# block 1

==> block_1/met1.png <==
Scale bar: 20 µm.
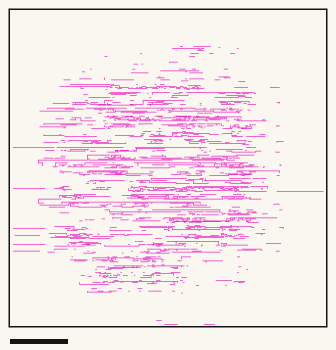

==> src/rtl/mux_pack.sv <==
// Packs the selected decryptor's character stream into MST_DWIDTH words,
// first character in the most-significant lane, with flush of partial words.
module mux_pack #(
    parameter int MST_DWIDTH = 32,
    parameter int SYS_DWIDTH = 8
) (
    input  logic                                                 clk_sys,
    input  logic                                                 rst_n,
    input  logic [1:0]                                           select,
    input  logic [SYS_DWIDTH-1:0]                                data0_i,
    input  logic                                                 valid0_i,
    input  logic [SYS_DWIDTH-1:0]                                data1_i,
    input  logic                                                 valid1_i,
    input  logic [SYS_DWIDTH-1:0]                                data2_i,
    input  logic                                                 valid2_i,
    input  logic                                                 flush_i,
    output logic [MST_DWIDTH-1:0]                                data_o,
    output logic                                                 valid_o,
    output logic [$clog2(MST_DWIDTH/SYS_DWIDTH):0]               count_o
);

    localparam int NBYTES = MST_DWIDTH / SYS_DWIDTH;
    localparam int CW     = $clog2(NBYTES) + 1;

    logic [MST_DWIDTH-1:0] acc, acc_base, acc_nxt;
    logic [CW-1:0]         cnt, cnt_base, cnt_nxt;
    logic [1:0]            sel_q;
    logic                  sel_chg, accept, emit;
    logic [SYS_DWIDTH-1:0] ch;

    always_comb begin
        accept = 1'b0;
        ch     = '0;
        case (select)
            2'b00: begin accept = valid0_i; ch = data0_i; end
            2'b01: begin accept = valid1_i; ch = data1_i; end
            2'b10: begin accept = valid2_i; ch = data2_i; end
            default: begin accept = 1'b0; ch = '0; end
        endcase

        // A source switch drops the partial word before this edge's capture.
        sel_chg  = (select != sel_q);
        acc_base = sel_chg ? '0 : acc;
        cnt_base = sel_chg ? '0 : cnt;

        acc_nxt = acc_base;
        for (int k = 0; k < NBYTES; k++) begin
            if (accept && cnt_base == CW'(k))
                acc_nxt[MST_DWIDTH-1-k*SYS_DWIDTH -: SYS_DWIDTH] = ch;
        end
        cnt_nxt = cnt_base + CW'(accept);
        emit    = (cnt_nxt == CW'(NBYTES)) || (flush_i && cnt_nxt != '0);
    end

    always_ff @(posedge clk_sys or negedge rst_n) begin
        if (!rst_n) begin
            acc     <= '0;
            cnt     <= '0;
            sel_q   <= 2'b00;
            data_o  <= '0;
            valid_o <= 1'b0;
            count_o <= '0;
        end else begin
            sel_q <= select;
            if (emit) begin
                data_o  <= acc_nxt;
                count_o <= cnt_nxt;
                valid_o <= 1'b1;
                acc     <= '0;
                cnt     <= '0;
            end else begin
                data_o  <= '0;
                count_o <= '0;
                valid_o <= 1'b0;
                acc     <= acc_nxt;
                cnt     <= cnt_nxt;
            end
        end
    end

endmodule

==> config.mk <==
export PLATFORM = sky130hd
export DESIGN_NAME = mux_pack
export DESIGN_NICKNAME = d
export VERILOG_FILES = /design/src/rtl/mux_pack.sv
export SDC_FILE = /design/constraint.sdc
export NUM_CORES = 1
export LEC_CHECK = 0
export ABC_AREA = 1
export CAP_MARGIN = 15
export CORE_MARGIN = 10
export CORE_UTILIZATION = 40
export CTS_CLUSTER_SIZE = 24
export DETAILED_ROUTE_END_ITERATION = 12
export PLACE_DENSITY = 0.68
export SYNTH_ARGS = -nofsm -noshare
export SYNTH_HDL_FRONTEND = slang
export SYNTH_SLANG_ARGS = --single-unit
==> constraint.sdc <==
create_clock -name clk_sys -period 2.1 [get_ports clk_sys]
set_input_delay 0.42 -clock clk_sys [delete_from_list [all_inputs] [get_ports clk_sys]]
set_output_delay 0.42 -clock clk_sys [all_outputs]
set_load 0.01 [all_outputs]
# block 2

File: config.mk
export PLATFORM = sky130hd
export DESIGN_NAME = prog_sequencer
export DESIGN_NICKNAME = d
export VERILOG_FILES = /design/src/rtl/prog_seq_pkg.sv /design/src/rtl/sat_counter.sv /design/src/rtl/prog_sequencer.sv
export SDC_FILE = /design/constraint.sdc
export NUM_CORES = 1
export LEC_CHECK = 0
export ABC_AREA = 1
export CELL_PAD_IN_SITES_DETAIL_PLACEMENT = 1
export CELL_PAD_IN_SITES_GLOBAL_PLACEMENT = 1
export CORE_ASPECT_RATIO = 0.8
export CORE_MARGIN = 5
export CORE_UTILIZATION = 32
export DETAILED_ROUTE_END_ITERATION = 12
export PLACE_DENSITY_LB_ADDON = 0.1
export SLEW_MARGIN = 5
export SYNTH_ARGS = -nofsm -noshare
export SYNTH_HDL_FRONTEND = slang
export SYNTH_SLANG_ARGS = --single-unit
File: constraint.sdc
create_clock -name Clk -period 1.7 [get_ports Clk]
set_input_delay 0.34 -clock Clk [delete_from_list [all_inputs] [get_ports Clk]]
set_output_delay 0.34 -clock Clk [all_outputs]
set_load 0.02 [all_outputs]
File: src/rtl/prog_seq_pkg.sv
// Shared types and constants for the program sequencer: state encoding,
// datapath widths, program base addresses and watchdog limit.
package prog_seq_pkg;

  localparam int PC_W       = 10;
  localparam int CNT_W      = 16;
  localparam int NUM_PROGS  = 3;
  localparam int PROG0_BASE = 0;
  localparam int PROG1_BASE = 96;
  localparam int PROG2_BASE = 256;
  localparam int PROG3_BASE = 512;
  localparam int WATCHDOG   = 1000;

  typedef enum logic [2:0] {
    IDLE,
    ARMED,
    LAUNCH,
    RUN,
    DONE
  } seq_state_t;

  // Bases wider than the PC are truncated to PC_W bits.
  function automatic logic [PC_W-1:0] base_addr(input logic [1:0] idx);
    logic [PC_W-1:0] b;
    case (idx)
      2'd0:    b = PC_W'(PROG0_BASE);
      2'd1:    b = PC_W'(PROG1_BASE);
      2'd2:    b = PC_W'(PROG2_BASE);
      default: b = PC_W'(PROG3_BASE);
    endcase
    return b;
  endfunction

endpackage

File: src/rtl/sat_counter.sv
// Up-counter with synchronous clear and enable that sticks at all-ones
// instead of wrapping.
module sat_counter #(
  parameter int CNT_W = 16
) (
  input  logic             Clk,
  input  logic             Reset,
  input  logic             clr,
  input  logic             en,
  output logic [CNT_W-1:0] count
);

  always_ff @(posedge Clk) begin
    if (Reset) begin
      count <= '0;
    end else if (clr) begin
      count <= '0;
    end else if (en && (count != '1)) begin
      count <= count + 1'b1;
    end
  end

endmodule

File: src/rtl/prog_sequencer.sv
// Launches a series of programs on the fetch unit, forwards branch requests
// while running, and stops fetch on halt or watchdog expiry.
//
//   state  | meaning
//   IDLE   | after reset, fetch frozen, waiting for Start
//   ARMED  | Start seen, waiting for its release
//   LAUNCH | one cycle: jump fetch to the current program base
//   RUN    | program executing, branches forwarded, cycles counted
//   DONE   | program ended by halt or watchdog, results held
module prog_sequencer
  import prog_seq_pkg::*;
(
  input  logic             Clk,
  input  logic             Reset,
  input  logic             Start,
  input  logic             Halt,
  input  logic             BrTaken,
  input  logic             BrAbsOrRel,
  input  logic [PC_W-1:0]  BrTarget,
  output logic             FetchHold,
  output logic             FetchJump,
  output logic             FetchAbsOrRel,
  output logic [PC_W-1:0]  FetchTarget,
  output logic             Running,
  output logic             Done,
  output logic             Timeout,
  output logic [1:0]       ProgIdx,
  output logic [CNT_W-1:0] CycleCount
);

  seq_state_t state, state_n;
  logic       cnt_clr, cnt_en;
  logic       halt_stop, wd_stop, next_prog;
  logic       wd_hit;

  assign wd_hit  = (CycleCount == CNT_W'(WATCHDOG - 1));
  assign Running = (state == RUN);

  always_comb begin
    state_n       = state;
    FetchHold     = 1'b1;
    FetchJump     = 1'b0;
    FetchAbsOrRel = 1'b0;
    FetchTarget   = '0;
    cnt_clr       = 1'b0;
    cnt_en        = 1'b0;
    halt_stop     = 1'b0;
    wd_stop       = 1'b0;
    next_prog     = 1'b0;
    case (state)
      IDLE: begin
        if (Start) state_n = ARMED;
      end
      ARMED: begin
        if (!Start) state_n = LAUNCH;
      end
      LAUNCH: begin
        FetchHold   = 1'b0;
        FetchJump   = 1'b1;
        FetchTarget = base_addr(ProgIdx);
        cnt_clr     = 1'b1;
        state_n     = RUN;
      end
      RUN: begin
        FetchHold     = 1'b0;
        FetchJump     = BrTaken;
        FetchAbsOrRel = BrAbsOrRel;
        FetchTarget   = BrTarget;
        cnt_en        = 1'b1;
        // Halt wins over both a branch and the watchdog in the same cycle.
        if (Halt) begin
          FetchHold = 1'b1;
          FetchJump = 1'b0;
          halt_stop = 1'b1;
          state_n   = DONE;
        end else if (wd_hit) begin
          FetchHold = 1'b1;
          FetchJump = 1'b0;
          cnt_en    = 1'b0;
          wd_stop   = 1'b1;
          state_n   = DONE;
        end
      end
      DONE: begin
        if (Start) begin
          next_prog = 1'b1;
          state_n   = ARMED;
        end
      end
      default: state_n = IDLE;
    endcase
  end

  always_ff @(posedge Clk) begin
    if (Reset) begin
      state   <= IDLE;
      ProgIdx <= '0;
      Done    <= 1'b0;
      Timeout <= 1'b0;
    end else begin
      state <= state_n;
      if (cnt_clr) begin
        Done    <= 1'b0;
        Timeout <= 1'b0;
      end
      if (halt_stop || wd_stop) Done <= 1'b1;
      if (wd_stop) Timeout <= 1'b1;
      if (next_prog) begin
        Done    <= 1'b0;
        ProgIdx <= (ProgIdx == 2'(NUM_PROGS - 1)) ? 2'd0 : ProgIdx + 2'd1;
      end
    end
  end

  sat_counter #(
    .CNT_W (CNT_W)
  ) u_cycle_cnt (
    .Clk   (Clk),
    .Reset (Reset),
    .clr   (cnt_clr),
    .en    (cnt_en),
    .count (CycleCount)
  );

endmodule

# block 3

[src/rtl/pwm_pkg.sv]
// Shared PWM constants and measurement FSM state type; the generator and the
// receiver take their defaults from here so both agree on the frame length.
package pwm_pkg;

    localparam int PWM_CNT_W   = 9;
    localparam int PWM_TIMEOUT = 511;
    localparam int PWM_FRAME   = 256;

    typedef enum logic [1:0] {
        WAIT_LOW,
        WAIT_RISE,
        HIGH,
        LOW
    } meas_state_t;

endpackage

[src/rtl/pwm_sync_edge.sv]
// Two-flop synchroniser for an asynchronous PWM line plus an edge register.
// o_ready rises once the synchroniser holds real samples after reset.
module pwm_sync_edge (
    input  logic clk_i,
    input  logic rst_i,
    input  logic pwm_i,
    output logic s_o,
    output logic rise_o,
    output logic fall_o,
    output logic ready_o
);

    logic       r_meta;
    logic       r_s;
    logic       r_d;
    logic [1:0] r_fill;

    always_ff @(posedge clk_i or posedge rst_i) begin
        if (rst_i) begin
            r_meta <= 1'b0;
            r_s    <= 1'b0;
            r_d    <= 1'b0;
            r_fill <= 2'b00;
        end else begin
            r_meta <= pwm_i;
            r_s    <= r_meta;
            r_d    <= r_s;
            r_fill <= {r_fill[0], 1'b1};
        end
    end

    assign s_o     = r_s;
    assign rise_o  = r_s & ~r_d;
    assign fall_o  = ~r_s & r_d;
    assign ready_o = r_fill[1];

endmodule

[src/rtl/pwm_meas.sv]
// PWM receiver: measures high time and period of an asynchronous PWM input in
// clk_i cycles and flags lines stuck high or low for TIMEOUT cycles.
module pwm_meas
    import pwm_pkg::*;
#(
    parameter int CNT_W   = PWM_CNT_W,
    parameter int TIMEOUT = PWM_TIMEOUT
) (
    input  logic             clk_i,
    input  logic             rst_i,
    input  logic             pwm_i,
    output logic [CNT_W-1:0] high_o,
    output logic [CNT_W-1:0] period_o,
    output logic             valid_o,
    output logic             stuck_hi_o,
    output logic             stuck_lo_o
);

    localparam logic [CNT_W-1:0] LP_TMO    = CNT_W'(TIMEOUT);
    localparam logic [CNT_W-1:0] LP_TMO_M1 = CNT_W'(TIMEOUT - 1);
    localparam logic [CNT_W-1:0] LP_ONE    = CNT_W'(1);

    logic             w_s;
    logic             w_rise;
    logic             w_fall;
    logic             w_ready;
    logic             w_edge;

    meas_state_t      r_state;
    logic [CNT_W-1:0] r_hcnt;
    logic [CNT_W-1:0] r_pcnt;
    logic [CNT_W-1:0] r_tcnt;
    logic [CNT_W-1:0] r_high;
    logic [CNT_W-1:0] r_period;
    logic             r_valid;
    logic             r_stuck_hi;
    logic             r_stuck_lo;

    pwm_sync_edge u_sync (
        .clk_i   (clk_i),
        .rst_i   (rst_i),
        .pwm_i   (pwm_i),
        .s_o     (w_s),
        .rise_o  (w_rise),
        .fall_o  (w_fall),
        .ready_o (w_ready)
    );

    assign w_edge = w_rise | w_fall;

    // WAIT_LOW waits for a genuine synchronised low, so a line already high at
    // reset release never yields a partial first pulse.
    always_ff @(posedge clk_i or posedge rst_i) begin
        if (rst_i) begin
            r_state  <= WAIT_LOW;
            r_hcnt   <= '0;
            r_pcnt   <= '0;
            r_high   <= '0;
            r_period <= '0;
            r_valid  <= 1'b0;
        end else begin
            r_valid <= 1'b0;
            case (r_state)
                WAIT_LOW: begin
                    if (w_ready && !w_s) begin
                        r_state <= WAIT_RISE;
                    end
                end
                WAIT_RISE: begin
                    if (w_rise) begin
                        r_hcnt  <= LP_ONE;
                        r_pcnt  <= LP_ONE;
                        r_state <= HIGH;
                    end
                end
                HIGH: begin
                    if (r_pcnt == LP_TMO) begin
                        r_state <= WAIT_LOW;
                    end else if (w_fall) begin
                        r_pcnt  <= r_pcnt + 1'b1;
                        r_state <= LOW;
                    end else begin
                        r_hcnt <= r_hcnt + 1'b1;
                        r_pcnt <= r_pcnt + 1'b1;
                    end
                end
                LOW: begin
                    if (w_rise) begin
                        r_high   <= r_hcnt;
                        r_period <= r_pcnt;
                        r_valid  <= 1'b1;
                        r_hcnt   <= LP_ONE;
                        r_pcnt   <= LP_ONE;
                        r_state  <= HIGH;
                    end else if (r_pcnt == LP_TMO) begin
                        r_state <= WAIT_RISE;
                    end else begin
                        r_pcnt <= r_pcnt + 1'b1;
                    end
                end
                default: r_state <= WAIT_LOW;
            endcase
        end
    end

    // Flags are raised on the same edge tcnt saturates at TIMEOUT.
    always_ff @(posedge clk_i or posedge rst_i) begin
        if (rst_i) begin
            r_tcnt     <= '0;
            r_stuck_hi <= 1'b0;
            r_stuck_lo <= 1'b0;
        end else if (w_edge) begin
            r_tcnt     <= '0;
            r_stuck_hi <= 1'b0;
            r_stuck_lo <= 1'b0;
        end else if (r_tcnt != LP_TMO) begin
            r_tcnt <= r_tcnt + 1'b1;
            if (r_tcnt == LP_TMO_M1) begin
                r_stuck_hi <= w_s;
                r_stuck_lo <= ~w_s;
            end
        end
    end

    assign high_o     = r_high;
    assign period_o   = r_period;
    assign valid_o    = r_valid;
    assign stuck_hi_o = r_stuck_hi;
    assign stuck_lo_o = r_stuck_lo;

endmodule

[config.mk]
export PLATFORM = sky130hd
export DESIGN_NAME = pwm_meas
export DESIGN_NICKNAME = d
export VERILOG_FILES = /design/src/rtl/pwm_pkg.sv /design/src/rtl/pwm_sync_edge.sv /design/src/rtl/pwm_meas.sv
export SDC_FILE = /design/constraint.sdc
export NUM_CORES = 1
export LEC_CHECK = 0
export ABC_AREA = 1
export CORE_ASPECT_RATIO = 0.8
export CORE_MARGIN = 2
export CORE_UTILIZATION = 35
export CTS_BUF_LIST = sky130_fd_sc_hd__clkbuf_4 sky130_fd_sc_hd__clkbuf_8
export DETAILED_ROUTE_END_ITERATION = 7
export PLACE_DENSITY = 0.64
export SLEW_MARGIN = 20
export SYNTH_ARGS = -nofsm -noshare
export SYNTH_HDL_FRONTEND = slang
export SYNTH_SLANG_ARGS = --single-unit
[constraint.sdc]
create_clock -name clk_i -period 2.5 [get_ports clk_i]
set_input_delay 0.5 -clock clk_i [delete_from_list [all_inputs] [get_ports clk_i]]
set_output_delay 0.5 -clock clk_i [all_outputs]
set_load 0.02 [all_outputs]
# block 4

File: config.mk
export PLATFORM = sky130hd
export DESIGN_NAME = load_mem_unit_flat
export DESIGN_NICKNAME = d
export VERILOG_FILES = /design/src/rtl/lc3b_types.sv /design/src/rtl/load_mem_unit_if.sv /design/src/rtl/load_align.sv /design/src/rtl/load_mem_unit.sv /design/src/flat_wrapper.sv
export SDC_FILE = /design/constraint.sdc
export NUM_CORES = 1
export LEC_CHECK = 0
export CAP_MARGIN = 10
export CORE_UTILIZATION = 35
export DETAILED_ROUTE_END_ITERATION = 8
export HOLD_SLACK_MARGIN = 0.06
export PLACE_DENSITY = 0.78
export SKIP_CTS_REPAIR_TIMING = 1
export SLEW_MARGIN = 40
export SYNTH_ARGS = -nofsm -noshare
export SYNTH_HDL_FRONTEND = slang
export SYNTH_HIERARCHICAL = 1
export SYNTH_SLANG_ARGS = --single-unit
File: constraint.sdc
create_clock -name clk -period 4.4 [get_ports clk]
set_clock_uncertainty 0.15 [all_clocks]
set_input_delay 0.88 -clock clk [delete_from_list [all_inputs] [get_ports clk]]
set_output_delay 0.88 -clock clk [all_outputs]
set_load 0.05 [all_outputs]
File: src/rtl/lc3b_types.sv
// rtl/lc3b_types.sv - shared LC-3b datapath types plus the load memory unit state encoding
package lc3b_types;

  typedef logic [15:0] lc3b_word;
  typedef logic [3:0]  lc3b_rob_addr;

  typedef struct packed {
    logic         valid;
    lc3b_rob_addr tag;
    lc3b_word     data;
  } CDB;

  typedef enum logic [1:0] {
    IDLE,
    READ,
    DRAIN,
    BCAST
  } lmu_state;

endpackage

File: src/rtl/load_mem_unit_if.sv
// rtl/load_mem_unit_if.sv - load buffer, D-cache and CDB signals of the load memory unit
interface load_mem_unit_if #(
  parameter int data_width = 16
);
  import lc3b_types::*;

  logic                  flush;
  logic                  lb_valid;
  logic [data_width-1:0] lb_addr;
  lc3b_rob_addr          lb_dest;
  logic                  lb_byte;
  logic                  st_conflict;
  logic                  lb_RE;
  logic                  dmem_read;
  logic [data_width-1:0] dmem_address;
  logic [data_width-1:0] dmem_rdata;
  logic                  dmem_resp;
  logic                  cdb_req;
  logic                  cdb_grant;
  CDB                    CDB_out;

  modport master (
    input  flush, lb_valid, lb_addr, lb_dest, lb_byte, st_conflict,
           dmem_rdata, dmem_resp, cdb_grant,
    output lb_RE, dmem_read, dmem_address, cdb_req, CDB_out
  );

  modport slave (
    output flush, lb_valid, lb_addr, lb_dest, lb_byte, st_conflict,
           dmem_rdata, dmem_resp, cdb_grant,
    input  lb_RE, dmem_read, dmem_address, cdb_req, CDB_out
  );

endinterface

File: src/rtl/load_align.sv
// rtl/load_align.sv - selects LDR word or sign-extended LDB byte from a cache read word
module load_align #(
  parameter int data_width = 16
) (
  input  logic [data_width-1:0] rdata,
  input  logic                  addr0,
  input  logic                  byte_sel,
  output logic [data_width-1:0] aligned
);

  logic [7:0] byte_val;

  // Odd byte addresses take the upper byte; bytes are sign-extended to a full word
  always_comb begin
    byte_val = addr0 ? rdata[15:8] : rdata[7:0];
    aligned  = byte_sel ? {{(data_width-8){byte_val[7]}}, byte_val} : rdata;
  end

endmodule

File: src/rtl/load_mem_unit.sv
// rtl/load_mem_unit.sv - pops the load buffer, reads the D-cache and broadcasts on the CDB
module load_mem_unit
  import lc3b_types::*;
#(
  parameter int data_width = 16
) (
  input logic              clk,
  input logic              reset,
  load_mem_unit_if.master  bus
);

  lmu_state              state, next_state;
  logic [data_width-1:0] addr_q;
  lc3b_rob_addr          dest_q;
  logic                  byte_q;
  lc3b_word              data_q;
  logic [data_width-1:0] aligned;
  logic                  pop, rd, req, bcast;

  load_align #(.data_width(data_width)) u_align (
    .rdata    (bus.dmem_rdata),
    .addr0    (addr_q[0]),
    .byte_sel (byte_q),
    .aligned  (aligned)
  );

  // Next state and strobes; a read stays asserted through DRAIN since the cache cannot drop a request
  always_comb begin
    next_state = state;
    pop        = 1'b0;
    rd         = 1'b0;
    req        = 1'b0;
    bcast      = 1'b0;
    case (state)
      IDLE: begin
        if (bus.lb_valid && !bus.st_conflict && !bus.flush) begin
          pop        = 1'b1;
          next_state = READ;
        end
      end
      READ: begin
        rd = 1'b1;
        if (bus.dmem_resp) next_state = bus.flush ? IDLE : BCAST;
        else if (bus.flush) next_state = DRAIN;
      end
      DRAIN: begin
        rd = 1'b1;
        if (bus.dmem_resp) next_state = IDLE;
      end
      BCAST: begin
        req = 1'b1;
        if (bus.flush) next_state = IDLE;
        else if (bus.cdb_grant) begin
          bcast      = 1'b1;
          next_state = IDLE;
        end
      end
      default: next_state = IDLE;
    endcase
    if (reset) begin
      pop   = 1'b0;
      rd    = 1'b0;
      req   = 1'b0;
      bcast = 1'b0;
    end
  end

  // State register, popped entry capture and aligned result capture on a clean response
  always_ff @(posedge clk) begin
    if (reset) begin
      state  <= IDLE;
      addr_q <= '0;
      dest_q <= '0;
      byte_q <= 1'b0;
      data_q <= '0;
    end else begin
      state <= next_state;
      if (pop) begin
        addr_q <= bus.lb_addr;
        dest_q <= bus.lb_dest;
        byte_q <= bus.lb_byte;
      end
      if (state == READ && bus.dmem_resp && !bus.flush) data_q <= aligned;
    end
  end

  assign bus.lb_RE         = pop;
  assign bus.dmem_read     = rd;
  assign bus.dmem_address  = addr_q;
  assign bus.cdb_req       = req;
  assign bus.CDB_out.valid = bcast;
  assign bus.CDB_out.tag   = dest_q;
  assign bus.CDB_out.data  = data_q;

endmodule
File: src/flat_wrapper.sv
// flat-port wrapper written by rule: the top's interface ports become plain ports
module load_mem_unit_flat import lc3b_types::*;
#(
  parameter int data_width = 16
)
  (clk, reset, bus_flush, bus_lb_valid, bus_lb_addr, bus_lb_dest, bus_lb_byte, bus_st_conflict, bus_dmem_rdata, bus_dmem_resp, bus_cdb_grant, bus_lb_RE, bus_dmem_read, bus_dmem_address, bus_cdb_req, bus_CDB_out);
  load_mem_unit_if #(.data_width(data_width)) bus_i ();
  input logic clk;
  input logic reset;
  input wire logic [$bits(bus_i.flush)-1:0] bus_flush;
  input wire logic [$bits(bus_i.lb_valid)-1:0] bus_lb_valid;
  input wire logic [$bits(bus_i.lb_addr)-1:0] bus_lb_addr;
  input wire logic [$bits(bus_i.lb_dest)-1:0] bus_lb_dest;
  input wire logic [$bits(bus_i.lb_byte)-1:0] bus_lb_byte;
  input wire logic [$bits(bus_i.st_conflict)-1:0] bus_st_conflict;
  input wire logic [$bits(bus_i.dmem_rdata)-1:0] bus_dmem_rdata;
  input wire logic [$bits(bus_i.dmem_resp)-1:0] bus_dmem_resp;
  input wire logic [$bits(bus_i.cdb_grant)-1:0] bus_cdb_grant;
  output wire logic [$bits(bus_i.lb_RE)-1:0] bus_lb_RE;
  output wire logic [$bits(bus_i.dmem_read)-1:0] bus_dmem_read;
  output wire logic [$bits(bus_i.dmem_address)-1:0] bus_dmem_address;
  output wire logic [$bits(bus_i.cdb_req)-1:0] bus_cdb_req;
  output wire logic [$bits(bus_i.CDB_out)-1:0] bus_CDB_out;
  assign bus_i.flush = bus_flush;
  assign bus_i.lb_valid = bus_lb_valid;
  assign bus_i.lb_addr = bus_lb_addr;
  assign bus_i.lb_dest = bus_lb_dest;
  assign bus_i.lb_byte = bus_lb_byte;
  assign bus_i.st_conflict = bus_st_conflict;
  assign bus_i.dmem_rdata = bus_dmem_rdata;
  assign bus_i.dmem_resp = bus_dmem_resp;
  assign bus_i.cdb_grant = bus_cdb_grant;
  assign bus_lb_RE = bus_i.lb_RE;
  assign bus_dmem_read = bus_i.dmem_read;
  assign bus_dmem_address = bus_i.dmem_address;
  assign bus_cdb_req = bus_i.cdb_req;
  assign bus_CDB_out = bus_i.CDB_out;
  load_mem_unit #(.data_width(data_width)) u_core (.clk(clk), .reset(reset), .bus(bus_i));
endmodule
# block 5

$ cat src/rtl/is_uart_rx.sv
// rtl/is_uart_rx.sv - UART receive deserializer: midpoint sampling, LSB-first, parity/frame error strobes
module is_uart_rx #(
    parameter int CLK_FREQ_HZ = 50_000_000,
    parameter int BAUD_RATE   = 115200,
    parameter int DATA_BITS   = 8,
    parameter int PARITY_EN   = 0,
    parameter int PARITY_ODD  = 0
) (
    input  logic                 clk_i,
    input  logic                 rstn_i,
    input  logic                 uart_rxd_r_i,
    output logic [DATA_BITS-1:0] data_o,
    output logic                 valid_o,
    output logic                 parity_err_o,
    output logic                 frame_err_o,
    output logic                 busy_o
);

    localparam int CLKS_PER_BIT = CLK_FREQ_HZ / BAUD_RATE;
    localparam int HALF         = CLKS_PER_BIT / 2;
    localparam int CW           = $clog2(CLKS_PER_BIT);

    localparam logic [CW-1:0] HALF_M1  = CW'(HALF - 1);
    localparam logic [CW-1:0] BIT_M1   = CW'(CLKS_PER_BIT - 1);
    localparam logic [3:0]    LAST_IDX = 4'(DATA_BITS - 1);
    localparam logic          ODD      = (PARITY_ODD != 0);

    if (CLKS_PER_BIT < 4) begin : g_cpb_chk
        $error("is_uart_rx: CLKS_PER_BIT must be at least 4");
    end
    if (DATA_BITS < 5 || DATA_BITS > 9) begin : g_db_chk
        $error("is_uart_rx: DATA_BITS must be 5..9");
    end

    typedef enum logic [2:0] {
        S_ARM,
        S_IDLE,
        S_START,
        S_DATA,
        S_PARITY,
        S_STOP
    } state_t;

    state_t               state_q, state_d;
    logic [CW-1:0]        cnt_q, cnt_d;
    logic [3:0]           idx_q, idx_d;
    logic [DATA_BITS-1:0] sh_q, sh_d;
    logic                 perr_lat_q, perr_lat_d;
    logic [DATA_BITS-1:0] data_q, data_d;
    logic                 valid_q, valid_d;
    logic                 perr_q, perr_d;
    logic                 ferr_q, ferr_d;
    logic                 busy_q, busy_d;

    always_comb begin
        state_d    = state_q;
        cnt_d      = cnt_q;
        idx_d      = idx_q;
        sh_d       = sh_q;
        perr_lat_d = perr_lat_q;
        data_d     = data_q;
        valid_d    = 1'b0;
        perr_d     = 1'b0;
        ferr_d     = 1'b0;
        busy_d     = busy_q;

        case (state_q)
            // The synchronizer comes out of reset low; wait for a full bit time of idle-high.
            S_ARM: begin
                busy_d = 1'b0;
                if (!uart_rxd_r_i) begin
                    cnt_d = '0;
                end else if (cnt_q == BIT_M1) begin
                    cnt_d   = '0;
                    state_d = S_IDLE;
                end else begin
                    cnt_d = cnt_q + 1'b1;
                end
            end
            S_IDLE: begin
                busy_d = 1'b0;
                cnt_d  = '0;
                if (!uart_rxd_r_i) begin
                    state_d    = S_START;
                    busy_d     = 1'b1;
                    perr_lat_d = 1'b0;
                end
            end
            S_START: begin
                if (cnt_q == HALF_M1) begin
                    cnt_d = '0;
                    if (uart_rxd_r_i) begin
                        state_d = S_IDLE;
                        busy_d  = 1'b0;
                    end else begin
                        state_d = S_DATA;
                        idx_d   = '0;
                    end
                end else begin
                    cnt_d = cnt_q + 1'b1;
                end
            end
            S_DATA: begin
                if (cnt_q == BIT_M1) begin
                    cnt_d = '0;
                    sh_d  = {uart_rxd_r_i, sh_q[DATA_BITS-1:1]};
                    if (idx_q == LAST_IDX) begin
                        state_d = (PARITY_EN != 0) ? S_PARITY : S_STOP;
                    end else begin
                        idx_d = idx_q + 1'b1;
                    end
                end else begin
                    cnt_d = cnt_q + 1'b1;
                end
            end
            S_PARITY: begin
                if (cnt_q == BIT_M1) begin
                    cnt_d      = '0;
                    perr_lat_d = uart_rxd_r_i ^ (^sh_q) ^ ODD;
                    state_d    = S_STOP;
                end else begin
                    cnt_d = cnt_q + 1'b1;
                end
            end
            S_STOP: begin
                if (cnt_q == BIT_M1) begin
                    cnt_d  = '0;
                    busy_d = 1'b0;
                    if (uart_rxd_r_i) begin
                        valid_d = 1'b1;
                        data_d  = sh_q;
                        perr_d  = perr_lat_q;
                        state_d = S_IDLE;
                    end else begin
                        ferr_d  = 1'b1;
                        state_d = S_ARM;
                    end
                end else begin
                    cnt_d = cnt_q + 1'b1;
                end
            end
            default: state_d = S_ARM;
        endcase
    end

    always_ff @(posedge clk_i or negedge rstn_i) begin
        if (!rstn_i) begin
            state_q    <= S_ARM;
            cnt_q      <= '0;
            idx_q      <= '0;
            sh_q       <= '0;
            perr_lat_q <= 1'b0;
            data_q     <= '0;
            valid_q    <= 1'b0;
            perr_q     <= 1'b0;
            ferr_q     <= 1'b0;
            busy_q     <= 1'b0;
        end else begin
            state_q    <= state_d;
            cnt_q      <= cnt_d;
            idx_q      <= idx_d;
            sh_q       <= sh_d;
            perr_lat_q <= perr_lat_d;
            data_q     <= data_d;
            valid_q    <= valid_d;
            perr_q     <= perr_d;
            ferr_q     <= ferr_d;
            busy_q     <= busy_d;
        end
    end

    assign data_o       = data_q;
    assign valid_o      = valid_q;
    assign parity_err_o = perr_q;
    assign frame_err_o  = ferr_q;
    assign busy_o       = busy_q;

endmodule

$ cat config.mk
export PLATFORM = sky130hd
export DESIGN_NAME = is_uart_rx
export DESIGN_NICKNAME = d
export VERILOG_FILES = /design/src/rtl/is_uart_rx.sv
export SDC_FILE = /design/constraint.sdc
export NUM_CORES = 1
export LEC_CHECK = 0
export CORE_MARGIN = 10
export CORE_UTILIZATION = 45
export CTS_CLUSTER_SIZE = 16
export DETAILED_ROUTE_END_ITERATION = 16
export SYNTH_ARGS = -nofsm -noshare
export SYNTH_HDL_FRONTEND = slang
export SYNTH_SLANG_ARGS = --single-unit
$ cat constraint.sdc
create_clock -name clk_i -period 2.7 [get_ports clk_i]
set_clock_uncertainty 0.05 [all_clocks]
set_input_delay 0.405 -clock clk_i [delete_from_list [all_inputs] [get_ports clk_i]]
set_output_delay 0.405 -clock clk_i [all_outputs]
set_load 0.1 [all_outputs]

==> screenshots <==
Ports around the boundary.
Scale bar: 20 µm. Pins as bars across the die edge, other pins in gray.
shot_01.png
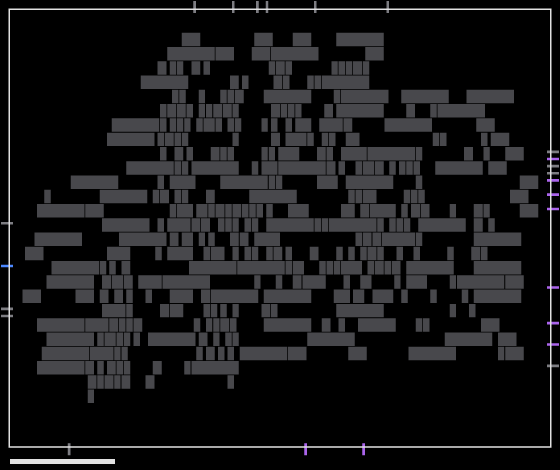
shot_02.png
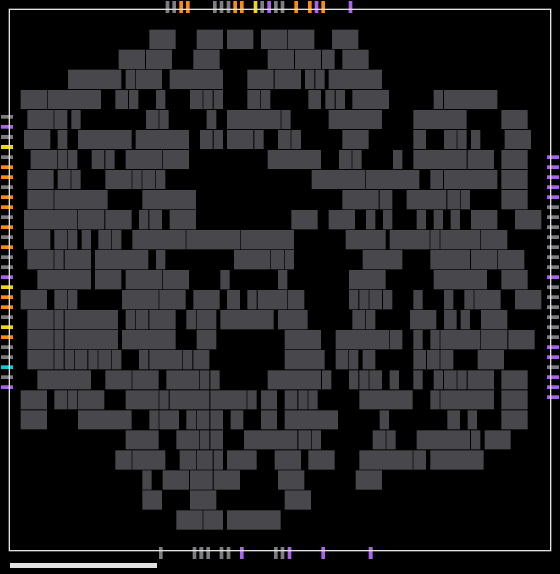
shot_03.png
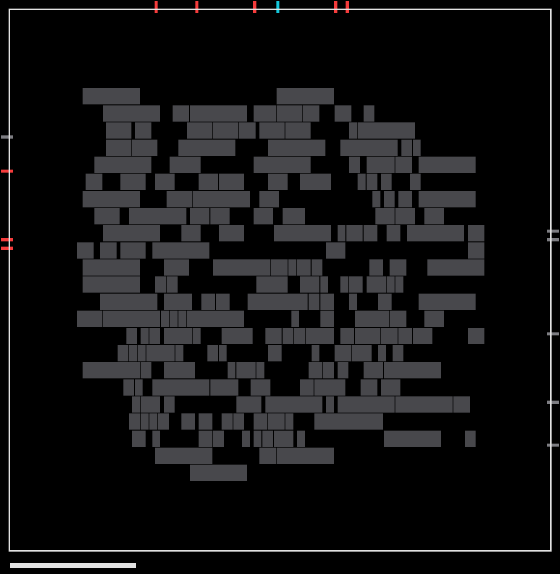
shot_04.png
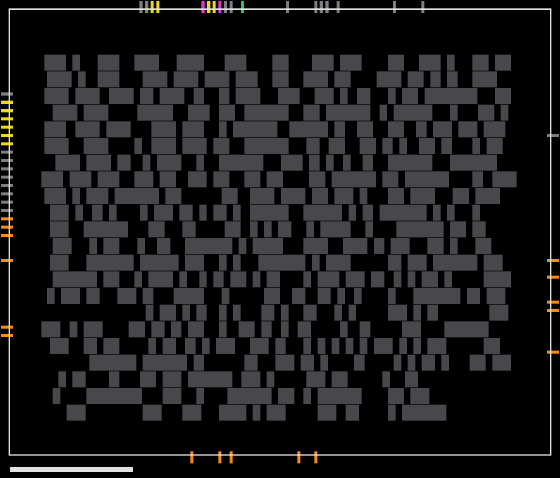
shot_05.png
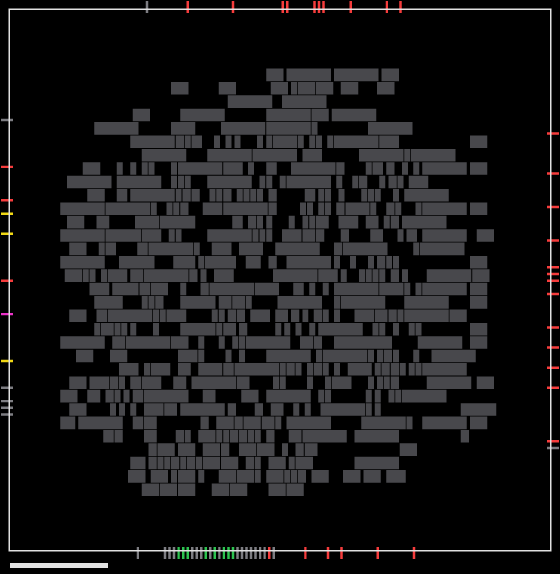
For block 1, see shot_05.png.
For block 4, see shot_02.png.
For block 2, see shot_04.png.
For block 5, see shot_03.png.
For block 3, see shot_01.png.
The one with the fewest pins is shot_03.png.

Key to shot_03.png:
Cyan stands for `uart_rxd_r_i`, pins 1, direction input, edge top. Red stands for `data_o`, pins 8, direction output, edge 5 top, 3 left.
All pins by edge: 6 top, 5 right, 4 left.

==> block_3/zoom.png <==
Scale bar: 20 µm. Region (26, 33) to (76, 83) µm. Cells in gray, sequential cells in the stronger gray; small squares are vias.
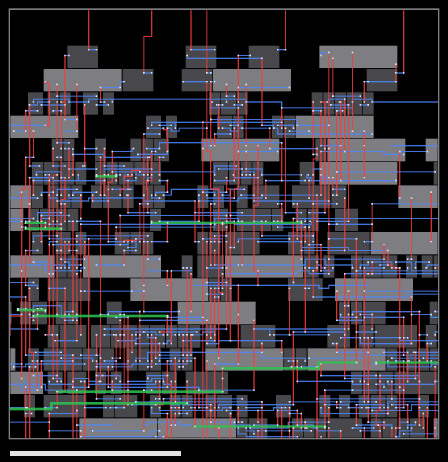
Red stands for met2. Green stands for met3. Blue stands for met1.
Netlist names of flops here include `r_hcnt` (7), `high_o` (6), `r_pcnt` (5). Sequential cells in the window: 20. Most frequent: nand2_1 (69), nand3_1 (25), inv_1 (23). 198 logic cells have their middle in the window.

==> block_3/wire_density.png <==
Scale bar: 20 µm. The die is cut into 21 by 17 equal tiles; dark blue is low, red is high, scaled to the fullest tile. Values are wire area over tile area, all layers added.
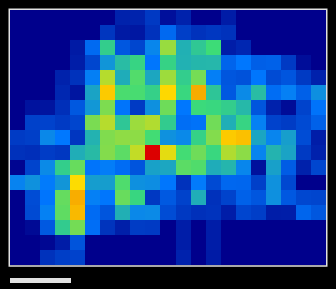
The emptiest ninth of the die: lower right. The fullest tile reaches 0.48. The densest ninth of the die: center.

==> Changelog: implementation, block 3 <==
### Changed

* Hold path cells at 0
* GR Util All Layers at 0.138
* 1st-pass router iterations at 4
* M2 GR Usage at 0.211
* Run status: completed
* CTS Sinks at 55
* Share of layout cells above drive strength 1 at 0.0687
* PostCTS Resize Cnt at 0
* GRT met3 Usage at 0.0286
* Post-Route WL at 5500 µm
* Post-Syn Nets at 351
* Termination of the worst setup path: r_tcnt[7]$_DFFE_PP0P_
* Placed cell area at 3080 µm²
* Post-synth EDFFs at 0
* Crit path cell chain: ha_1 -> and3_1 -> ha_1 -> inv_1 -> nor2_1 -> nor2_1 -> nand2_1 -> nor2_1 -> nand2_1 -> nand2_1 -> nor2_1
* Commonest cells in the netlist: nand2_1 (111), dfrtp_1 (55), nand3_1 (37)
* Hold-fix buffers, CTS at 0
* Setup Buffers After CTS at 0
* NumNets Final at 375
* Die Span Y at 83.1 µm
* Vias at 2183
* Worst path slowest cell: dfrtp_1
* CTS HTree Levels at 2
* Fp_density at 0.365
* Vias per cell at 4.65
* Fin util at 0.423
* IO Count at 24
* Max_cap viols at 0
* DRT iter0 DRCs at 74
* Die X at 103 µm
* First-pass GRT wire length at 9580 µm
* CTS tree: built
* Latest clock arrival within the worst-skew pair at 0.31 ns
* Post-synth ARST share at 1.00
* Buf+Inv Stages, Crit Path at 1
* Synthesized cell area at 2740 µm²
* Cell Rows at 28
* Dpl hpwl at 3890 µm
* Hold WS at 0.346 ns
* Sequential share of the synthesized area at 0.502
* I/O Buffers at 23
* Fin crit share at 0.785
* Top comb family, area: simple AND/OR/NAND/NOR gates
* Met3 wire length at 233 µm
* Reg2Reg Depth at 11
-- block 3: final cells by class --
cell class,count,area (µm²),share of cell area
clock buffer,5,68.8,0.0217
clock inverter,3,23.8,0.00750
inverter,37,146,0.0462
multi-input combinational,240,1170,0.370
sequential,55,1380,0.434
tap,105,131,0.0415
timing repair buffer,24,250,0.0790
-- block 3: power breakdown --
group	internal, mW	total, mW	switching [mW]
registers	1.04	1.23	0.190
logic	0.303	0.790	0.487
clock network	0.201	0.508	0.307
total	1.55	2.53	0.984
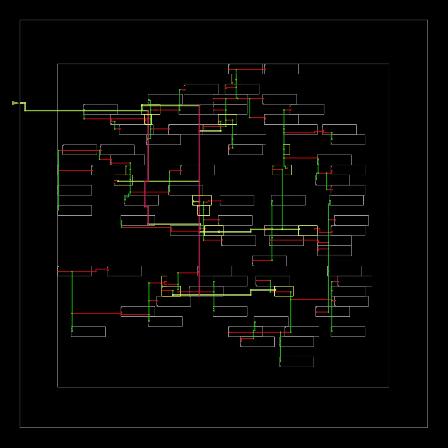
(block_1/final_clocks.png)
flip-flops: 73
P_clk: 901 µW
latest clock arrival within the worst-skew pair: 0.35 ns

==> block_1/registers.png <==
Scale bar: 20 µm. Other sequential cells in the stronger gray, the rest of the logic in the fainter gray.
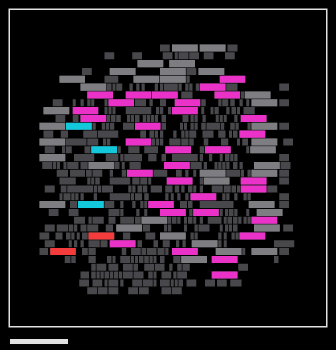
Cyan stands for `cnt`, placed flops 3. Magenta stands for `acc`, placed flops 32. Red stands for `sel_q`, placed flops 2.
Another 36 sequential cells are not colored.

## Picture notes: block_1/met1.png
The layer carries 3490 µm of wire. The longest straight run is 40.5 µm.
met1 Use GR: 0.162
Post-Route WL: 8250 µm
Vias: 2782

==> Changelog: implementation, block 1 <==
### Changed

* R2r endpoint: acc[28]$_DFF_PN0_
* Vias per cell at 4.84
* Hold-fix buffers, CTS at 0
* NumNets Final at 503
* GRT met3 Usage at 0.0445
* Synthesized cell area at 3220 µm²
* Min Tclk post-route at 2.01 ns
* Gpl congestion at 0.836
* Post-Layout Cell Count at 575
* ClkCell Share at 0.0334
* Signal buffers share of area at 0.235
* Top comb family, area: simple AND/OR/NAND/NOR gates
* CTS HTree Levels at 3
* Mi-comb count at 269
* Largest fanout on the critical path at 7
* Clock Pin Slew Worst Setup and Hold Paths at 0.07 ns
* Synth Instances at 369
* Yosys stat cell total at 369
* # clk buffers at 12
* Largest net degree at the start of global routing at 74
* PostCTS Resize Cnt at 4
* Register Area at 1830 µm²
* Crit path DAT at 2.24 ns
* Hold Vio Cnt, Final at 0
* Final setup violation count at 0
* YS warnings at 0
* I/O Buffers at 67
* Adder Area Share at 0.00777
* Max Freq at 497 MHz
* Run status: completed
* Post-synth EDFFs at 0
* Fillers at 684
block 1: report_power, final:
| group | switching [mW] | internal, mW | total (mW) |
|---|---|---|---|
| logic | 0.384 | 0.331 | 0.716 |
| clock network | 0.479 | 0.421 | 0.901 |
| registers | 0.0244 | 1.47 | 1.49 |
| total | 0.888 | 2.22 | 3.11 |
block 1: worst reg2reg max path: cells and delay by family, from the launching register on:
| kind | cells | cell delay (ns) |
|---|---|---|
| flip-flops | 1 | 0.39 |
| buffers and inverters | 4 | 0.40 |
| adder cells (fa/ha/maj) | 2 | 0.41 |
| AND/OR/NAND/NOR | 8 | 0.68 |
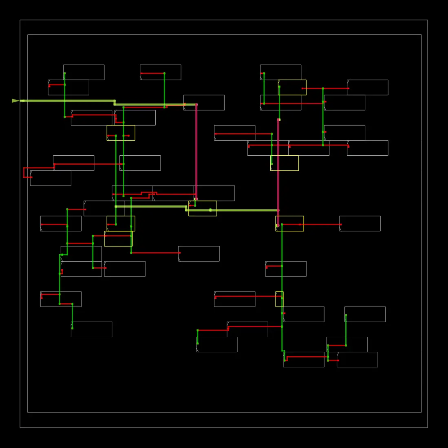
(block_4/final_clocks.png)
TritonCTS Buffers: 5
CTS Sinks: 39
# clk buffers: 8

==> Changelog: implementation, block 4 <==
### Changed

* CP dominant cell by count: clkdlybuf4s50_1
* Worst setup margin at 0.699 ns
* Clock buffer depth at 2
* Worst Hold Launch: u_core/dest_q[2]$_SDFFE_PP0P_
* DR WL met2 at 2050 µm
* Sequential share of the synthesized area at 0.438
* Post-Layout Cell Count at 368
* Placed cell area at 2630 µm²
* Clock Pin Slew Worst Setup and Hold Paths at 0.07 ns
* Crit path cell chain: clkdlybuf4s50_1 -> nor3b_2 -> nand2_1 -> nor2_1 -> clkdlybuf4s50_1
* M2 GR Usage at 0.270
* Yosys reg bits at 39
* Logic area at 887 µm²
* Mean area per synthesized cell at 7.99 µm²
* Die Span Y at 73.4 µm
* Main area contributors: dfxtp_1 (44%), nand2_1 (16%), a21oi_1 (13%), mux2_4 (6.7%), ha_1 (2.8%)
* Gpl congestion at 0.758
* Worst rel slew slack at 0.523
* Hold Vio Cnt, Final at 0
* Buf+Inv Stages, Crit Path at 2
* Post-route DRC at 0
* Most frequently placed logic cells in the final layout: clkdlybuf4s50_1 (80), nand2_1 (75), a21oi_1 (46), dfxtp_1 (39), nor2_1 (10)
* Placed Instances at 360
* Max_cap viols at 0
* Flop-to-flop setup slack at 2.60 ns
* Synth Instances at 223
* Run status: completed
* Vias at 1723
* Area growth from synthesis to layout at 53.2%
* Cell Rows at 25
* Max Freq at 270 MHz
* Min Tclk post-route at 3.70 ns
* Met1 Use GR at 0.213
* Yosys chip area at 1780 µm²
* Vias in the first global route at 1529
* Fp_density at 0.370
-- block 4: final cells by class --
class,instances,area share
Multi-Input combinational cell,162,0.325
Timing Repair Buffer,85,0.312
Sequential cell,39,0.286
Clock buffer,8,0.0367
Tap cell,67,0.0307
Inverter,7,0.00963
-- block 4: where the power goes --
part,switching [mW],total (mW),internal (mW)
Clock,0.118,0.261,0.143
Combinational,0.140,0.241,0.101
Sequential,0.0148,0.388,0.373
Total,0.273,0.890,0.617
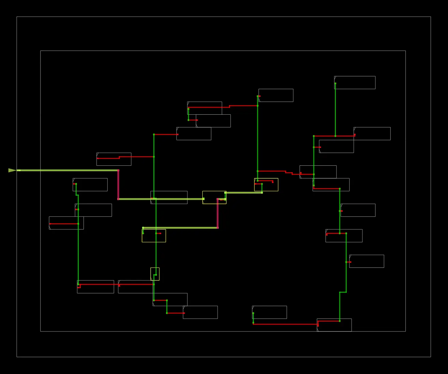
(block_2/final_clocks.png)
CTS Sinks: 23
skew final: 0.00848 ns
P_clk: 358 µW
latest clock arrival within the worst-skew pair: 0.27 ns

==> block_2/wire_density.png <==
Scale bar: 20 µm. The die is cut into 18 by 15 equal tiles; dark blue is low, red is high, scaled to the fullest tile. Values are wire area over tile area, all layers added.
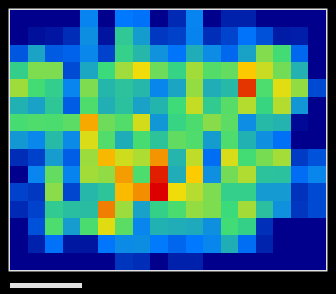
The mean over all tiles is 0.13. 30% of the tiles are over half the peak. The densest ninth of the die: center.

==> Changelog: implementation, block 2 <==
### Changed

* Run status: finished, violations left
* Failing checks: negative setup slack
* Vias in the first global route at 1972
* Hold Vio Cnt, Final at 0
* CTS Root Cell: clkbuf_8
* M2 GR Usage at 0.321
* Synthesized cell area at 1560 µm²
* Main area contributors: dfxtp_1 (29%), nand2_1 (13%), a21oi_2 (6.7%), inv_1 (5.5%), nor2_1 (5.5%)
* Largest net degree at the start of global routing at 17
* Sequential share of the synthesized area at 0.294
* Antenna-violating nets left at 0
* Count of different cell masters after synthesis at 26
* WP data required at 1.36 ns
* Largest fanout on the critical path at 3
* GRT met3 Usage at 0.0420
* Worst Hold Launch: Done$_SDFFE_PP0P_
* R2r endpoint: u_cycle_cnt.count[6]$_SDFFE_PP0P_
* TritonCTS Buffers at 3
* Dpl hpwl at 4280 µm
* Critical R2R Launch: state[2]$_SDFFE_PP0P_
* Termination of the worst setup path: FetchHold
* Psw at 466 µW
* First-pass GRT wire length at 9320 µm
* YS warnings at 0
* Reg2Reg Depth at 11
* Worst-margin pin slew at 0.251 ns
* Max-slew violations at 0
* Tool warning count at 29
* Setup Buffers After CTS at 5
* Yosys reg bits at 23
* Crit path cell chain: clkdlybuf4s50_1 -> inv_1 -> a21oi_2 -> o21ai_2 -> nand3_4 -> nand2_4 -> buf_6
* Top sig layer: met4
* Met1 Use GR at 0.240
* CTS tree: built
* Mi-comb count at 169
* Top power group: registers
* Clock Pin Slew Worst Setup and Hold Paths at 0.09 ns
* Area growth from synthesis to layout at 78.3%
* DR WL/cell at 14.6 µm
* Adder Area Share at 0.00800
* Final setup violation count at 10
* 1st-pass router iterations at 4
* Worst setup margin at -0.0724 ns
==> block 2: sequential cells by signal (all words and copies together), names as in the netlist <==
name               flops
Done                   1
ProgIdx                2
Timeout                1
state                  3
u_cycle_cnt.count     16
==> block 2: stage by stage <==
step	hold WS [ns]	instance area, µm²	cells	worst slack, ns	TNS (ns)
final	0.484	2790	385	-0.0724	-0.273
after CTS	0.481	2630	381	-0.0706	-0.137
after floorplan	0.409	1570	224	-0.0218	-0.0218
after detailed placement	0.466	2440	372	-0.557	-3.95
after global routing	0.529	2790	385	-0.132	-1.83
after global placement	0.454	2440	372	-0.569	-3.62
==> block_5/registers.png <==
Scale bar: 20 µm. Other sequential cells in the stronger gray, the rest of the logic in the fainter gray.
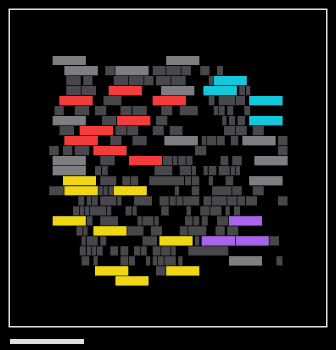
Red stands for `sh_q`, placed flops 8. Purple stands for `state_q`, placed flops 3. Yellow stands for `cnt_q`, placed flops 9. Cyan stands for `idx_q`, placed flops 4, where upper right.
flop share of the area: 0.416
fin util: 0.545

==> block_5/met1.png <==
Scale bar: 20 µm.
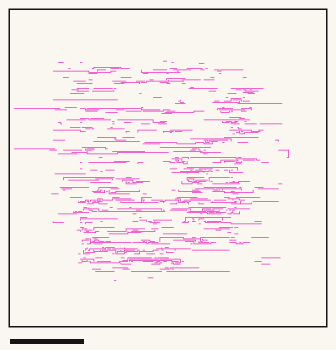
190 nets have wire on it. The layer holds 45% of the routed length. The layer carries 1750 µm of wire. The longest straight run is 17.9 µm. The wires run mostly horizontal.
Post-Route WL: 3920 µm
Vias: 1471
met1 Use GR: 0.142

==> Changelog: implementation, block 5 <==
### Changed

* CTS HTree Levels at 2
* Setup Buffers After CTS at 0
* Clock Pin Slew Worst Setup and Hold Paths at 0.07 ns
* Dpl hpwl at 2790 µm
* Run status: completed
* Sequential share of the synthesized area at 0.475
* Max_cap viols at 0
* Die Span Y at 85.8 µm
* Cell Rows at 23
* Adder Area Share at 0.0257
* Post-Syn Nets at 192
* Commonest cells in the netlist: dfrtp_1 (37), nand2_1 (18), mux2_2 (16)
* YS warnings at 0
* Placed Instances at 247
* Crit path cell chain: inv_1 -> ha_1 -> or4b_4 -> o311ai_4 -> and2_1 -> or3b_4 -> mux2_4
* Post-synth EDFFs at 0
* DR WL/cell at 15.4 µm
* Post-synth ARST share at 1.00
* Commonest Layout Cell: dfrtp_1
* Worst-margin pin slew at 0.807 ns
* Main area contributors: dfrtp_1 (48%), mux2_2 (9.2%), xnor2_1 (3.6%), nand2_1 (3.5%), o21ai_0 (2.8%)
[block 5: report_power, final]
group	switching, mW	internal, mW
Combinational	0.283	0.231
Sequential	0.0982	0.597
Clock	0.190	0.268
[block 5: layout make-up]
cell class	instances	area, µm²
Timing Repair Buffer	18	135
Sequential cell	37	926
Clock inverter	2	35.0
Fill cell	383	1860
Multi-Input combinational cell	134	970
Tap cell	50	62.6
Clock buffer	5	68.8
Inverter	8	30.0

# block 6

===== src/rtl/rv_pipe_pkg.sv =====
// Shared pipeline definitions for the fetch stage.
//   NOP_INST    : canonical bubble instruction (addi x0,x0,0)
//   PC_STEP     : byte distance between consecutive fetch addresses
//   req_state_e : instruction-memory request FSM encoding
package rv_pipe_pkg;

    localparam logic [31:0] NOP_INST = 32'h0000_0013;
    localparam logic [31:0] PC_STEP  = 32'd4;

    typedef enum logic {
        REQ_IDLE = 1'b0,
        REQ_PEND = 1'b1
    } req_state_e;

endpackage


===== src/rtl/if_fetch_buffer.sv =====
// Two-entry {PC, instruction} FIFO between the imem response port and IF/ID.
// Ports:
//   clk, rst              : clock, synchronous active-high reset
//   push, push_pc/inst    : write one entry (ignored when full unless popping)
//   pop                   : drop the head entry (ignored when empty)
//   flush                 : clear everything; wins over push and pop
//   head_pc, head_inst    : head entry contents (meaningless when empty)
//   count, full, empty    : occupancy
module if_fetch_buffer
    import rv_pipe_pkg::*;
(
    input  logic        clk,
    input  logic        rst,
    input  logic        push,
    input  logic [31:0] push_pc,
    input  logic [31:0] push_inst,
    input  logic        pop,
    input  logic        flush,
    output logic [31:0] head_pc,
    output logic [31:0] head_inst,
    output logic [1:0]  count,
    output logic        full,
    output logic        empty
);

    logic [31:0] pc_q   [2];
    logic [31:0] pc_d   [2];
    logic [31:0] inst_q [2];
    logic [31:0] inst_d [2];
    logic        rd_q, rd_d;
    logic        wr_q, wr_d;
    logic [1:0]  count_q, count_d;
    logic        do_push, do_pop;

    assign full      = (count_q == 2'd2);
    assign empty     = (count_q == 2'd0);
    assign count     = count_q;
    assign head_pc   = pc_q[rd_q];
    assign head_inst = inst_q[rd_q];

    always_comb begin
        pc_d    = pc_q;
        inst_d  = inst_q;
        rd_d    = rd_q;
        wr_d    = wr_q;
        count_d = count_q;
        do_pop  = pop && !empty;
        // A full buffer may take a new entry only when the head leaves this cycle.
        do_push = push && (!full || do_pop);
        if (flush) begin
            rd_d    = 1'b0;
            wr_d    = 1'b0;
            count_d = 2'd0;
        end else begin
            if (do_push) begin
                pc_d[wr_q]   = push_pc;
                inst_d[wr_q] = push_inst;
                wr_d         = ~wr_q;
            end
            if (do_pop) begin
                rd_d = ~rd_q;
            end
            count_d = count_q + {1'b0, do_push} - {1'b0, do_pop};
        end
    end

    always_ff @(posedge clk) begin
        if (rst) begin
            pc_q[0]   <= '0;
            pc_q[1]   <= '0;
            inst_q[0] <= NOP_INST;
            inst_q[1] <= NOP_INST;
            rd_q      <= 1'b0;
            wr_q      <= 1'b0;
            count_q   <= 2'd0;
        end else begin
            pc_q    <= pc_d;
            inst_q  <= inst_d;
            rd_q    <= rd_d;
            wr_q    <= wr_d;
            count_q <= count_d;
        end
    end

endmodule


===== src/rtl/if_fetch_stage.sv =====
// Instruction-fetch stage: PC generation, in-order imem requests, 2-entry
// instruction buffer feeding the IF/ID register.
// Ports:
//   clk_IF, rst_IF        : clock, synchronous active-high reset
//   en_IF                 : IF/ID accepts the head entry this cycle (0 = stall)
//   redirect_IF/_PC_IF    : taken branch/jump; flush and refetch from target
//   imem_req/addr/gnt_IF  : request handshake; addr held stable until gnt
//   imem_rvalid/rdata_IF  : in-order responses, at least one cycle after gnt
//   PC_out/inst_out_IF    : head entry (0 / NOP_INST when empty)
//   valid_out_IF          : head entry valid
//   NOP_out_IF            : bubble into IF/ID (empty buffer or redirect)
//   dbg_*                 : request FSM state, in-flight and discard counters
// Handshake: a request transfers on a cycle with imem_req_IF & imem_gnt_IF;
// the address stays constant while imem_req_IF is high and gnt is low. IF/ID
// takes the head on a cycle with en_IF & valid_out_IF & ~redirect_IF.
module if_fetch_stage #(
    parameter logic [31:0] RESET_PC = 32'h0000_0000,
    parameter logic [31:0] NOP_INST = rv_pipe_pkg::NOP_INST
) (
    input  logic                   clk_IF,
    input  logic                   rst_IF,
    input  logic                   en_IF,
    input  logic                   redirect_IF,
    input  logic [31:0]            redirect_PC_IF,
    output logic                   imem_req_IF,
    output logic [31:0]            imem_addr_IF,
    input  logic                   imem_gnt_IF,
    input  logic                   imem_rvalid_IF,
    input  logic [31:0]            imem_rdata_IF,
    output logic [31:0]            PC_out_IF,
    output logic [31:0]            inst_out_IF,
    output logic                   valid_out_IF,
    output logic                   NOP_out_IF,
    output rv_pipe_pkg::req_state_e dbg_state_IF,
    output logic [1:0]             dbg_inflight_IF,
    output logic [2:0]             dbg_discard_IF
);
    import rv_pipe_pkg::*;

    req_state_e  state_q, state_d;
    logic [31:0] pc_fetch_q, pc_fetch_d;
    logic [1:0]  inflight_q, inflight_d;
    // Stale responses still owed by imem after redirects; back-to-back
    // redirects can stack more than two.
    logic [2:0]  discard_q, discard_d;
    // Issue-PC tags for requests granted but not yet answered.
    logic [31:0] tag_q [2];
    logic [31:0] tag_d [2];
    logic        tag_rd_q, tag_rd_d;
    logic        tag_wr_q, tag_wr_d;

    logic        gnt_acc, resp_drop, resp_take;
    logic        buf_push, buf_pop;
    logic [31:0] buf_head_pc, buf_head_inst;
    logic [1:0]  buf_count, buf_count_nxt;
    logic        buf_full, buf_empty;
    logic [2:0]  in_use_nxt;

    assign imem_req_IF     = (state_q == REQ_PEND);
    assign imem_addr_IF    = pc_fetch_q;
    assign valid_out_IF    = !buf_empty;
    assign PC_out_IF       = valid_out_IF ? buf_head_pc   : 32'h0;
    assign inst_out_IF     = valid_out_IF ? buf_head_inst : NOP_INST;
    assign NOP_out_IF      = redirect_IF | ~valid_out_IF;
    assign dbg_state_IF    = state_q;
    assign dbg_inflight_IF = inflight_q;
    assign dbg_discard_IF  = discard_q;

    assign gnt_acc   = imem_req_IF && imem_gnt_IF;
    assign resp_drop = imem_rvalid_IF && (discard_q != 3'd0);
    // A response with nothing outstanding belongs to a pre-reset request.
    assign resp_take = imem_rvalid_IF && (discard_q == 3'd0) && (inflight_q != 2'd0);
    assign buf_push  = resp_take && !redirect_IF && (!buf_full || buf_pop);
    assign buf_pop   = en_IF && valid_out_IF && !redirect_IF;

    always_comb begin
        pc_fetch_d = pc_fetch_q;
        inflight_d = inflight_q;
        discard_d  = discard_q;
        tag_d      = tag_q;
        tag_rd_d   = tag_rd_q;
        tag_wr_d   = tag_wr_q;
        state_d    = state_q;

        if (redirect_IF) begin
            // Everything outstanding (plus a request granted right now) turns
            // stale; a response arriving this cycle is consumed as stale.
            pc_fetch_d = redirect_PC_IF & ~32'h3;
            inflight_d = 2'd0;
            discard_d  = discard_q - {2'b0, resp_drop} + {1'b0, inflight_q}
                         - {2'b0, resp_take} + {2'b0, gnt_acc};
            tag_rd_d   = 1'b0;
            tag_wr_d   = 1'b0;
            state_d    = REQ_IDLE;
        end else begin
            inflight_d = inflight_q + {1'b0, gnt_acc} - {1'b0, resp_take};
            discard_d  = discard_q - {2'b0, resp_drop};
            if (gnt_acc) begin
                pc_fetch_d      = pc_fetch_q + PC_STEP;
                tag_d[tag_wr_q] = pc_fetch_q;
                tag_wr_d        = ~tag_wr_q;
            end
            if (resp_take) begin
                tag_rd_d = ~tag_rd_q;
            end
        end

        buf_count_nxt = redirect_IF ? 2'd0
                      : buf_count + {1'b0, buf_push} - {1'b0, buf_pop};
        in_use_nxt    = {1'b0, buf_count_nxt} + {1'b0, inflight_d};

        if (!redirect_IF) begin
            case (state_q)
                REQ_IDLE: if (in_use_nxt < 3'd2) state_d = REQ_PEND;
                REQ_PEND: if (gnt_acc && in_use_nxt >= 3'd2) state_d = REQ_IDLE;
                default:  state_d = REQ_IDLE;
            endcase
        end
    end

    always_ff @(posedge clk_IF) begin
        if (rst_IF) begin
            state_q    <= REQ_IDLE;
            pc_fetch_q <= RESET_PC;
            inflight_q <= 2'd0;
            discard_q  <= 3'd0;
            tag_q[0]   <= '0;
            tag_q[1]   <= '0;
            tag_rd_q   <= 1'b0;
            tag_wr_q   <= 1'b0;
        end else begin
            state_q    <= state_d;
            pc_fetch_q <= pc_fetch_d;
            inflight_q <= inflight_d;
            discard_q  <= discard_d;
            tag_q      <= tag_d;
            tag_rd_q   <= tag_rd_d;
            tag_wr_q   <= tag_wr_d;
        end
    end

    if_fetch_buffer u_buf (
        .clk       (clk_IF),
        .rst       (rst_IF),
        .push      (buf_push),
        .push_pc   (tag_q[tag_rd_q]),
        .push_inst (imem_rdata_IF),
        .pop       (buf_pop),
        .flush     (redirect_IF),
        .head_pc   (buf_head_pc),
        .head_inst (buf_head_inst),
        .count     (buf_count),
        .full      (buf_full),
        .empty     (buf_empty)
    );

endmodule

===== config.mk =====
export PLATFORM = sky130hd
export DESIGN_NAME = if_fetch_stage
export DESIGN_NICKNAME = d
export VERILOG_FILES = /design/src/rtl/rv_pipe_pkg.sv /design/src/rtl/if_fetch_buffer.sv /design/src/rtl/if_fetch_stage.sv
export SDC_FILE = /design/constraint.sdc
export NUM_CORES = 1
export LEC_CHECK = 0
export ABC_AREA = 0
export ABC_CLOCK_PERIOD_IN_PS = 3400
export CORE_MARGIN = 5
export CORE_UTILIZATION = 50
export CTS_CLUSTER_DIAMETER = 200
export DETAILED_ROUTE_END_ITERATION = 10
export HOLD_SLACK_MARGIN = 0.08
export PLACE_DENSITY = 0.76
export SYNTH_ARGS = -nofsm -noshare
export SYNTH_HDL_FRONTEND = slang
export SYNTH_SLANG_ARGS = --single-unit

===== constraint.sdc =====
create_clock -name clk_IF -period 3.4 [get_ports clk_IF]
set_input_delay 0.68 -clock clk_IF [delete_from_list [all_inputs] [get_ports clk_IF]]
set_output_delay 0.68 -clock clk_IF [all_outputs]
set_load 0.02 [all_outputs]

# block 7

===== config.mk =====
export PLATFORM = sky130hd
export DESIGN_NAME = pcm_arbiter_flat
export DESIGN_NICKNAME = d
export VERILOG_FILES = /design/src/rtl/pcm_arbiter_if.sv /design/src/rtl/pcm_arbiter.sv /design/src/flat_wrapper.sv
export SDC_FILE = /design/constraint.sdc
export NUM_CORES = 1
export LEC_CHECK = 0
export CORE_AREA = 2 2 617 619
export DETAILED_ROUTE_END_ITERATION = 16
export DIE_AREA = 0 0 619 621
export SYNTH_ARGS = -nofsm -noshare
export SYNTH_HDL_FRONTEND = slang
export SYNTH_SLANG_ARGS = --single-unit

===== constraint.sdc =====
create_clock -name clk -period 3.7 [get_ports clk]
set_input_delay 0.74 -clock clk [delete_from_list [all_inputs] [get_ports clk]]
set_output_delay 0.74 -clock clk [all_outputs]
set_load 0.02 [all_outputs]

===== src/rtl/pcm_arbiter_if.sv =====
// Requester-side and PCM-side signal bundle for pcm_arbiter.
// slave = the arbiter; master = requesters plus the PCM driving the arbiter's inputs.
interface pcm_arbiter_if #(
    parameter int NUM_REQ = 4,
    parameter int SIG_W   = 256
);
    // Requester side
    logic [NUM_REQ-1:0]       req;
    logic [NUM_REQ*3-1:0]     req_instr;
    logic [NUM_REQ*32-1:0]    req_id;
    logic [NUM_REQ*SIG_W-1:0] req_sig;
    logic [NUM_REQ-1:0]       rsp_valid;
    logic                     rsp_ok;
    logic                     rsp_comp;
    logic [31:0]              rsp_status;
    logic [31:0]              rsp_data;
    logic                     busy;

    // PCM side
    logic [2:0]               pcm_instr;
    logic [31:0]              pcm_id;
    logic [SIG_W-1:0]         pcm_sig;
    logic                     pcm_sig_valid;
    logic [31:0]              pcm_status;
    logic                     pcm_comp;
    logic [31:0]              pcm_ctrl;

    modport slave (
        input  req, req_instr, req_id, req_sig,
        input  pcm_status, pcm_comp, pcm_ctrl,
        output rsp_valid, rsp_ok, rsp_comp, rsp_status, rsp_data, busy,
        output pcm_instr, pcm_id, pcm_sig, pcm_sig_valid
    );

    modport master (
        output req, req_instr, req_id, req_sig,
        output pcm_status, pcm_comp, pcm_ctrl,
        input  rsp_valid, rsp_ok, rsp_comp, rsp_status, rsp_data, busy,
        input  pcm_instr, pcm_id, pcm_sig, pcm_sig_valid
    );
endinterface


===== src/rtl/pcm_arbiter.sv =====
// Arbiter/sequencer sharing one PUF comparison manager (PCM) between NUM_REQ requesters.
// Round-robin by default; define PCM_ARB_FIXED_PRIO_EN for lowest-index-first priority.
module pcm_arbiter #(
    parameter int          NUM_REQ        = 4,
    parameter int          SIG_W          = 256,
    parameter int          PCM_LAT        = 1,
    parameter logic [31:0] ILLEGAL_STATUS = 32'd5
) (
    input  logic         clk,
    input  logic         rst,
    pcm_arbiter_if.slave bus
);

    localparam int         IDX_W      = $clog2(NUM_REQ);
    localparam int         SUM_W      = IDX_W + 1;
    localparam logic [2:0] OP_IDLE    = 3'd0;
    localparam logic [2:0] OP_COMPARE = 3'd2;
    localparam logic [2:0] OP_MAX     = 3'd5;

    typedef enum logic [2:0] {
        S_IDLE,
        S_CLEAR,
        S_ISSUE,
        S_WAIT,
        S_RESP
    } state_t;

    state_t state, state_nxt;

    // Winner selection
    logic [IDX_W-1:0] search_start;
    logic [IDX_W-1:0] win_idx;
    logic [SUM_W-1:0] cand;
    logic             win_found;
    logic [2:0]       win_instr;
    logic [31:0]      win_id;
    logic [SIG_W-1:0] win_sig;
    logic             win_legal;
    logic             grant;

    // Latched transaction
    logic [IDX_W-1:0] grant_idx;
    logic [2:0]       instr_q;
    logic [31:0]      id_q;
    logic [SIG_W-1:0] sig_q;
    logic [3:0]       wait_cnt;
    logic             wait_done;

    // Response registers
    logic             rsp_ok_q;
    logic             rsp_comp_q;
    logic [31:0]      rsp_status_q;
    logic [31:0]      rsp_data_q;

`ifdef PCM_ARB_FIXED_PRIO_EN
    assign search_start = '0;
`else
    logic [IDX_W-1:0] rr_ptr;

    // rr_ptr holds the first index to search next, i.e. last_grant+1 wrapped.
    always_ff @(posedge clk) begin
        if (!rst) begin
            rr_ptr <= '0;
        end else if (grant) begin
            rr_ptr <= (win_idx == IDX_W'(NUM_REQ - 1)) ? '0 : win_idx + IDX_W'(1);
        end
    end

    assign search_start = rr_ptr;
`endif

    // NOTE: every variable assigned in an always_comb gets a default first, so no
    // path through the block can leave it unassigned and infer a latch.
    always_comb begin
        win_found = 1'b0;
        win_idx   = '0;
        cand      = '0;
        for (int i = 0; i < NUM_REQ; i++) begin
            cand = SUM_W'(search_start) + SUM_W'(i);
            if (cand >= SUM_W'(NUM_REQ)) begin
                cand = cand - SUM_W'(NUM_REQ);
            end
            if (!win_found && bus.req[cand[IDX_W-1:0]]) begin
                win_found = 1'b1;
                win_idx   = cand[IDX_W-1:0];
            end
        end
    end

    assign win_instr = 3'(bus.req_instr >> (32'(win_idx) * 3));
    assign win_id    = 32'(bus.req_id >> (32'(win_idx) * 32));
    assign win_sig   = SIG_W'(bus.req_sig >> (32'(win_idx) * SIG_W));
    assign win_legal = (win_instr != OP_IDLE) && (win_instr <= OP_MAX);
    assign grant     = (state == S_IDLE) && win_found;
    assign wait_done = (state == S_WAIT) && (wait_cnt == 4'd0);

    // NOTE: sequential state uses non-blocking assignments so every register
    // samples pre-edge values regardless of statement order.
    always_ff @(posedge clk) begin
        if (!rst) begin
            state <= S_IDLE;
        end else begin
            state <= state_nxt;
        end
    end

    always_comb begin
        state_nxt = state;
        case (state)
            S_IDLE: begin
                if (win_found) begin
                    state_nxt = win_legal ? S_CLEAR : S_RESP;
                end
            end
            S_CLEAR: state_nxt = S_ISSUE;
            S_ISSUE: state_nxt = S_WAIT;
            S_WAIT: begin
                if (wait_done) begin
                    state_nxt = S_RESP;
                end
            end
            S_RESP:  state_nxt = S_IDLE;
            default: state_nxt = S_IDLE;
        endcase
    end

    // The latched signature is reset as well, because pcm_sig must read zero out
    // of reset; the cost is a reset on every bit of this wide register.
    always_ff @(posedge clk) begin
        if (!rst) begin
            grant_idx    <= '0;
            instr_q      <= OP_IDLE;
            id_q         <= '0;
            sig_q        <= '0;
            wait_cnt     <= '0;
            rsp_ok_q     <= 1'b0;
            rsp_comp_q   <= 1'b0;
            rsp_status_q <= '0;
            rsp_data_q   <= '0;
        end else begin
            if (grant) begin
                grant_idx <= win_idx;
                instr_q   <= win_instr;
                id_q      <= win_id;
                sig_q     <= win_sig;
                if (!win_legal) begin
                    rsp_ok_q     <= 1'b0;
                    rsp_comp_q   <= 1'b0;
                    rsp_status_q <= ILLEGAL_STATUS;
                    rsp_data_q   <= '0;
                end
            end

            if (state == S_ISSUE) begin
                wait_cnt <= 4'(PCM_LAT - 1);
            end else if ((state == S_WAIT) && (wait_cnt != 4'd0)) begin
                wait_cnt <= wait_cnt - 4'd1;
            end

            // PCM outputs are valid on the final WAIT cycle.
            if (wait_done) begin
                rsp_ok_q     <= (bus.pcm_status == 32'd0);
                rsp_comp_q   <= bus.pcm_comp;
                rsp_status_q <= bus.pcm_status;
                rsp_data_q   <= bus.pcm_ctrl;
            end
        end
    end

    // Outside ISSUE the PCM sees IDLE_IN, which also clears any stale status.
    always_comb begin
        bus.pcm_instr     = OP_IDLE;
        bus.pcm_sig_valid = 1'b0;
        bus.rsp_valid     = '0;
        case (state)
            S_ISSUE: begin
                bus.pcm_instr     = instr_q;
                bus.pcm_sig_valid = (instr_q == OP_COMPARE);
            end
            S_RESP: begin
                bus.rsp_valid = NUM_REQ'(1) << grant_idx;
            end
            default: begin
            end
        endcase
    end

    assign bus.busy       = (state != S_IDLE);
    assign bus.pcm_id     = id_q;
    assign bus.pcm_sig    = sig_q;
    assign bus.rsp_ok     = rsp_ok_q;
    assign bus.rsp_comp   = rsp_comp_q;
    assign bus.rsp_status = rsp_status_q;
    assign bus.rsp_data   = rsp_data_q;

endmodule


===== src/flat_wrapper.sv =====
// flat-port wrapper written by rule: the top's interface ports become plain ports
module pcm_arbiter_flat 
#(
    parameter int          NUM_REQ        = 4,
    parameter int          SIG_W          = 256,
    parameter int          PCM_LAT        = 1,
    parameter logic [31:0] ILLEGAL_STATUS = 32'd5
)
  (clk, rst, bus_req, bus_req_instr, bus_req_id, bus_req_sig, bus_pcm_status, bus_pcm_comp, bus_pcm_ctrl, bus_rsp_valid, bus_rsp_ok, bus_rsp_comp, bus_rsp_status, bus_rsp_data, bus_busy, bus_pcm_instr, bus_pcm_id, bus_pcm_sig, bus_pcm_sig_valid);
  pcm_arbiter_if #(.NUM_REQ(NUM_REQ), .SIG_W(SIG_W)) bus_i ();
  input  logic clk;
  input  logic rst;
  input wire logic [$bits(bus_i.req)-1:0] bus_req;
  input wire logic [$bits(bus_i.req_instr)-1:0] bus_req_instr;
  input wire logic [$bits(bus_i.req_id)-1:0] bus_req_id;
  input wire logic [$bits(bus_i.req_sig)-1:0] bus_req_sig;
  input wire logic [$bits(bus_i.pcm_status)-1:0] bus_pcm_status;
  input wire logic [$bits(bus_i.pcm_comp)-1:0] bus_pcm_comp;
  input wire logic [$bits(bus_i.pcm_ctrl)-1:0] bus_pcm_ctrl;
  output wire logic [$bits(bus_i.rsp_valid)-1:0] bus_rsp_valid;
  output wire logic [$bits(bus_i.rsp_ok)-1:0] bus_rsp_ok;
  output wire logic [$bits(bus_i.rsp_comp)-1:0] bus_rsp_comp;
  output wire logic [$bits(bus_i.rsp_status)-1:0] bus_rsp_status;
  output wire logic [$bits(bus_i.rsp_data)-1:0] bus_rsp_data;
  output wire logic [$bits(bus_i.busy)-1:0] bus_busy;
  output wire logic [$bits(bus_i.pcm_instr)-1:0] bus_pcm_instr;
  output wire logic [$bits(bus_i.pcm_id)-1:0] bus_pcm_id;
  output wire logic [$bits(bus_i.pcm_sig)-1:0] bus_pcm_sig;
  output wire logic [$bits(bus_i.pcm_sig_valid)-1:0] bus_pcm_sig_valid;
  assign bus_i.req = bus_req;
  assign bus_i.req_instr = bus_req_instr;
  assign bus_i.req_id = bus_req_id;
  assign bus_i.req_sig = bus_req_sig;
  assign bus_i.pcm_status = bus_pcm_status;
  assign bus_i.pcm_comp = bus_pcm_comp;
  assign bus_i.pcm_ctrl = bus_pcm_ctrl;
  assign bus_rsp_valid = bus_i.rsp_valid;
  assign bus_rsp_ok = bus_i.rsp_ok;
  assign bus_rsp_comp = bus_i.rsp_comp;
  assign bus_rsp_status = bus_i.rsp_status;
  assign bus_rsp_data = bus_i.rsp_data;
  assign bus_busy = bus_i.busy;
  assign bus_pcm_instr = bus_i.pcm_instr;
  assign bus_pcm_id = bus_i.pcm_id;
  assign bus_pcm_sig = bus_i.pcm_sig;
  assign bus_pcm_sig_valid = bus_i.pcm_sig_valid;
  pcm_arbiter #(.NUM_REQ(NUM_REQ), .SIG_W(SIG_W), .PCM_LAT(PCM_LAT), .ILLEGAL_STATUS(ILLEGAL_STATUS)) u_core (.clk(clk), .rst(rst), .bus(bus_i));
endmodule

# block 8

--- src/rtl/core_sequencer.sv ---
// Multi-cycle RV32I control sequencer: owns the PC and steps FETCH/DECODE/EXEC/XWAIT/MEM/WB.
// Optional performance counters are enabled by defining CORE_SEQ_PERF_CNT_EN.
module core_sequencer #(
    parameter logic [31:0] RESET_PC = 32'h0000_0000,
    parameter int unsigned WAIT_MAX = 15
) (
    input  logic        clk,
    input  logic        reset,
    input  logic        run,
    output logic        imem_req,
    output logic [31:0] imem_addr,
    input  logic        imem_ack,
    output logic        decode_req,
    output logic        exec_req,
    input  logic [31:0] ex_next_pc,
    input  logic        ex_rd_mem,
    input  logic        ex_wr_mem,
    input  logic        ex_wr_regfile,
    output logic        dmem_req,
    input  logic        dmem_ack,
    output logic        rf_we,
    output logic [31:0] pc,
    output logic [2:0]  state,
    output logic        fault,
    output logic [31:0] cycle_cnt,
    output logic [31:0] instret_cnt
);

    localparam int unsigned WAIT_W = (WAIT_MAX < 1) ? 1 : $clog2(WAIT_MAX + 1);

    typedef enum logic [2:0] {
        ST_IDLE   = 3'd0,
        ST_FETCH  = 3'd1,
        ST_DECODE = 3'd2,
        ST_EXEC   = 3'd3,
        ST_XWAIT  = 3'd4,
        ST_MEM    = 3'd5,
        ST_WB     = 3'd6,
        ST_FAULT  = 3'd7
    } state_e;

    state_e              state_q, state_d;
    logic [WAIT_W-1:0]   wait_q, wait_d;
    logic [31:0]         pc_q, pc_d;
    logic [31:0]         next_pc_q, next_pc_d;
    logic                mem_op_q, mem_op_d;
    logic                wr_rf_q, wr_rf_d;
    logic                wait_expired;

    // Last permitted unacked cycle of a request state; an ack in it still wins.
    assign wait_expired = (WAIT_MAX != 0) && (wait_q == WAIT_W'(WAIT_MAX - 1));

    always_ff @(posedge clk or posedge reset) begin
        if (reset) begin
            state_q   <= ST_IDLE;
            wait_q    <= '0;
            pc_q      <= RESET_PC;
            next_pc_q <= '0;
            mem_op_q  <= 1'b0;
            wr_rf_q   <= 1'b0;
        end else begin
            state_q   <= state_d;
            wait_q    <= wait_d;
            pc_q      <= pc_d;
            next_pc_q <= next_pc_d;
            mem_op_q  <= mem_op_d;
            wr_rf_q   <= wr_rf_d;
        end
    end

    // Next-state logic; wait_d defaults to zero so every state entry clears it.
    always_comb begin
        state_d   = state_q;
        wait_d    = '0;
        pc_d      = pc_q;
        next_pc_d = next_pc_q;
        mem_op_d  = mem_op_q;
        wr_rf_d   = wr_rf_q;
        unique case (state_q)
            ST_IDLE: begin
                if (run) state_d = ST_FETCH;
            end
            ST_FETCH: begin
                if (imem_ack)          state_d = ST_DECODE;
                else if (wait_expired) state_d = ST_FAULT;
                else                   wait_d  = wait_q + WAIT_W'(1);
            end
            ST_DECODE: state_d = ST_EXEC;
            ST_EXEC:   state_d = ST_XWAIT;
            ST_XWAIT: begin
                next_pc_d = ex_next_pc;
                mem_op_d  = ex_rd_mem | ex_wr_mem;
                wr_rf_d   = ex_wr_regfile;
                if (ex_next_pc[1:0] != 2'b00)       state_d = ST_FAULT;
                else if (ex_rd_mem | ex_wr_mem)     state_d = ST_MEM;
                else                                state_d = ST_WB;
            end
            ST_MEM: begin
                if (dmem_ack)          state_d = ST_WB;
                else if (wait_expired) state_d = ST_FAULT;
                else                   wait_d  = wait_q + WAIT_W'(1);
            end
            ST_WB: begin
                pc_d    = next_pc_q;
                state_d = run ? ST_FETCH : ST_IDLE;
            end
            ST_FAULT: state_d = ST_FAULT;
        endcase
    end

    // Outputs decode only registered state, so reset reaches them without a clock.
    always_comb begin
        imem_req   = (state_q == ST_FETCH);
        decode_req = (state_q == ST_DECODE);
        exec_req   = (state_q == ST_EXEC);
        dmem_req   = (state_q == ST_MEM);
        rf_we      = (state_q == ST_WB) && wr_rf_q;
        fault      = (state_q == ST_FAULT);
        imem_addr  = (state_q == ST_FETCH) ? pc_q : 32'h0;
        pc         = pc_q;
        state      = state_q;
    end

`ifdef CORE_SEQ_PERF_CNT_EN
    logic [31:0] cycle_cnt_q, cycle_cnt_d;
    logic [31:0] instret_cnt_q, instret_cnt_d;

    always_comb begin
        cycle_cnt_d   = cycle_cnt_q;
        instret_cnt_d = instret_cnt_q;
        if (state_q != ST_IDLE && state_q != ST_FAULT) cycle_cnt_d = cycle_cnt_q + 32'd1;
        if (state_q == ST_WB) instret_cnt_d = instret_cnt_q + 32'd1;
    end

    always_ff @(posedge clk or posedge reset) begin
        if (reset) begin
            cycle_cnt_q   <= '0;
            instret_cnt_q <= '0;
        end else begin
            cycle_cnt_q   <= cycle_cnt_d;
            instret_cnt_q <= instret_cnt_d;
        end
    end

    assign cycle_cnt   = cycle_cnt_q;
    assign instret_cnt = instret_cnt_q;
`else
    assign cycle_cnt   = 32'h0;
    assign instret_cnt = 32'h0;
`endif

endmodule

--- config.mk ---
export PLATFORM = sky130hd
export DESIGN_NAME = core_sequencer
export DESIGN_NICKNAME = d
export VERILOG_FILES = /design/src/rtl/core_sequencer.sv
export SDC_FILE = /design/constraint.sdc
export NUM_CORES = 1
export LEC_CHECK = 0
export CAP_MARGIN = 10
export CORE_MARGIN = 5
export CORE_UTILIZATION = 41
export CTS_CLUSTER_SIZE = 30
export DETAILED_ROUTE_END_ITERATION = 7
export PLACE_DENSITY_LB_ADDON = 0.1
export SYNTH_ARGS = -nofsm -noshare
export SYNTH_HDL_FRONTEND = slang
export SYNTH_SLANG_ARGS = --single-unit
--- constraint.sdc ---
create_clock -name clk -period 2.8 [get_ports clk]
set_clock_uncertainty 0.05 [all_clocks]
set_input_delay 0.28 -clock clk [delete_from_list [all_inputs] [get_ports clk]]
set_output_delay 0.28 -clock clk [all_outputs]
set_load 0.005 [all_outputs]
# block 9

$ cat src/rtl/imem_loader_pkg.sv
// Shared definitions for the instruction-memory boot loader: ISA word width
// and the loader FSM state encodings.
package imem_loader_pkg;

  localparam int INST_W_ISA = 19;

  localparam logic [2:0] ST_LEN_HI = 3'd0;
  localparam logic [2:0] ST_LEN_LO = 3'd1;
  localparam logic [2:0] ST_B2     = 3'd2;
  localparam logic [2:0] ST_B1     = 3'd3;
  localparam logic [2:0] ST_B0     = 3'd4;
  localparam logic [2:0] ST_CSUM   = 3'd5;
  localparam logic [2:0] ST_DONE   = 3'd6;
  localparam logic [2:0] ST_ERR    = 3'd7;

  // States in which the loader is still consuming frame bytes.
  function automatic logic is_load_state(input logic [2:0] s);
    return (s <= ST_CSUM);
  endfunction

endpackage

$ cat src/rtl/imem_loader.sv
// Boot-time loader: parses a framed byte stream into instruction words, writes
// them to instruction memory, and holds the CPU in reset until a good frame lands.
//
// Handshake: a byte is consumed on a rising edge where rx_valid && rx_ready;
// rx_valid without rx_ready leaves the byte with the source, and rx_ready never
// depends combinationally on rx_valid.
module imem_loader
  import imem_loader_pkg::*;
#(
  parameter int ADDR_W = 8,
  parameter int INST_W = INST_W_ISA
) (
  input  logic              clk,
  input  logic              reset,
  input  logic [7:0]        rx_data,
  input  logic              rx_valid,
  output logic              rx_ready,
  input  logic              load_req,
  output logic              imem_we,
  output logic [ADDR_W-1:0] imem_addr,
  output logic [INST_W-1:0] imem_wdata,
  output logic              cpu_hold,
  output logic              load_done,
  output logic              load_err,
  output logic [2:0]        fsm_state
);

  localparam int          CNT_W     = ADDR_W + 1;
  localparam logic [16:0] MAX_WORDS = 17'(1) << ADDR_W;

  logic [2:0]        state;
  logic [2:0]        state_nx;
  logic [15:0]       len;
  logic [CNT_W-1:0]  word_cnt;
  logic [7:0]        xor_acc;
  logic [INST_W-9:0] word_hi;
  logic              accept;
  logic [15:0]       len_rx;
  logic              len_bad;
  logic              last_word;
  logic              in_final;

  assign accept    = rx_valid && rx_ready;
  assign len_rx    = {len[15:8], rx_data};
  assign len_bad   = (len_rx == 16'd0) || ({1'b0, len_rx} > MAX_WORDS);
  assign last_word = (16'(word_cnt) + 16'd1) == len;
  assign in_final  = (state == ST_DONE) || (state == ST_ERR);
  assign fsm_state = state;

  always_comb begin
    state_nx = state;
    case (state)
      ST_LEN_HI: if (accept) state_nx = ST_LEN_LO;
      ST_LEN_LO: if (accept) state_nx = len_bad ? ST_ERR : ST_B2;
      ST_B2:     if (accept) state_nx = ST_B1;
      ST_B1:     if (accept) state_nx = ST_B0;
      ST_B0:     if (accept) state_nx = last_word ? ST_CSUM : ST_B2;
      ST_CSUM:   if (accept) state_nx = ((xor_acc ^ rx_data) == 8'h00) ? ST_DONE : ST_ERR;
      ST_DONE,
      ST_ERR:    if (load_req) state_nx = ST_LEN_HI;
      default:   state_nx = ST_LEN_HI;
    endcase
  end

  always_ff @(posedge clk or negedge reset) begin
    if (!reset) begin
      state      <= ST_LEN_HI;
      len        <= '0;
      word_cnt   <= '0;
      xor_acc    <= '0;
      word_hi    <= '0;
      rx_ready   <= 1'b0;
      imem_we    <= 1'b0;
      imem_addr  <= '0;
      imem_wdata <= '0;
      cpu_hold   <= 1'b1;
      load_done  <= 1'b0;
      load_err   <= 1'b0;
    end else begin
      state    <= state_nx;
      rx_ready <= is_load_state(state_nx);
      imem_we  <= 1'b0;

      if (accept) begin
        xor_acc <= xor_acc ^ rx_data;
        case (state)
          ST_LEN_HI: len[15:8] <= rx_data;
          ST_LEN_LO: len[7:0]  <= rx_data;
          // Only the low bits of the first byte belong to the word.
          ST_B2:     word_hi[INST_W-9:8] <= rx_data[INST_W-17:0];
          ST_B1:     word_hi[7:0] <= rx_data;
          ST_B0: begin
            imem_we    <= 1'b1;
            imem_addr  <= word_cnt[ADDR_W-1:0];
            imem_wdata <= {word_hi, rx_data};
            word_cnt   <= word_cnt + CNT_W'(1);
          end
          default: ;
        endcase
      end

      if (state_nx == ST_DONE && state != ST_DONE) begin
        cpu_hold  <= 1'b0;
        load_done <= 1'b1;
      end
      if (state_nx == ST_ERR && state != ST_ERR) begin
        load_err <= 1'b1;
      end

      // Restart keeps previously written words; only loader bookkeeping clears.
      if (in_final && load_req) begin
        load_done <= 1'b0;
        load_err  <= 1'b0;
        xor_acc   <= '0;
        word_cnt  <= '0;
        cpu_hold  <= 1'b1;
      end
    end
  end

endmodule

$ cat config.mk
export PLATFORM = sky130hd
export DESIGN_NAME = imem_loader
export DESIGN_NICKNAME = d
export VERILOG_FILES = /design/src/rtl/imem_loader_pkg.sv /design/src/rtl/imem_loader.sv
export SDC_FILE = /design/constraint.sdc
export NUM_CORES = 1
export LEC_CHECK = 0
export CAP_MARGIN = 40
export CORE_UTILIZATION = 59
export CTS_CLUSTER_SIZE = 25
export DETAILED_ROUTE_END_ITERATION = 10
export PLACE_DENSITY = 0.84
export SKIP_LAST_GASP = 1
export SLEW_MARGIN = 20
export SYNTH_ARGS = -nofsm -noshare
export SYNTH_HDL_FRONTEND = slang
export SYNTH_SLANG_ARGS = --single-unit
$ cat constraint.sdc
create_clock -name clk -period 4.58 [get_ports clk]
set_clock_uncertainty 0.05 [all_clocks]
set_input_delay 0.916 -clock clk [delete_from_list [all_inputs] [get_ports clk]]
set_output_delay 0.916 -clock clk [all_outputs]
set_load 0.1 [all_outputs]

==> gallery <==
The metal 1 layer.
Plate I
Scale bar: 200 µm.
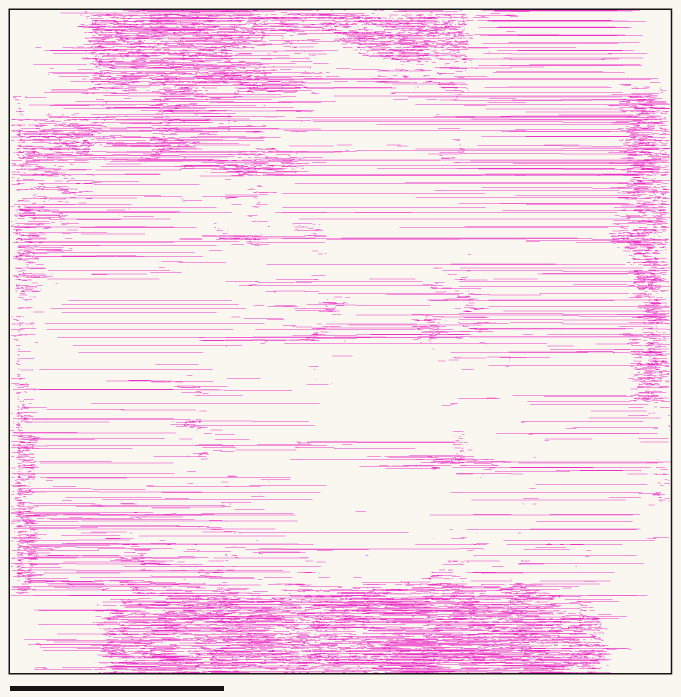
Plate II
Scale bar: 50 µm.
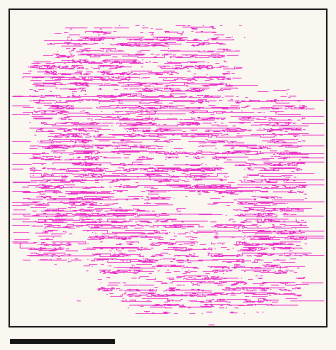
Plate III
Scale bar: 20 µm.
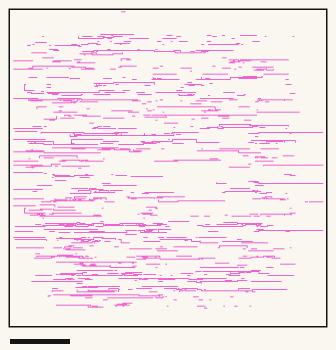
Plate IV
Scale bar: 20 µm.
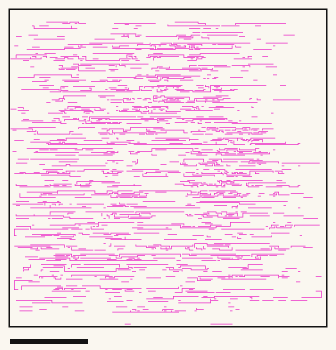
Plate I -> block 7
Plate IV -> block 9
Plate III -> block 8
Plate II -> block 6
- smallest die: Plate IV

==> block_6/final_clocks.png <==
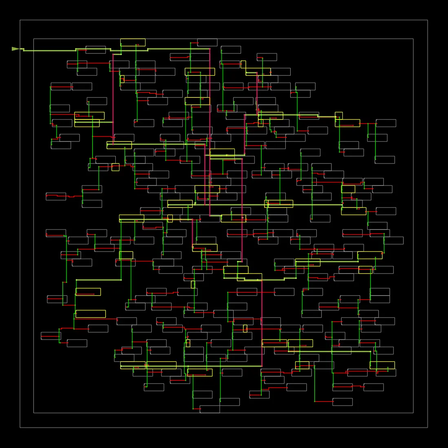
skew final: 0.0128 ns
flip-flops: 226

==> block_6/zoom.png <==
Scale bar: 20 µm. Region (51, 81) to (101, 131) µm. Cells in gray, sequential cells in the stronger gray; small squares are vias.
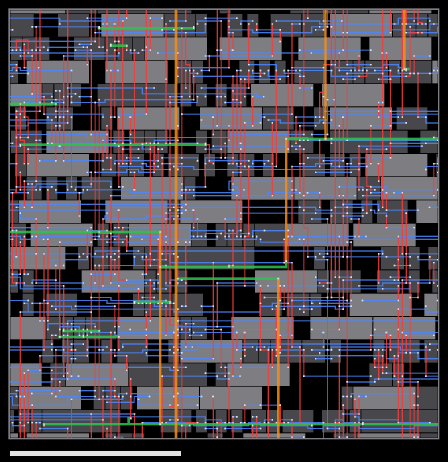
Blue stands for met1. Red stands for met2. Orange stands for met4. Green stands for met3.
Netlist names of flops here include `tag_q` (31), `u_buf.pc_q` (15). 204 logic cells have their middle in the window. Most frequent: nand2_1 (63), dfxtp_1 (46), a21oi_1 (28). Sequential cells in the window: 46.

==> Changelog: implementation, block 6 <==
### Changed

* Most frequently placed logic cells in the final layout: nand2_1 (281), dfxtp_1 (224), clkdlybuf4s50_1 (167), nor2_1 (152), a21oi_1 (136)
* Run status: completed
* Psw at 1.44 mW
* First-pass GRT wire length at 41300 µm
* Reg power frac at 0.452
* Crit path DAT at 2.35 ns
* Crit path depth at 4
* Worst-margin pin slew at 1.06 ns
* Max_cap viols at 0
* Latest clock arrival within the worst-skew pair at 0.51 ns
* I/O Buffers at 168
* CP Launch Point: u_buf.count[1]$_SDFF_PP0_
* Worst setup SP type: flip-flop
* Hold WS at 0.385 ns
* Main flop type: dfxtp_1
* Logic area at 4960 µm²
* Fin area at 12600 µm²
* ClkCell Share at 0.0672
* Largest fanout on the critical path at 59
* Top delay family on crit path: buffers and inverters
* # clk buffers at 34
* Comb. pwr at 597 µW
* Clock buffer depth at 3
* Leakage at 3.95 nW
* CTS HTree Levels at 1
* Fin util at 0.647
* Buf+Inv Stages, Crit Path at 2
* Placed cell area at 11800 µm²
* R2r endpoint: dbg_discard_IF[2]$_SDFF_PP0_
* Post-route DRC at 0
* CTS tree: built
* Vias at 8713
* Yosys reg bits at 226
* Worst min path class: primary input to flip-flop
* Signal buffers share of area at 0.152
* DR WL/cell at 15.7 µm
* Clock Pin Slew Worst Setup and Hold Paths at 0.06 ns
* Combinational share of cell area at 0.392
* Cell Rows at 51
-- block 6: per-layer routing --
metal  share of wire  up-vias  global-route usage
met5               0        -                   0
met4           0.016        0              0.0521
met3           0.078       38              0.0512
met2            0.44      298               0.342
met1            0.46     4030               0.306
li1                -     4347                   -
-- block 6: kinds of logic after synthesis --
kind of cell             Yosys count  synth area share
AND/OR/NAND/NOR                  516             0.219
flip-flops                       226             0.454
AND-OR/OR-AND                    220             0.131
buffers and inverters            112            0.0504
multiplexers                      93            0.0935
XOR/XNOR                          39            0.0343
adder cells (fa/ha/maj)           12            0.0173
other                              1          0.000377
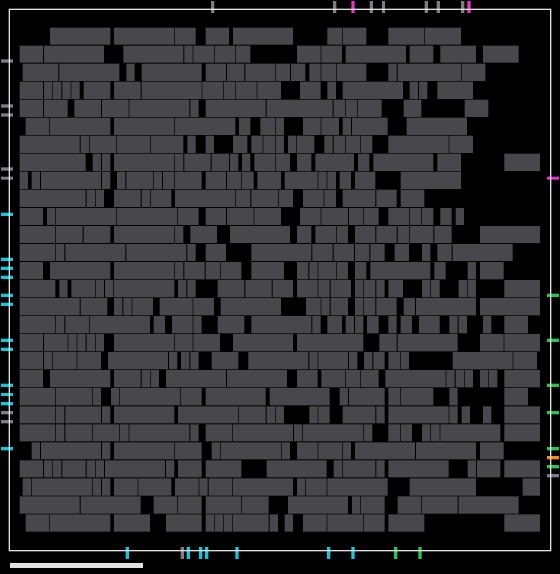
(block_9/pins.png)
Scale bar: 20 µm. Pins as bars across the die edge, other pins in gray.
Green stands for `imem_addr`, pins 8, direction output, edge 6 right, 2 bottom. Cyan stands for `imem_wdata`, pins 19, direction output, edge 12 left, 7 bottom. Orange stands for `imem_we`, pins 1, direction output, edge right. Magenta stands for `fsm_state`, pins 3, direction output, edge 2 top, 1 right.
All pins by edge: 19 left, 10 bottom, 9 top, 9 right.

==> Changelog: implementation, block 9 <==
### Changed

* Fillers at 285
* Mi-comb count at 271
* ClkCell Share at 0.0344
* Placed Instances at 512
* Min Tclk post-route at 3.26 ns
* Tapcells at 75
* Termination of the worst setup path: load_done$_DFFE_PN0P_
* Core Area at 5990 µm²
* GR Util All Layers at 0.339
* DR WL met2 at 5190 µm
* WHS Endpoint: imem_addr[3]$_DFFE_PN0P_
* Top comb family, area: simple AND/OR/NAND/NOR gates
* Yosys stat cell total at 375
* Largest net degree at the start of global routing at 53
* P_clk at 467 µW
* Crit path cell chain: clkdlybuf4s50_1 -> or4_1 -> or3_1 -> a41o_1 -> o21ai_1 -> nand2_1 -> a311oi_1 -> a21o_1
* Main area contributors: dfrtp_1 (52%), nand2_1 (11%), mux2_2 (8.2%), xor2_1 (4.7%), xnor2_1 (2.6%)
* Cell Rows at 28
* Clock buffer depth at 2
* Main flop type: dfrtp_1
* CTS Root Cell: clkbuf_8
* Post-Syn Nets at 388
* Flop-to-flop setup slack at 1.73 ns
* Max-slew violations at 0
* Worst setup SP type: primary input
* Yosys chip area at 3730 µm²
* Logic pwr share at 0.565
* Worst Hold Launch: imem_addr[3]$_DFFE_PN0P_
* Mux frac, synth at 0.0843
* Post-route DRC at 0
* Run status: completed
* Flop share of the area at 0.397
* Yosys reg bits at 79
* Clock network fraction of design power at 0.117
* DRT iter0 DRCs at 263
* Grt total ovfl at 0
* First-pass GRT wire length at 16100 µm
* Dpl hpwl at 6800 µm
* Hold Vio Cnt, Final at 0
* Area growth from synthesis to layout at 33.6%
* Gr busiest metal: met2
* Hold WS at 0.431 ns
* Logic area at 1650 µm²
* Commonest cells in the netlist: nand2_1 (106), dfrtp_1 (78), mux2_2 (27)
-- block 9: registers in the layout, summed over array words and instances (netlist names) --
register and flops:
imem_wdata 19, fsm_state 3, len 16, rx_ready 1, load_err 1, xor_acc 8, word_cnt 9, imem_addr 8
word_hi 11, imem_we 1, cpu_hold 1, load_done 1
-- block 9: worst max-delay path, delay by kind of cell --
| kind | cells | cell delay, ns |
|---|---|---|
| buf+inv | 1 | 0.61 |
| compound gates | 4 | 0.88 |
| simple gates | 3 | 1.09 |
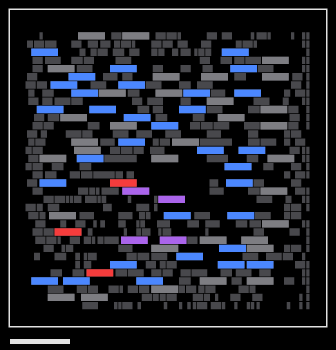
(block_8/registers.png)
Scale bar: 20 µm. Other sequential cells in the stronger gray, the rest of the logic in the fainter gray.
Purple stands for `wait_q`, placed flops 4. Blue stands for `next_pc_q`, placed flops 32. Red stands for `state`, placed flops 3.
fin util: 0.562
Seq group: 1.95 mW

==> Changelog: implementation, block 8 <==
### Changed

* Die area at 11100 µm²
* Setup Buffers After CTS at 0
* Hold-fix buffers, CTS at 0
* Register Area at 1800 µm²
* Top comb family, area: multiplexers
* Inverters at 6
* Logic area at 1560 µm²
* Tool warning count at 27
* Worst VDD drop at 0.000474 V
* Fillers at 785
* CTS Sinks at 72
* PostCTS Resize Cnt at 0
* Run status: completed
* Vias in the first global route at 2290
* WP data required at 2.47 ns
* Termination of the worst setup path: imem_addr[31]
* Antenna-violating nets left at 0
* Reg2Reg Depth at 3
* Worst min path class: primary input to asynchronous set/reset pin
* GR Util All Layers at 0.133
* CP Launch Point: state[0]$_DFFE_PP0P_
* Buf+Inv Stages, Crit Path at 3
* Critical R2R Launch: state[1]$_DFFE_PP0P_
* Max_cap viols at 0
* Top delay family on crit path: buffers and inverters
* Initial antenna violation count at 0
* Yosys top cell by instances: dfrtp_1
* Met1 Use GR at 0.167
* Signal buffers share of area at 0.240
* Commonest Layout Cell: clkdlybuf4s50_1
* YS warnings at 0
* Die X at 105 µm
* Worst path slowest cell: dfrtp_1
* M2 GR Usage at 0.212
[block 8: stage by stage]
step | instance area (µm²) | instances | total power [mW] | hold WS, ns
6_report | 4930 | 520 | 5.17 | 0.240
5_1_grt | 4930 | 520 | 5.53 | 0.280
4_1_cts | 4930 | 520 | 5.26 | 0.251
3_5_place_dp | 4710 | 505 | 4.33 | 0.437
3_3_place_gp | 4710 | 505 | 4.27 | 0.434
2_1_floorplan | 3950 | 356 | 3.26 | 0.382
[block 8: registers in the layout, summed over array words and instances, names as in the netlist]
signal and cells:
state 3, wait_q 4, pc 32, next_pc_q 32
wr_rf_q 1
==> block_7/zoom.png <==
Scale bar: 20 µm. Region (284, 410) to (334, 460) µm. Cells in gray, sequential cells in the stronger gray; small squares are vias.
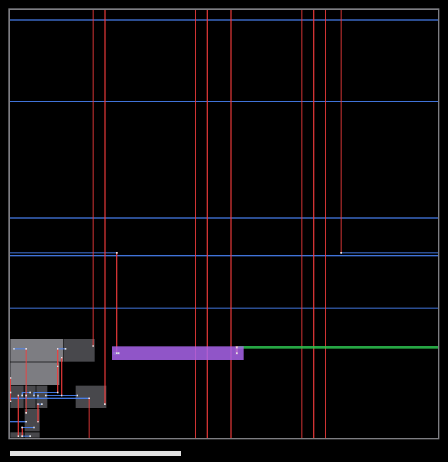
Orange stands for met4. Blue stands for met1. Green stands for met3. Purple stands for met5. Red stands for met2.
8 logic cells have their middle in the window. Netlist names of flops here include `u_core.bus.pcm_sig` (2). Sequential cells in the window: 2.

==> Changelog: implementation, block 7 <==
### Changed

* Run status: completed
* Post-synth EDFFs at 0
* Peak per-stage delay on the critical path at 0.67 ns
* Share of layout cells above drive strength 1 at 0.0766
* Die Span Y at 621 µm
* Leakage at 17.2 nW
* And+or+nand+nor area frac at 0.483
* Setup TNS Final at 0 ns
* Overall Power at 39.6 mW
* Worst setup SP type: flip-flop
* CTS Root Cell: clkbuf_16
* Fin crit share at 0.933
* Commonest Layout Cell: clkdlybuf4s50_1
* Crit path cell chain: nor2_2 -> and3_1 -> nor3b_2 -> clkdlybuf4s50_1
* Main flop type: dfxtp_1
* Worst-margin pin slew at 1.06 ns
* M2 GR Usage at 0.285
* Met1 Use GR at 0.187
* WHS Endpoint: u_core.bus.pcm_sig[206]$_SDFFE_PN0P_
* First-pass GRT wire length at 409000 µm
* Mux frac, synth at 0
* Fillers at 44000
* 1st-pass router iterations at 5
* Hold-fix buffers, CTS at 0
* Crit path DAT at 2.71 ns
* Most frequently placed logic cells in the final layout: clkdlybuf4s50_1 (1586), nand2_1 (1460), nand3_1 (871), dfxtp_1 (368), a21oi_1 (297)
* Top comb family, area: simple AND/OR/NAND/NOR gates
* Critical R2R Launch: u_core.rr_ptr[1]$_SDFFE_PN0P_
-- block 7: cell type report --
cell class,instances,share of cell area
Clock buffer,74,0.0341
Sequential cell,368,0.156
Timing Repair Buffer,1860,0.399
Clock inverter,40,0.00914
Tap cell,5016,0.133
Multi-Input combinational cell,2784,0.265
Inverter,5,0.000555
Antenna cell,83,0.00439
-- block 7: where the power goes --
group | switching [mW] | total (mW) | internal [mW]
combinational | 16.9 | 26.4 | 9.53
clock | 2.67 | 6.20 | 3.53
sequential | 1.22 | 6.96 | 5.73


==> notes/layouts.md <==
Pictures saved along the way, in no particular order.

The clock network.
panel A
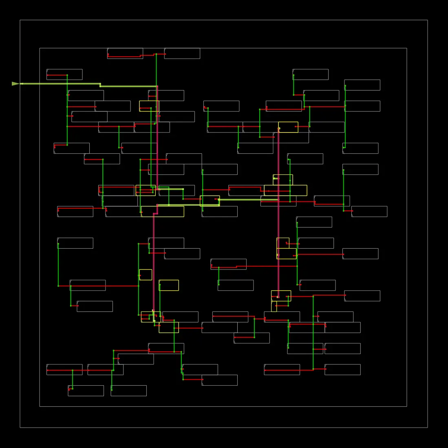
panel B
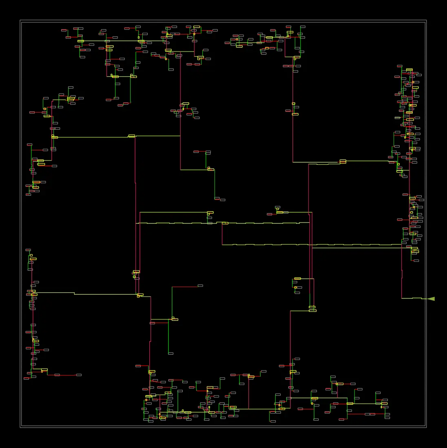
panel C
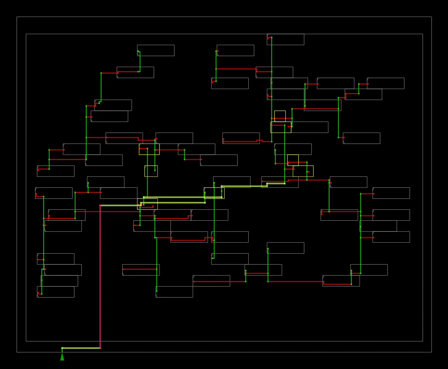
panel D
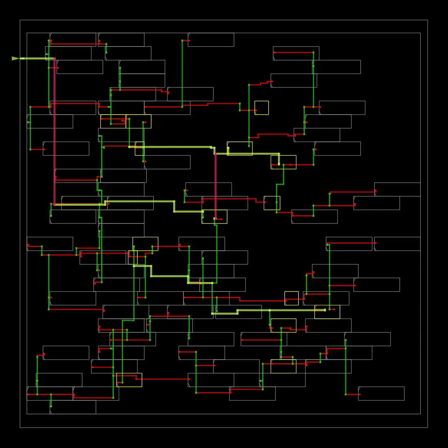
Panel C comes from block 3.
Panel D comes from block 9.
Panel A comes from block 8.
Panel B comes from block 7.
The one with the most sequential cells is panel B.
The one with the fewest clock buffers is panel C.


## Gallery

Ports around the boundary.
image #1
Scale bar: 50 µm. Pins as bars across the die edge, other pins in gray.
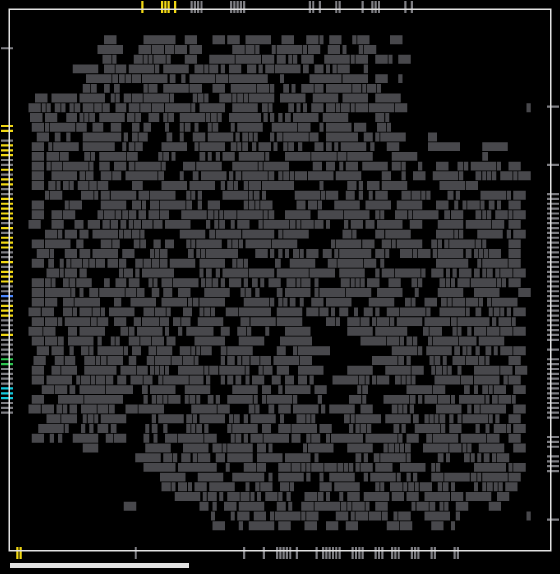
image #2
Scale bar: 20 µm. Pins as bars across the die edge, other pins in gray.
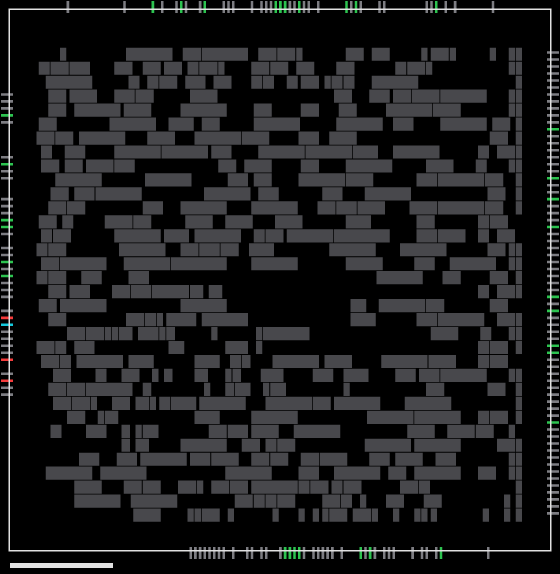
image #3
Scale bar: 200 µm. Pins as bars across the die edge, other pins in gray.
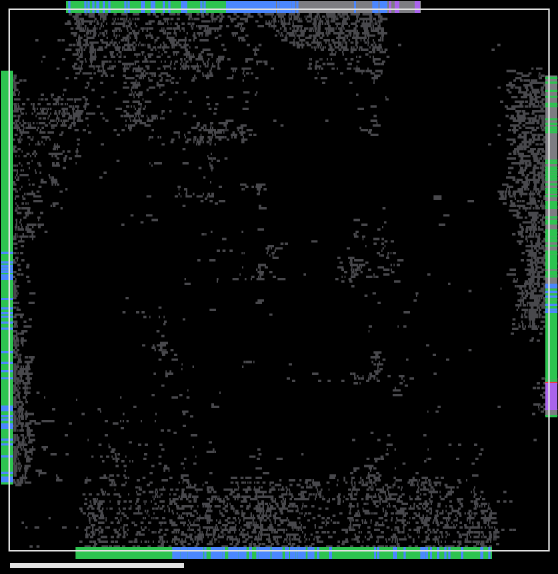
| picture | from |
|---|---|
| image #2 | block 8 |
| image #3 | block 7 |
| image #1 | block 6 |

Power and IR drop assume default switching activity.
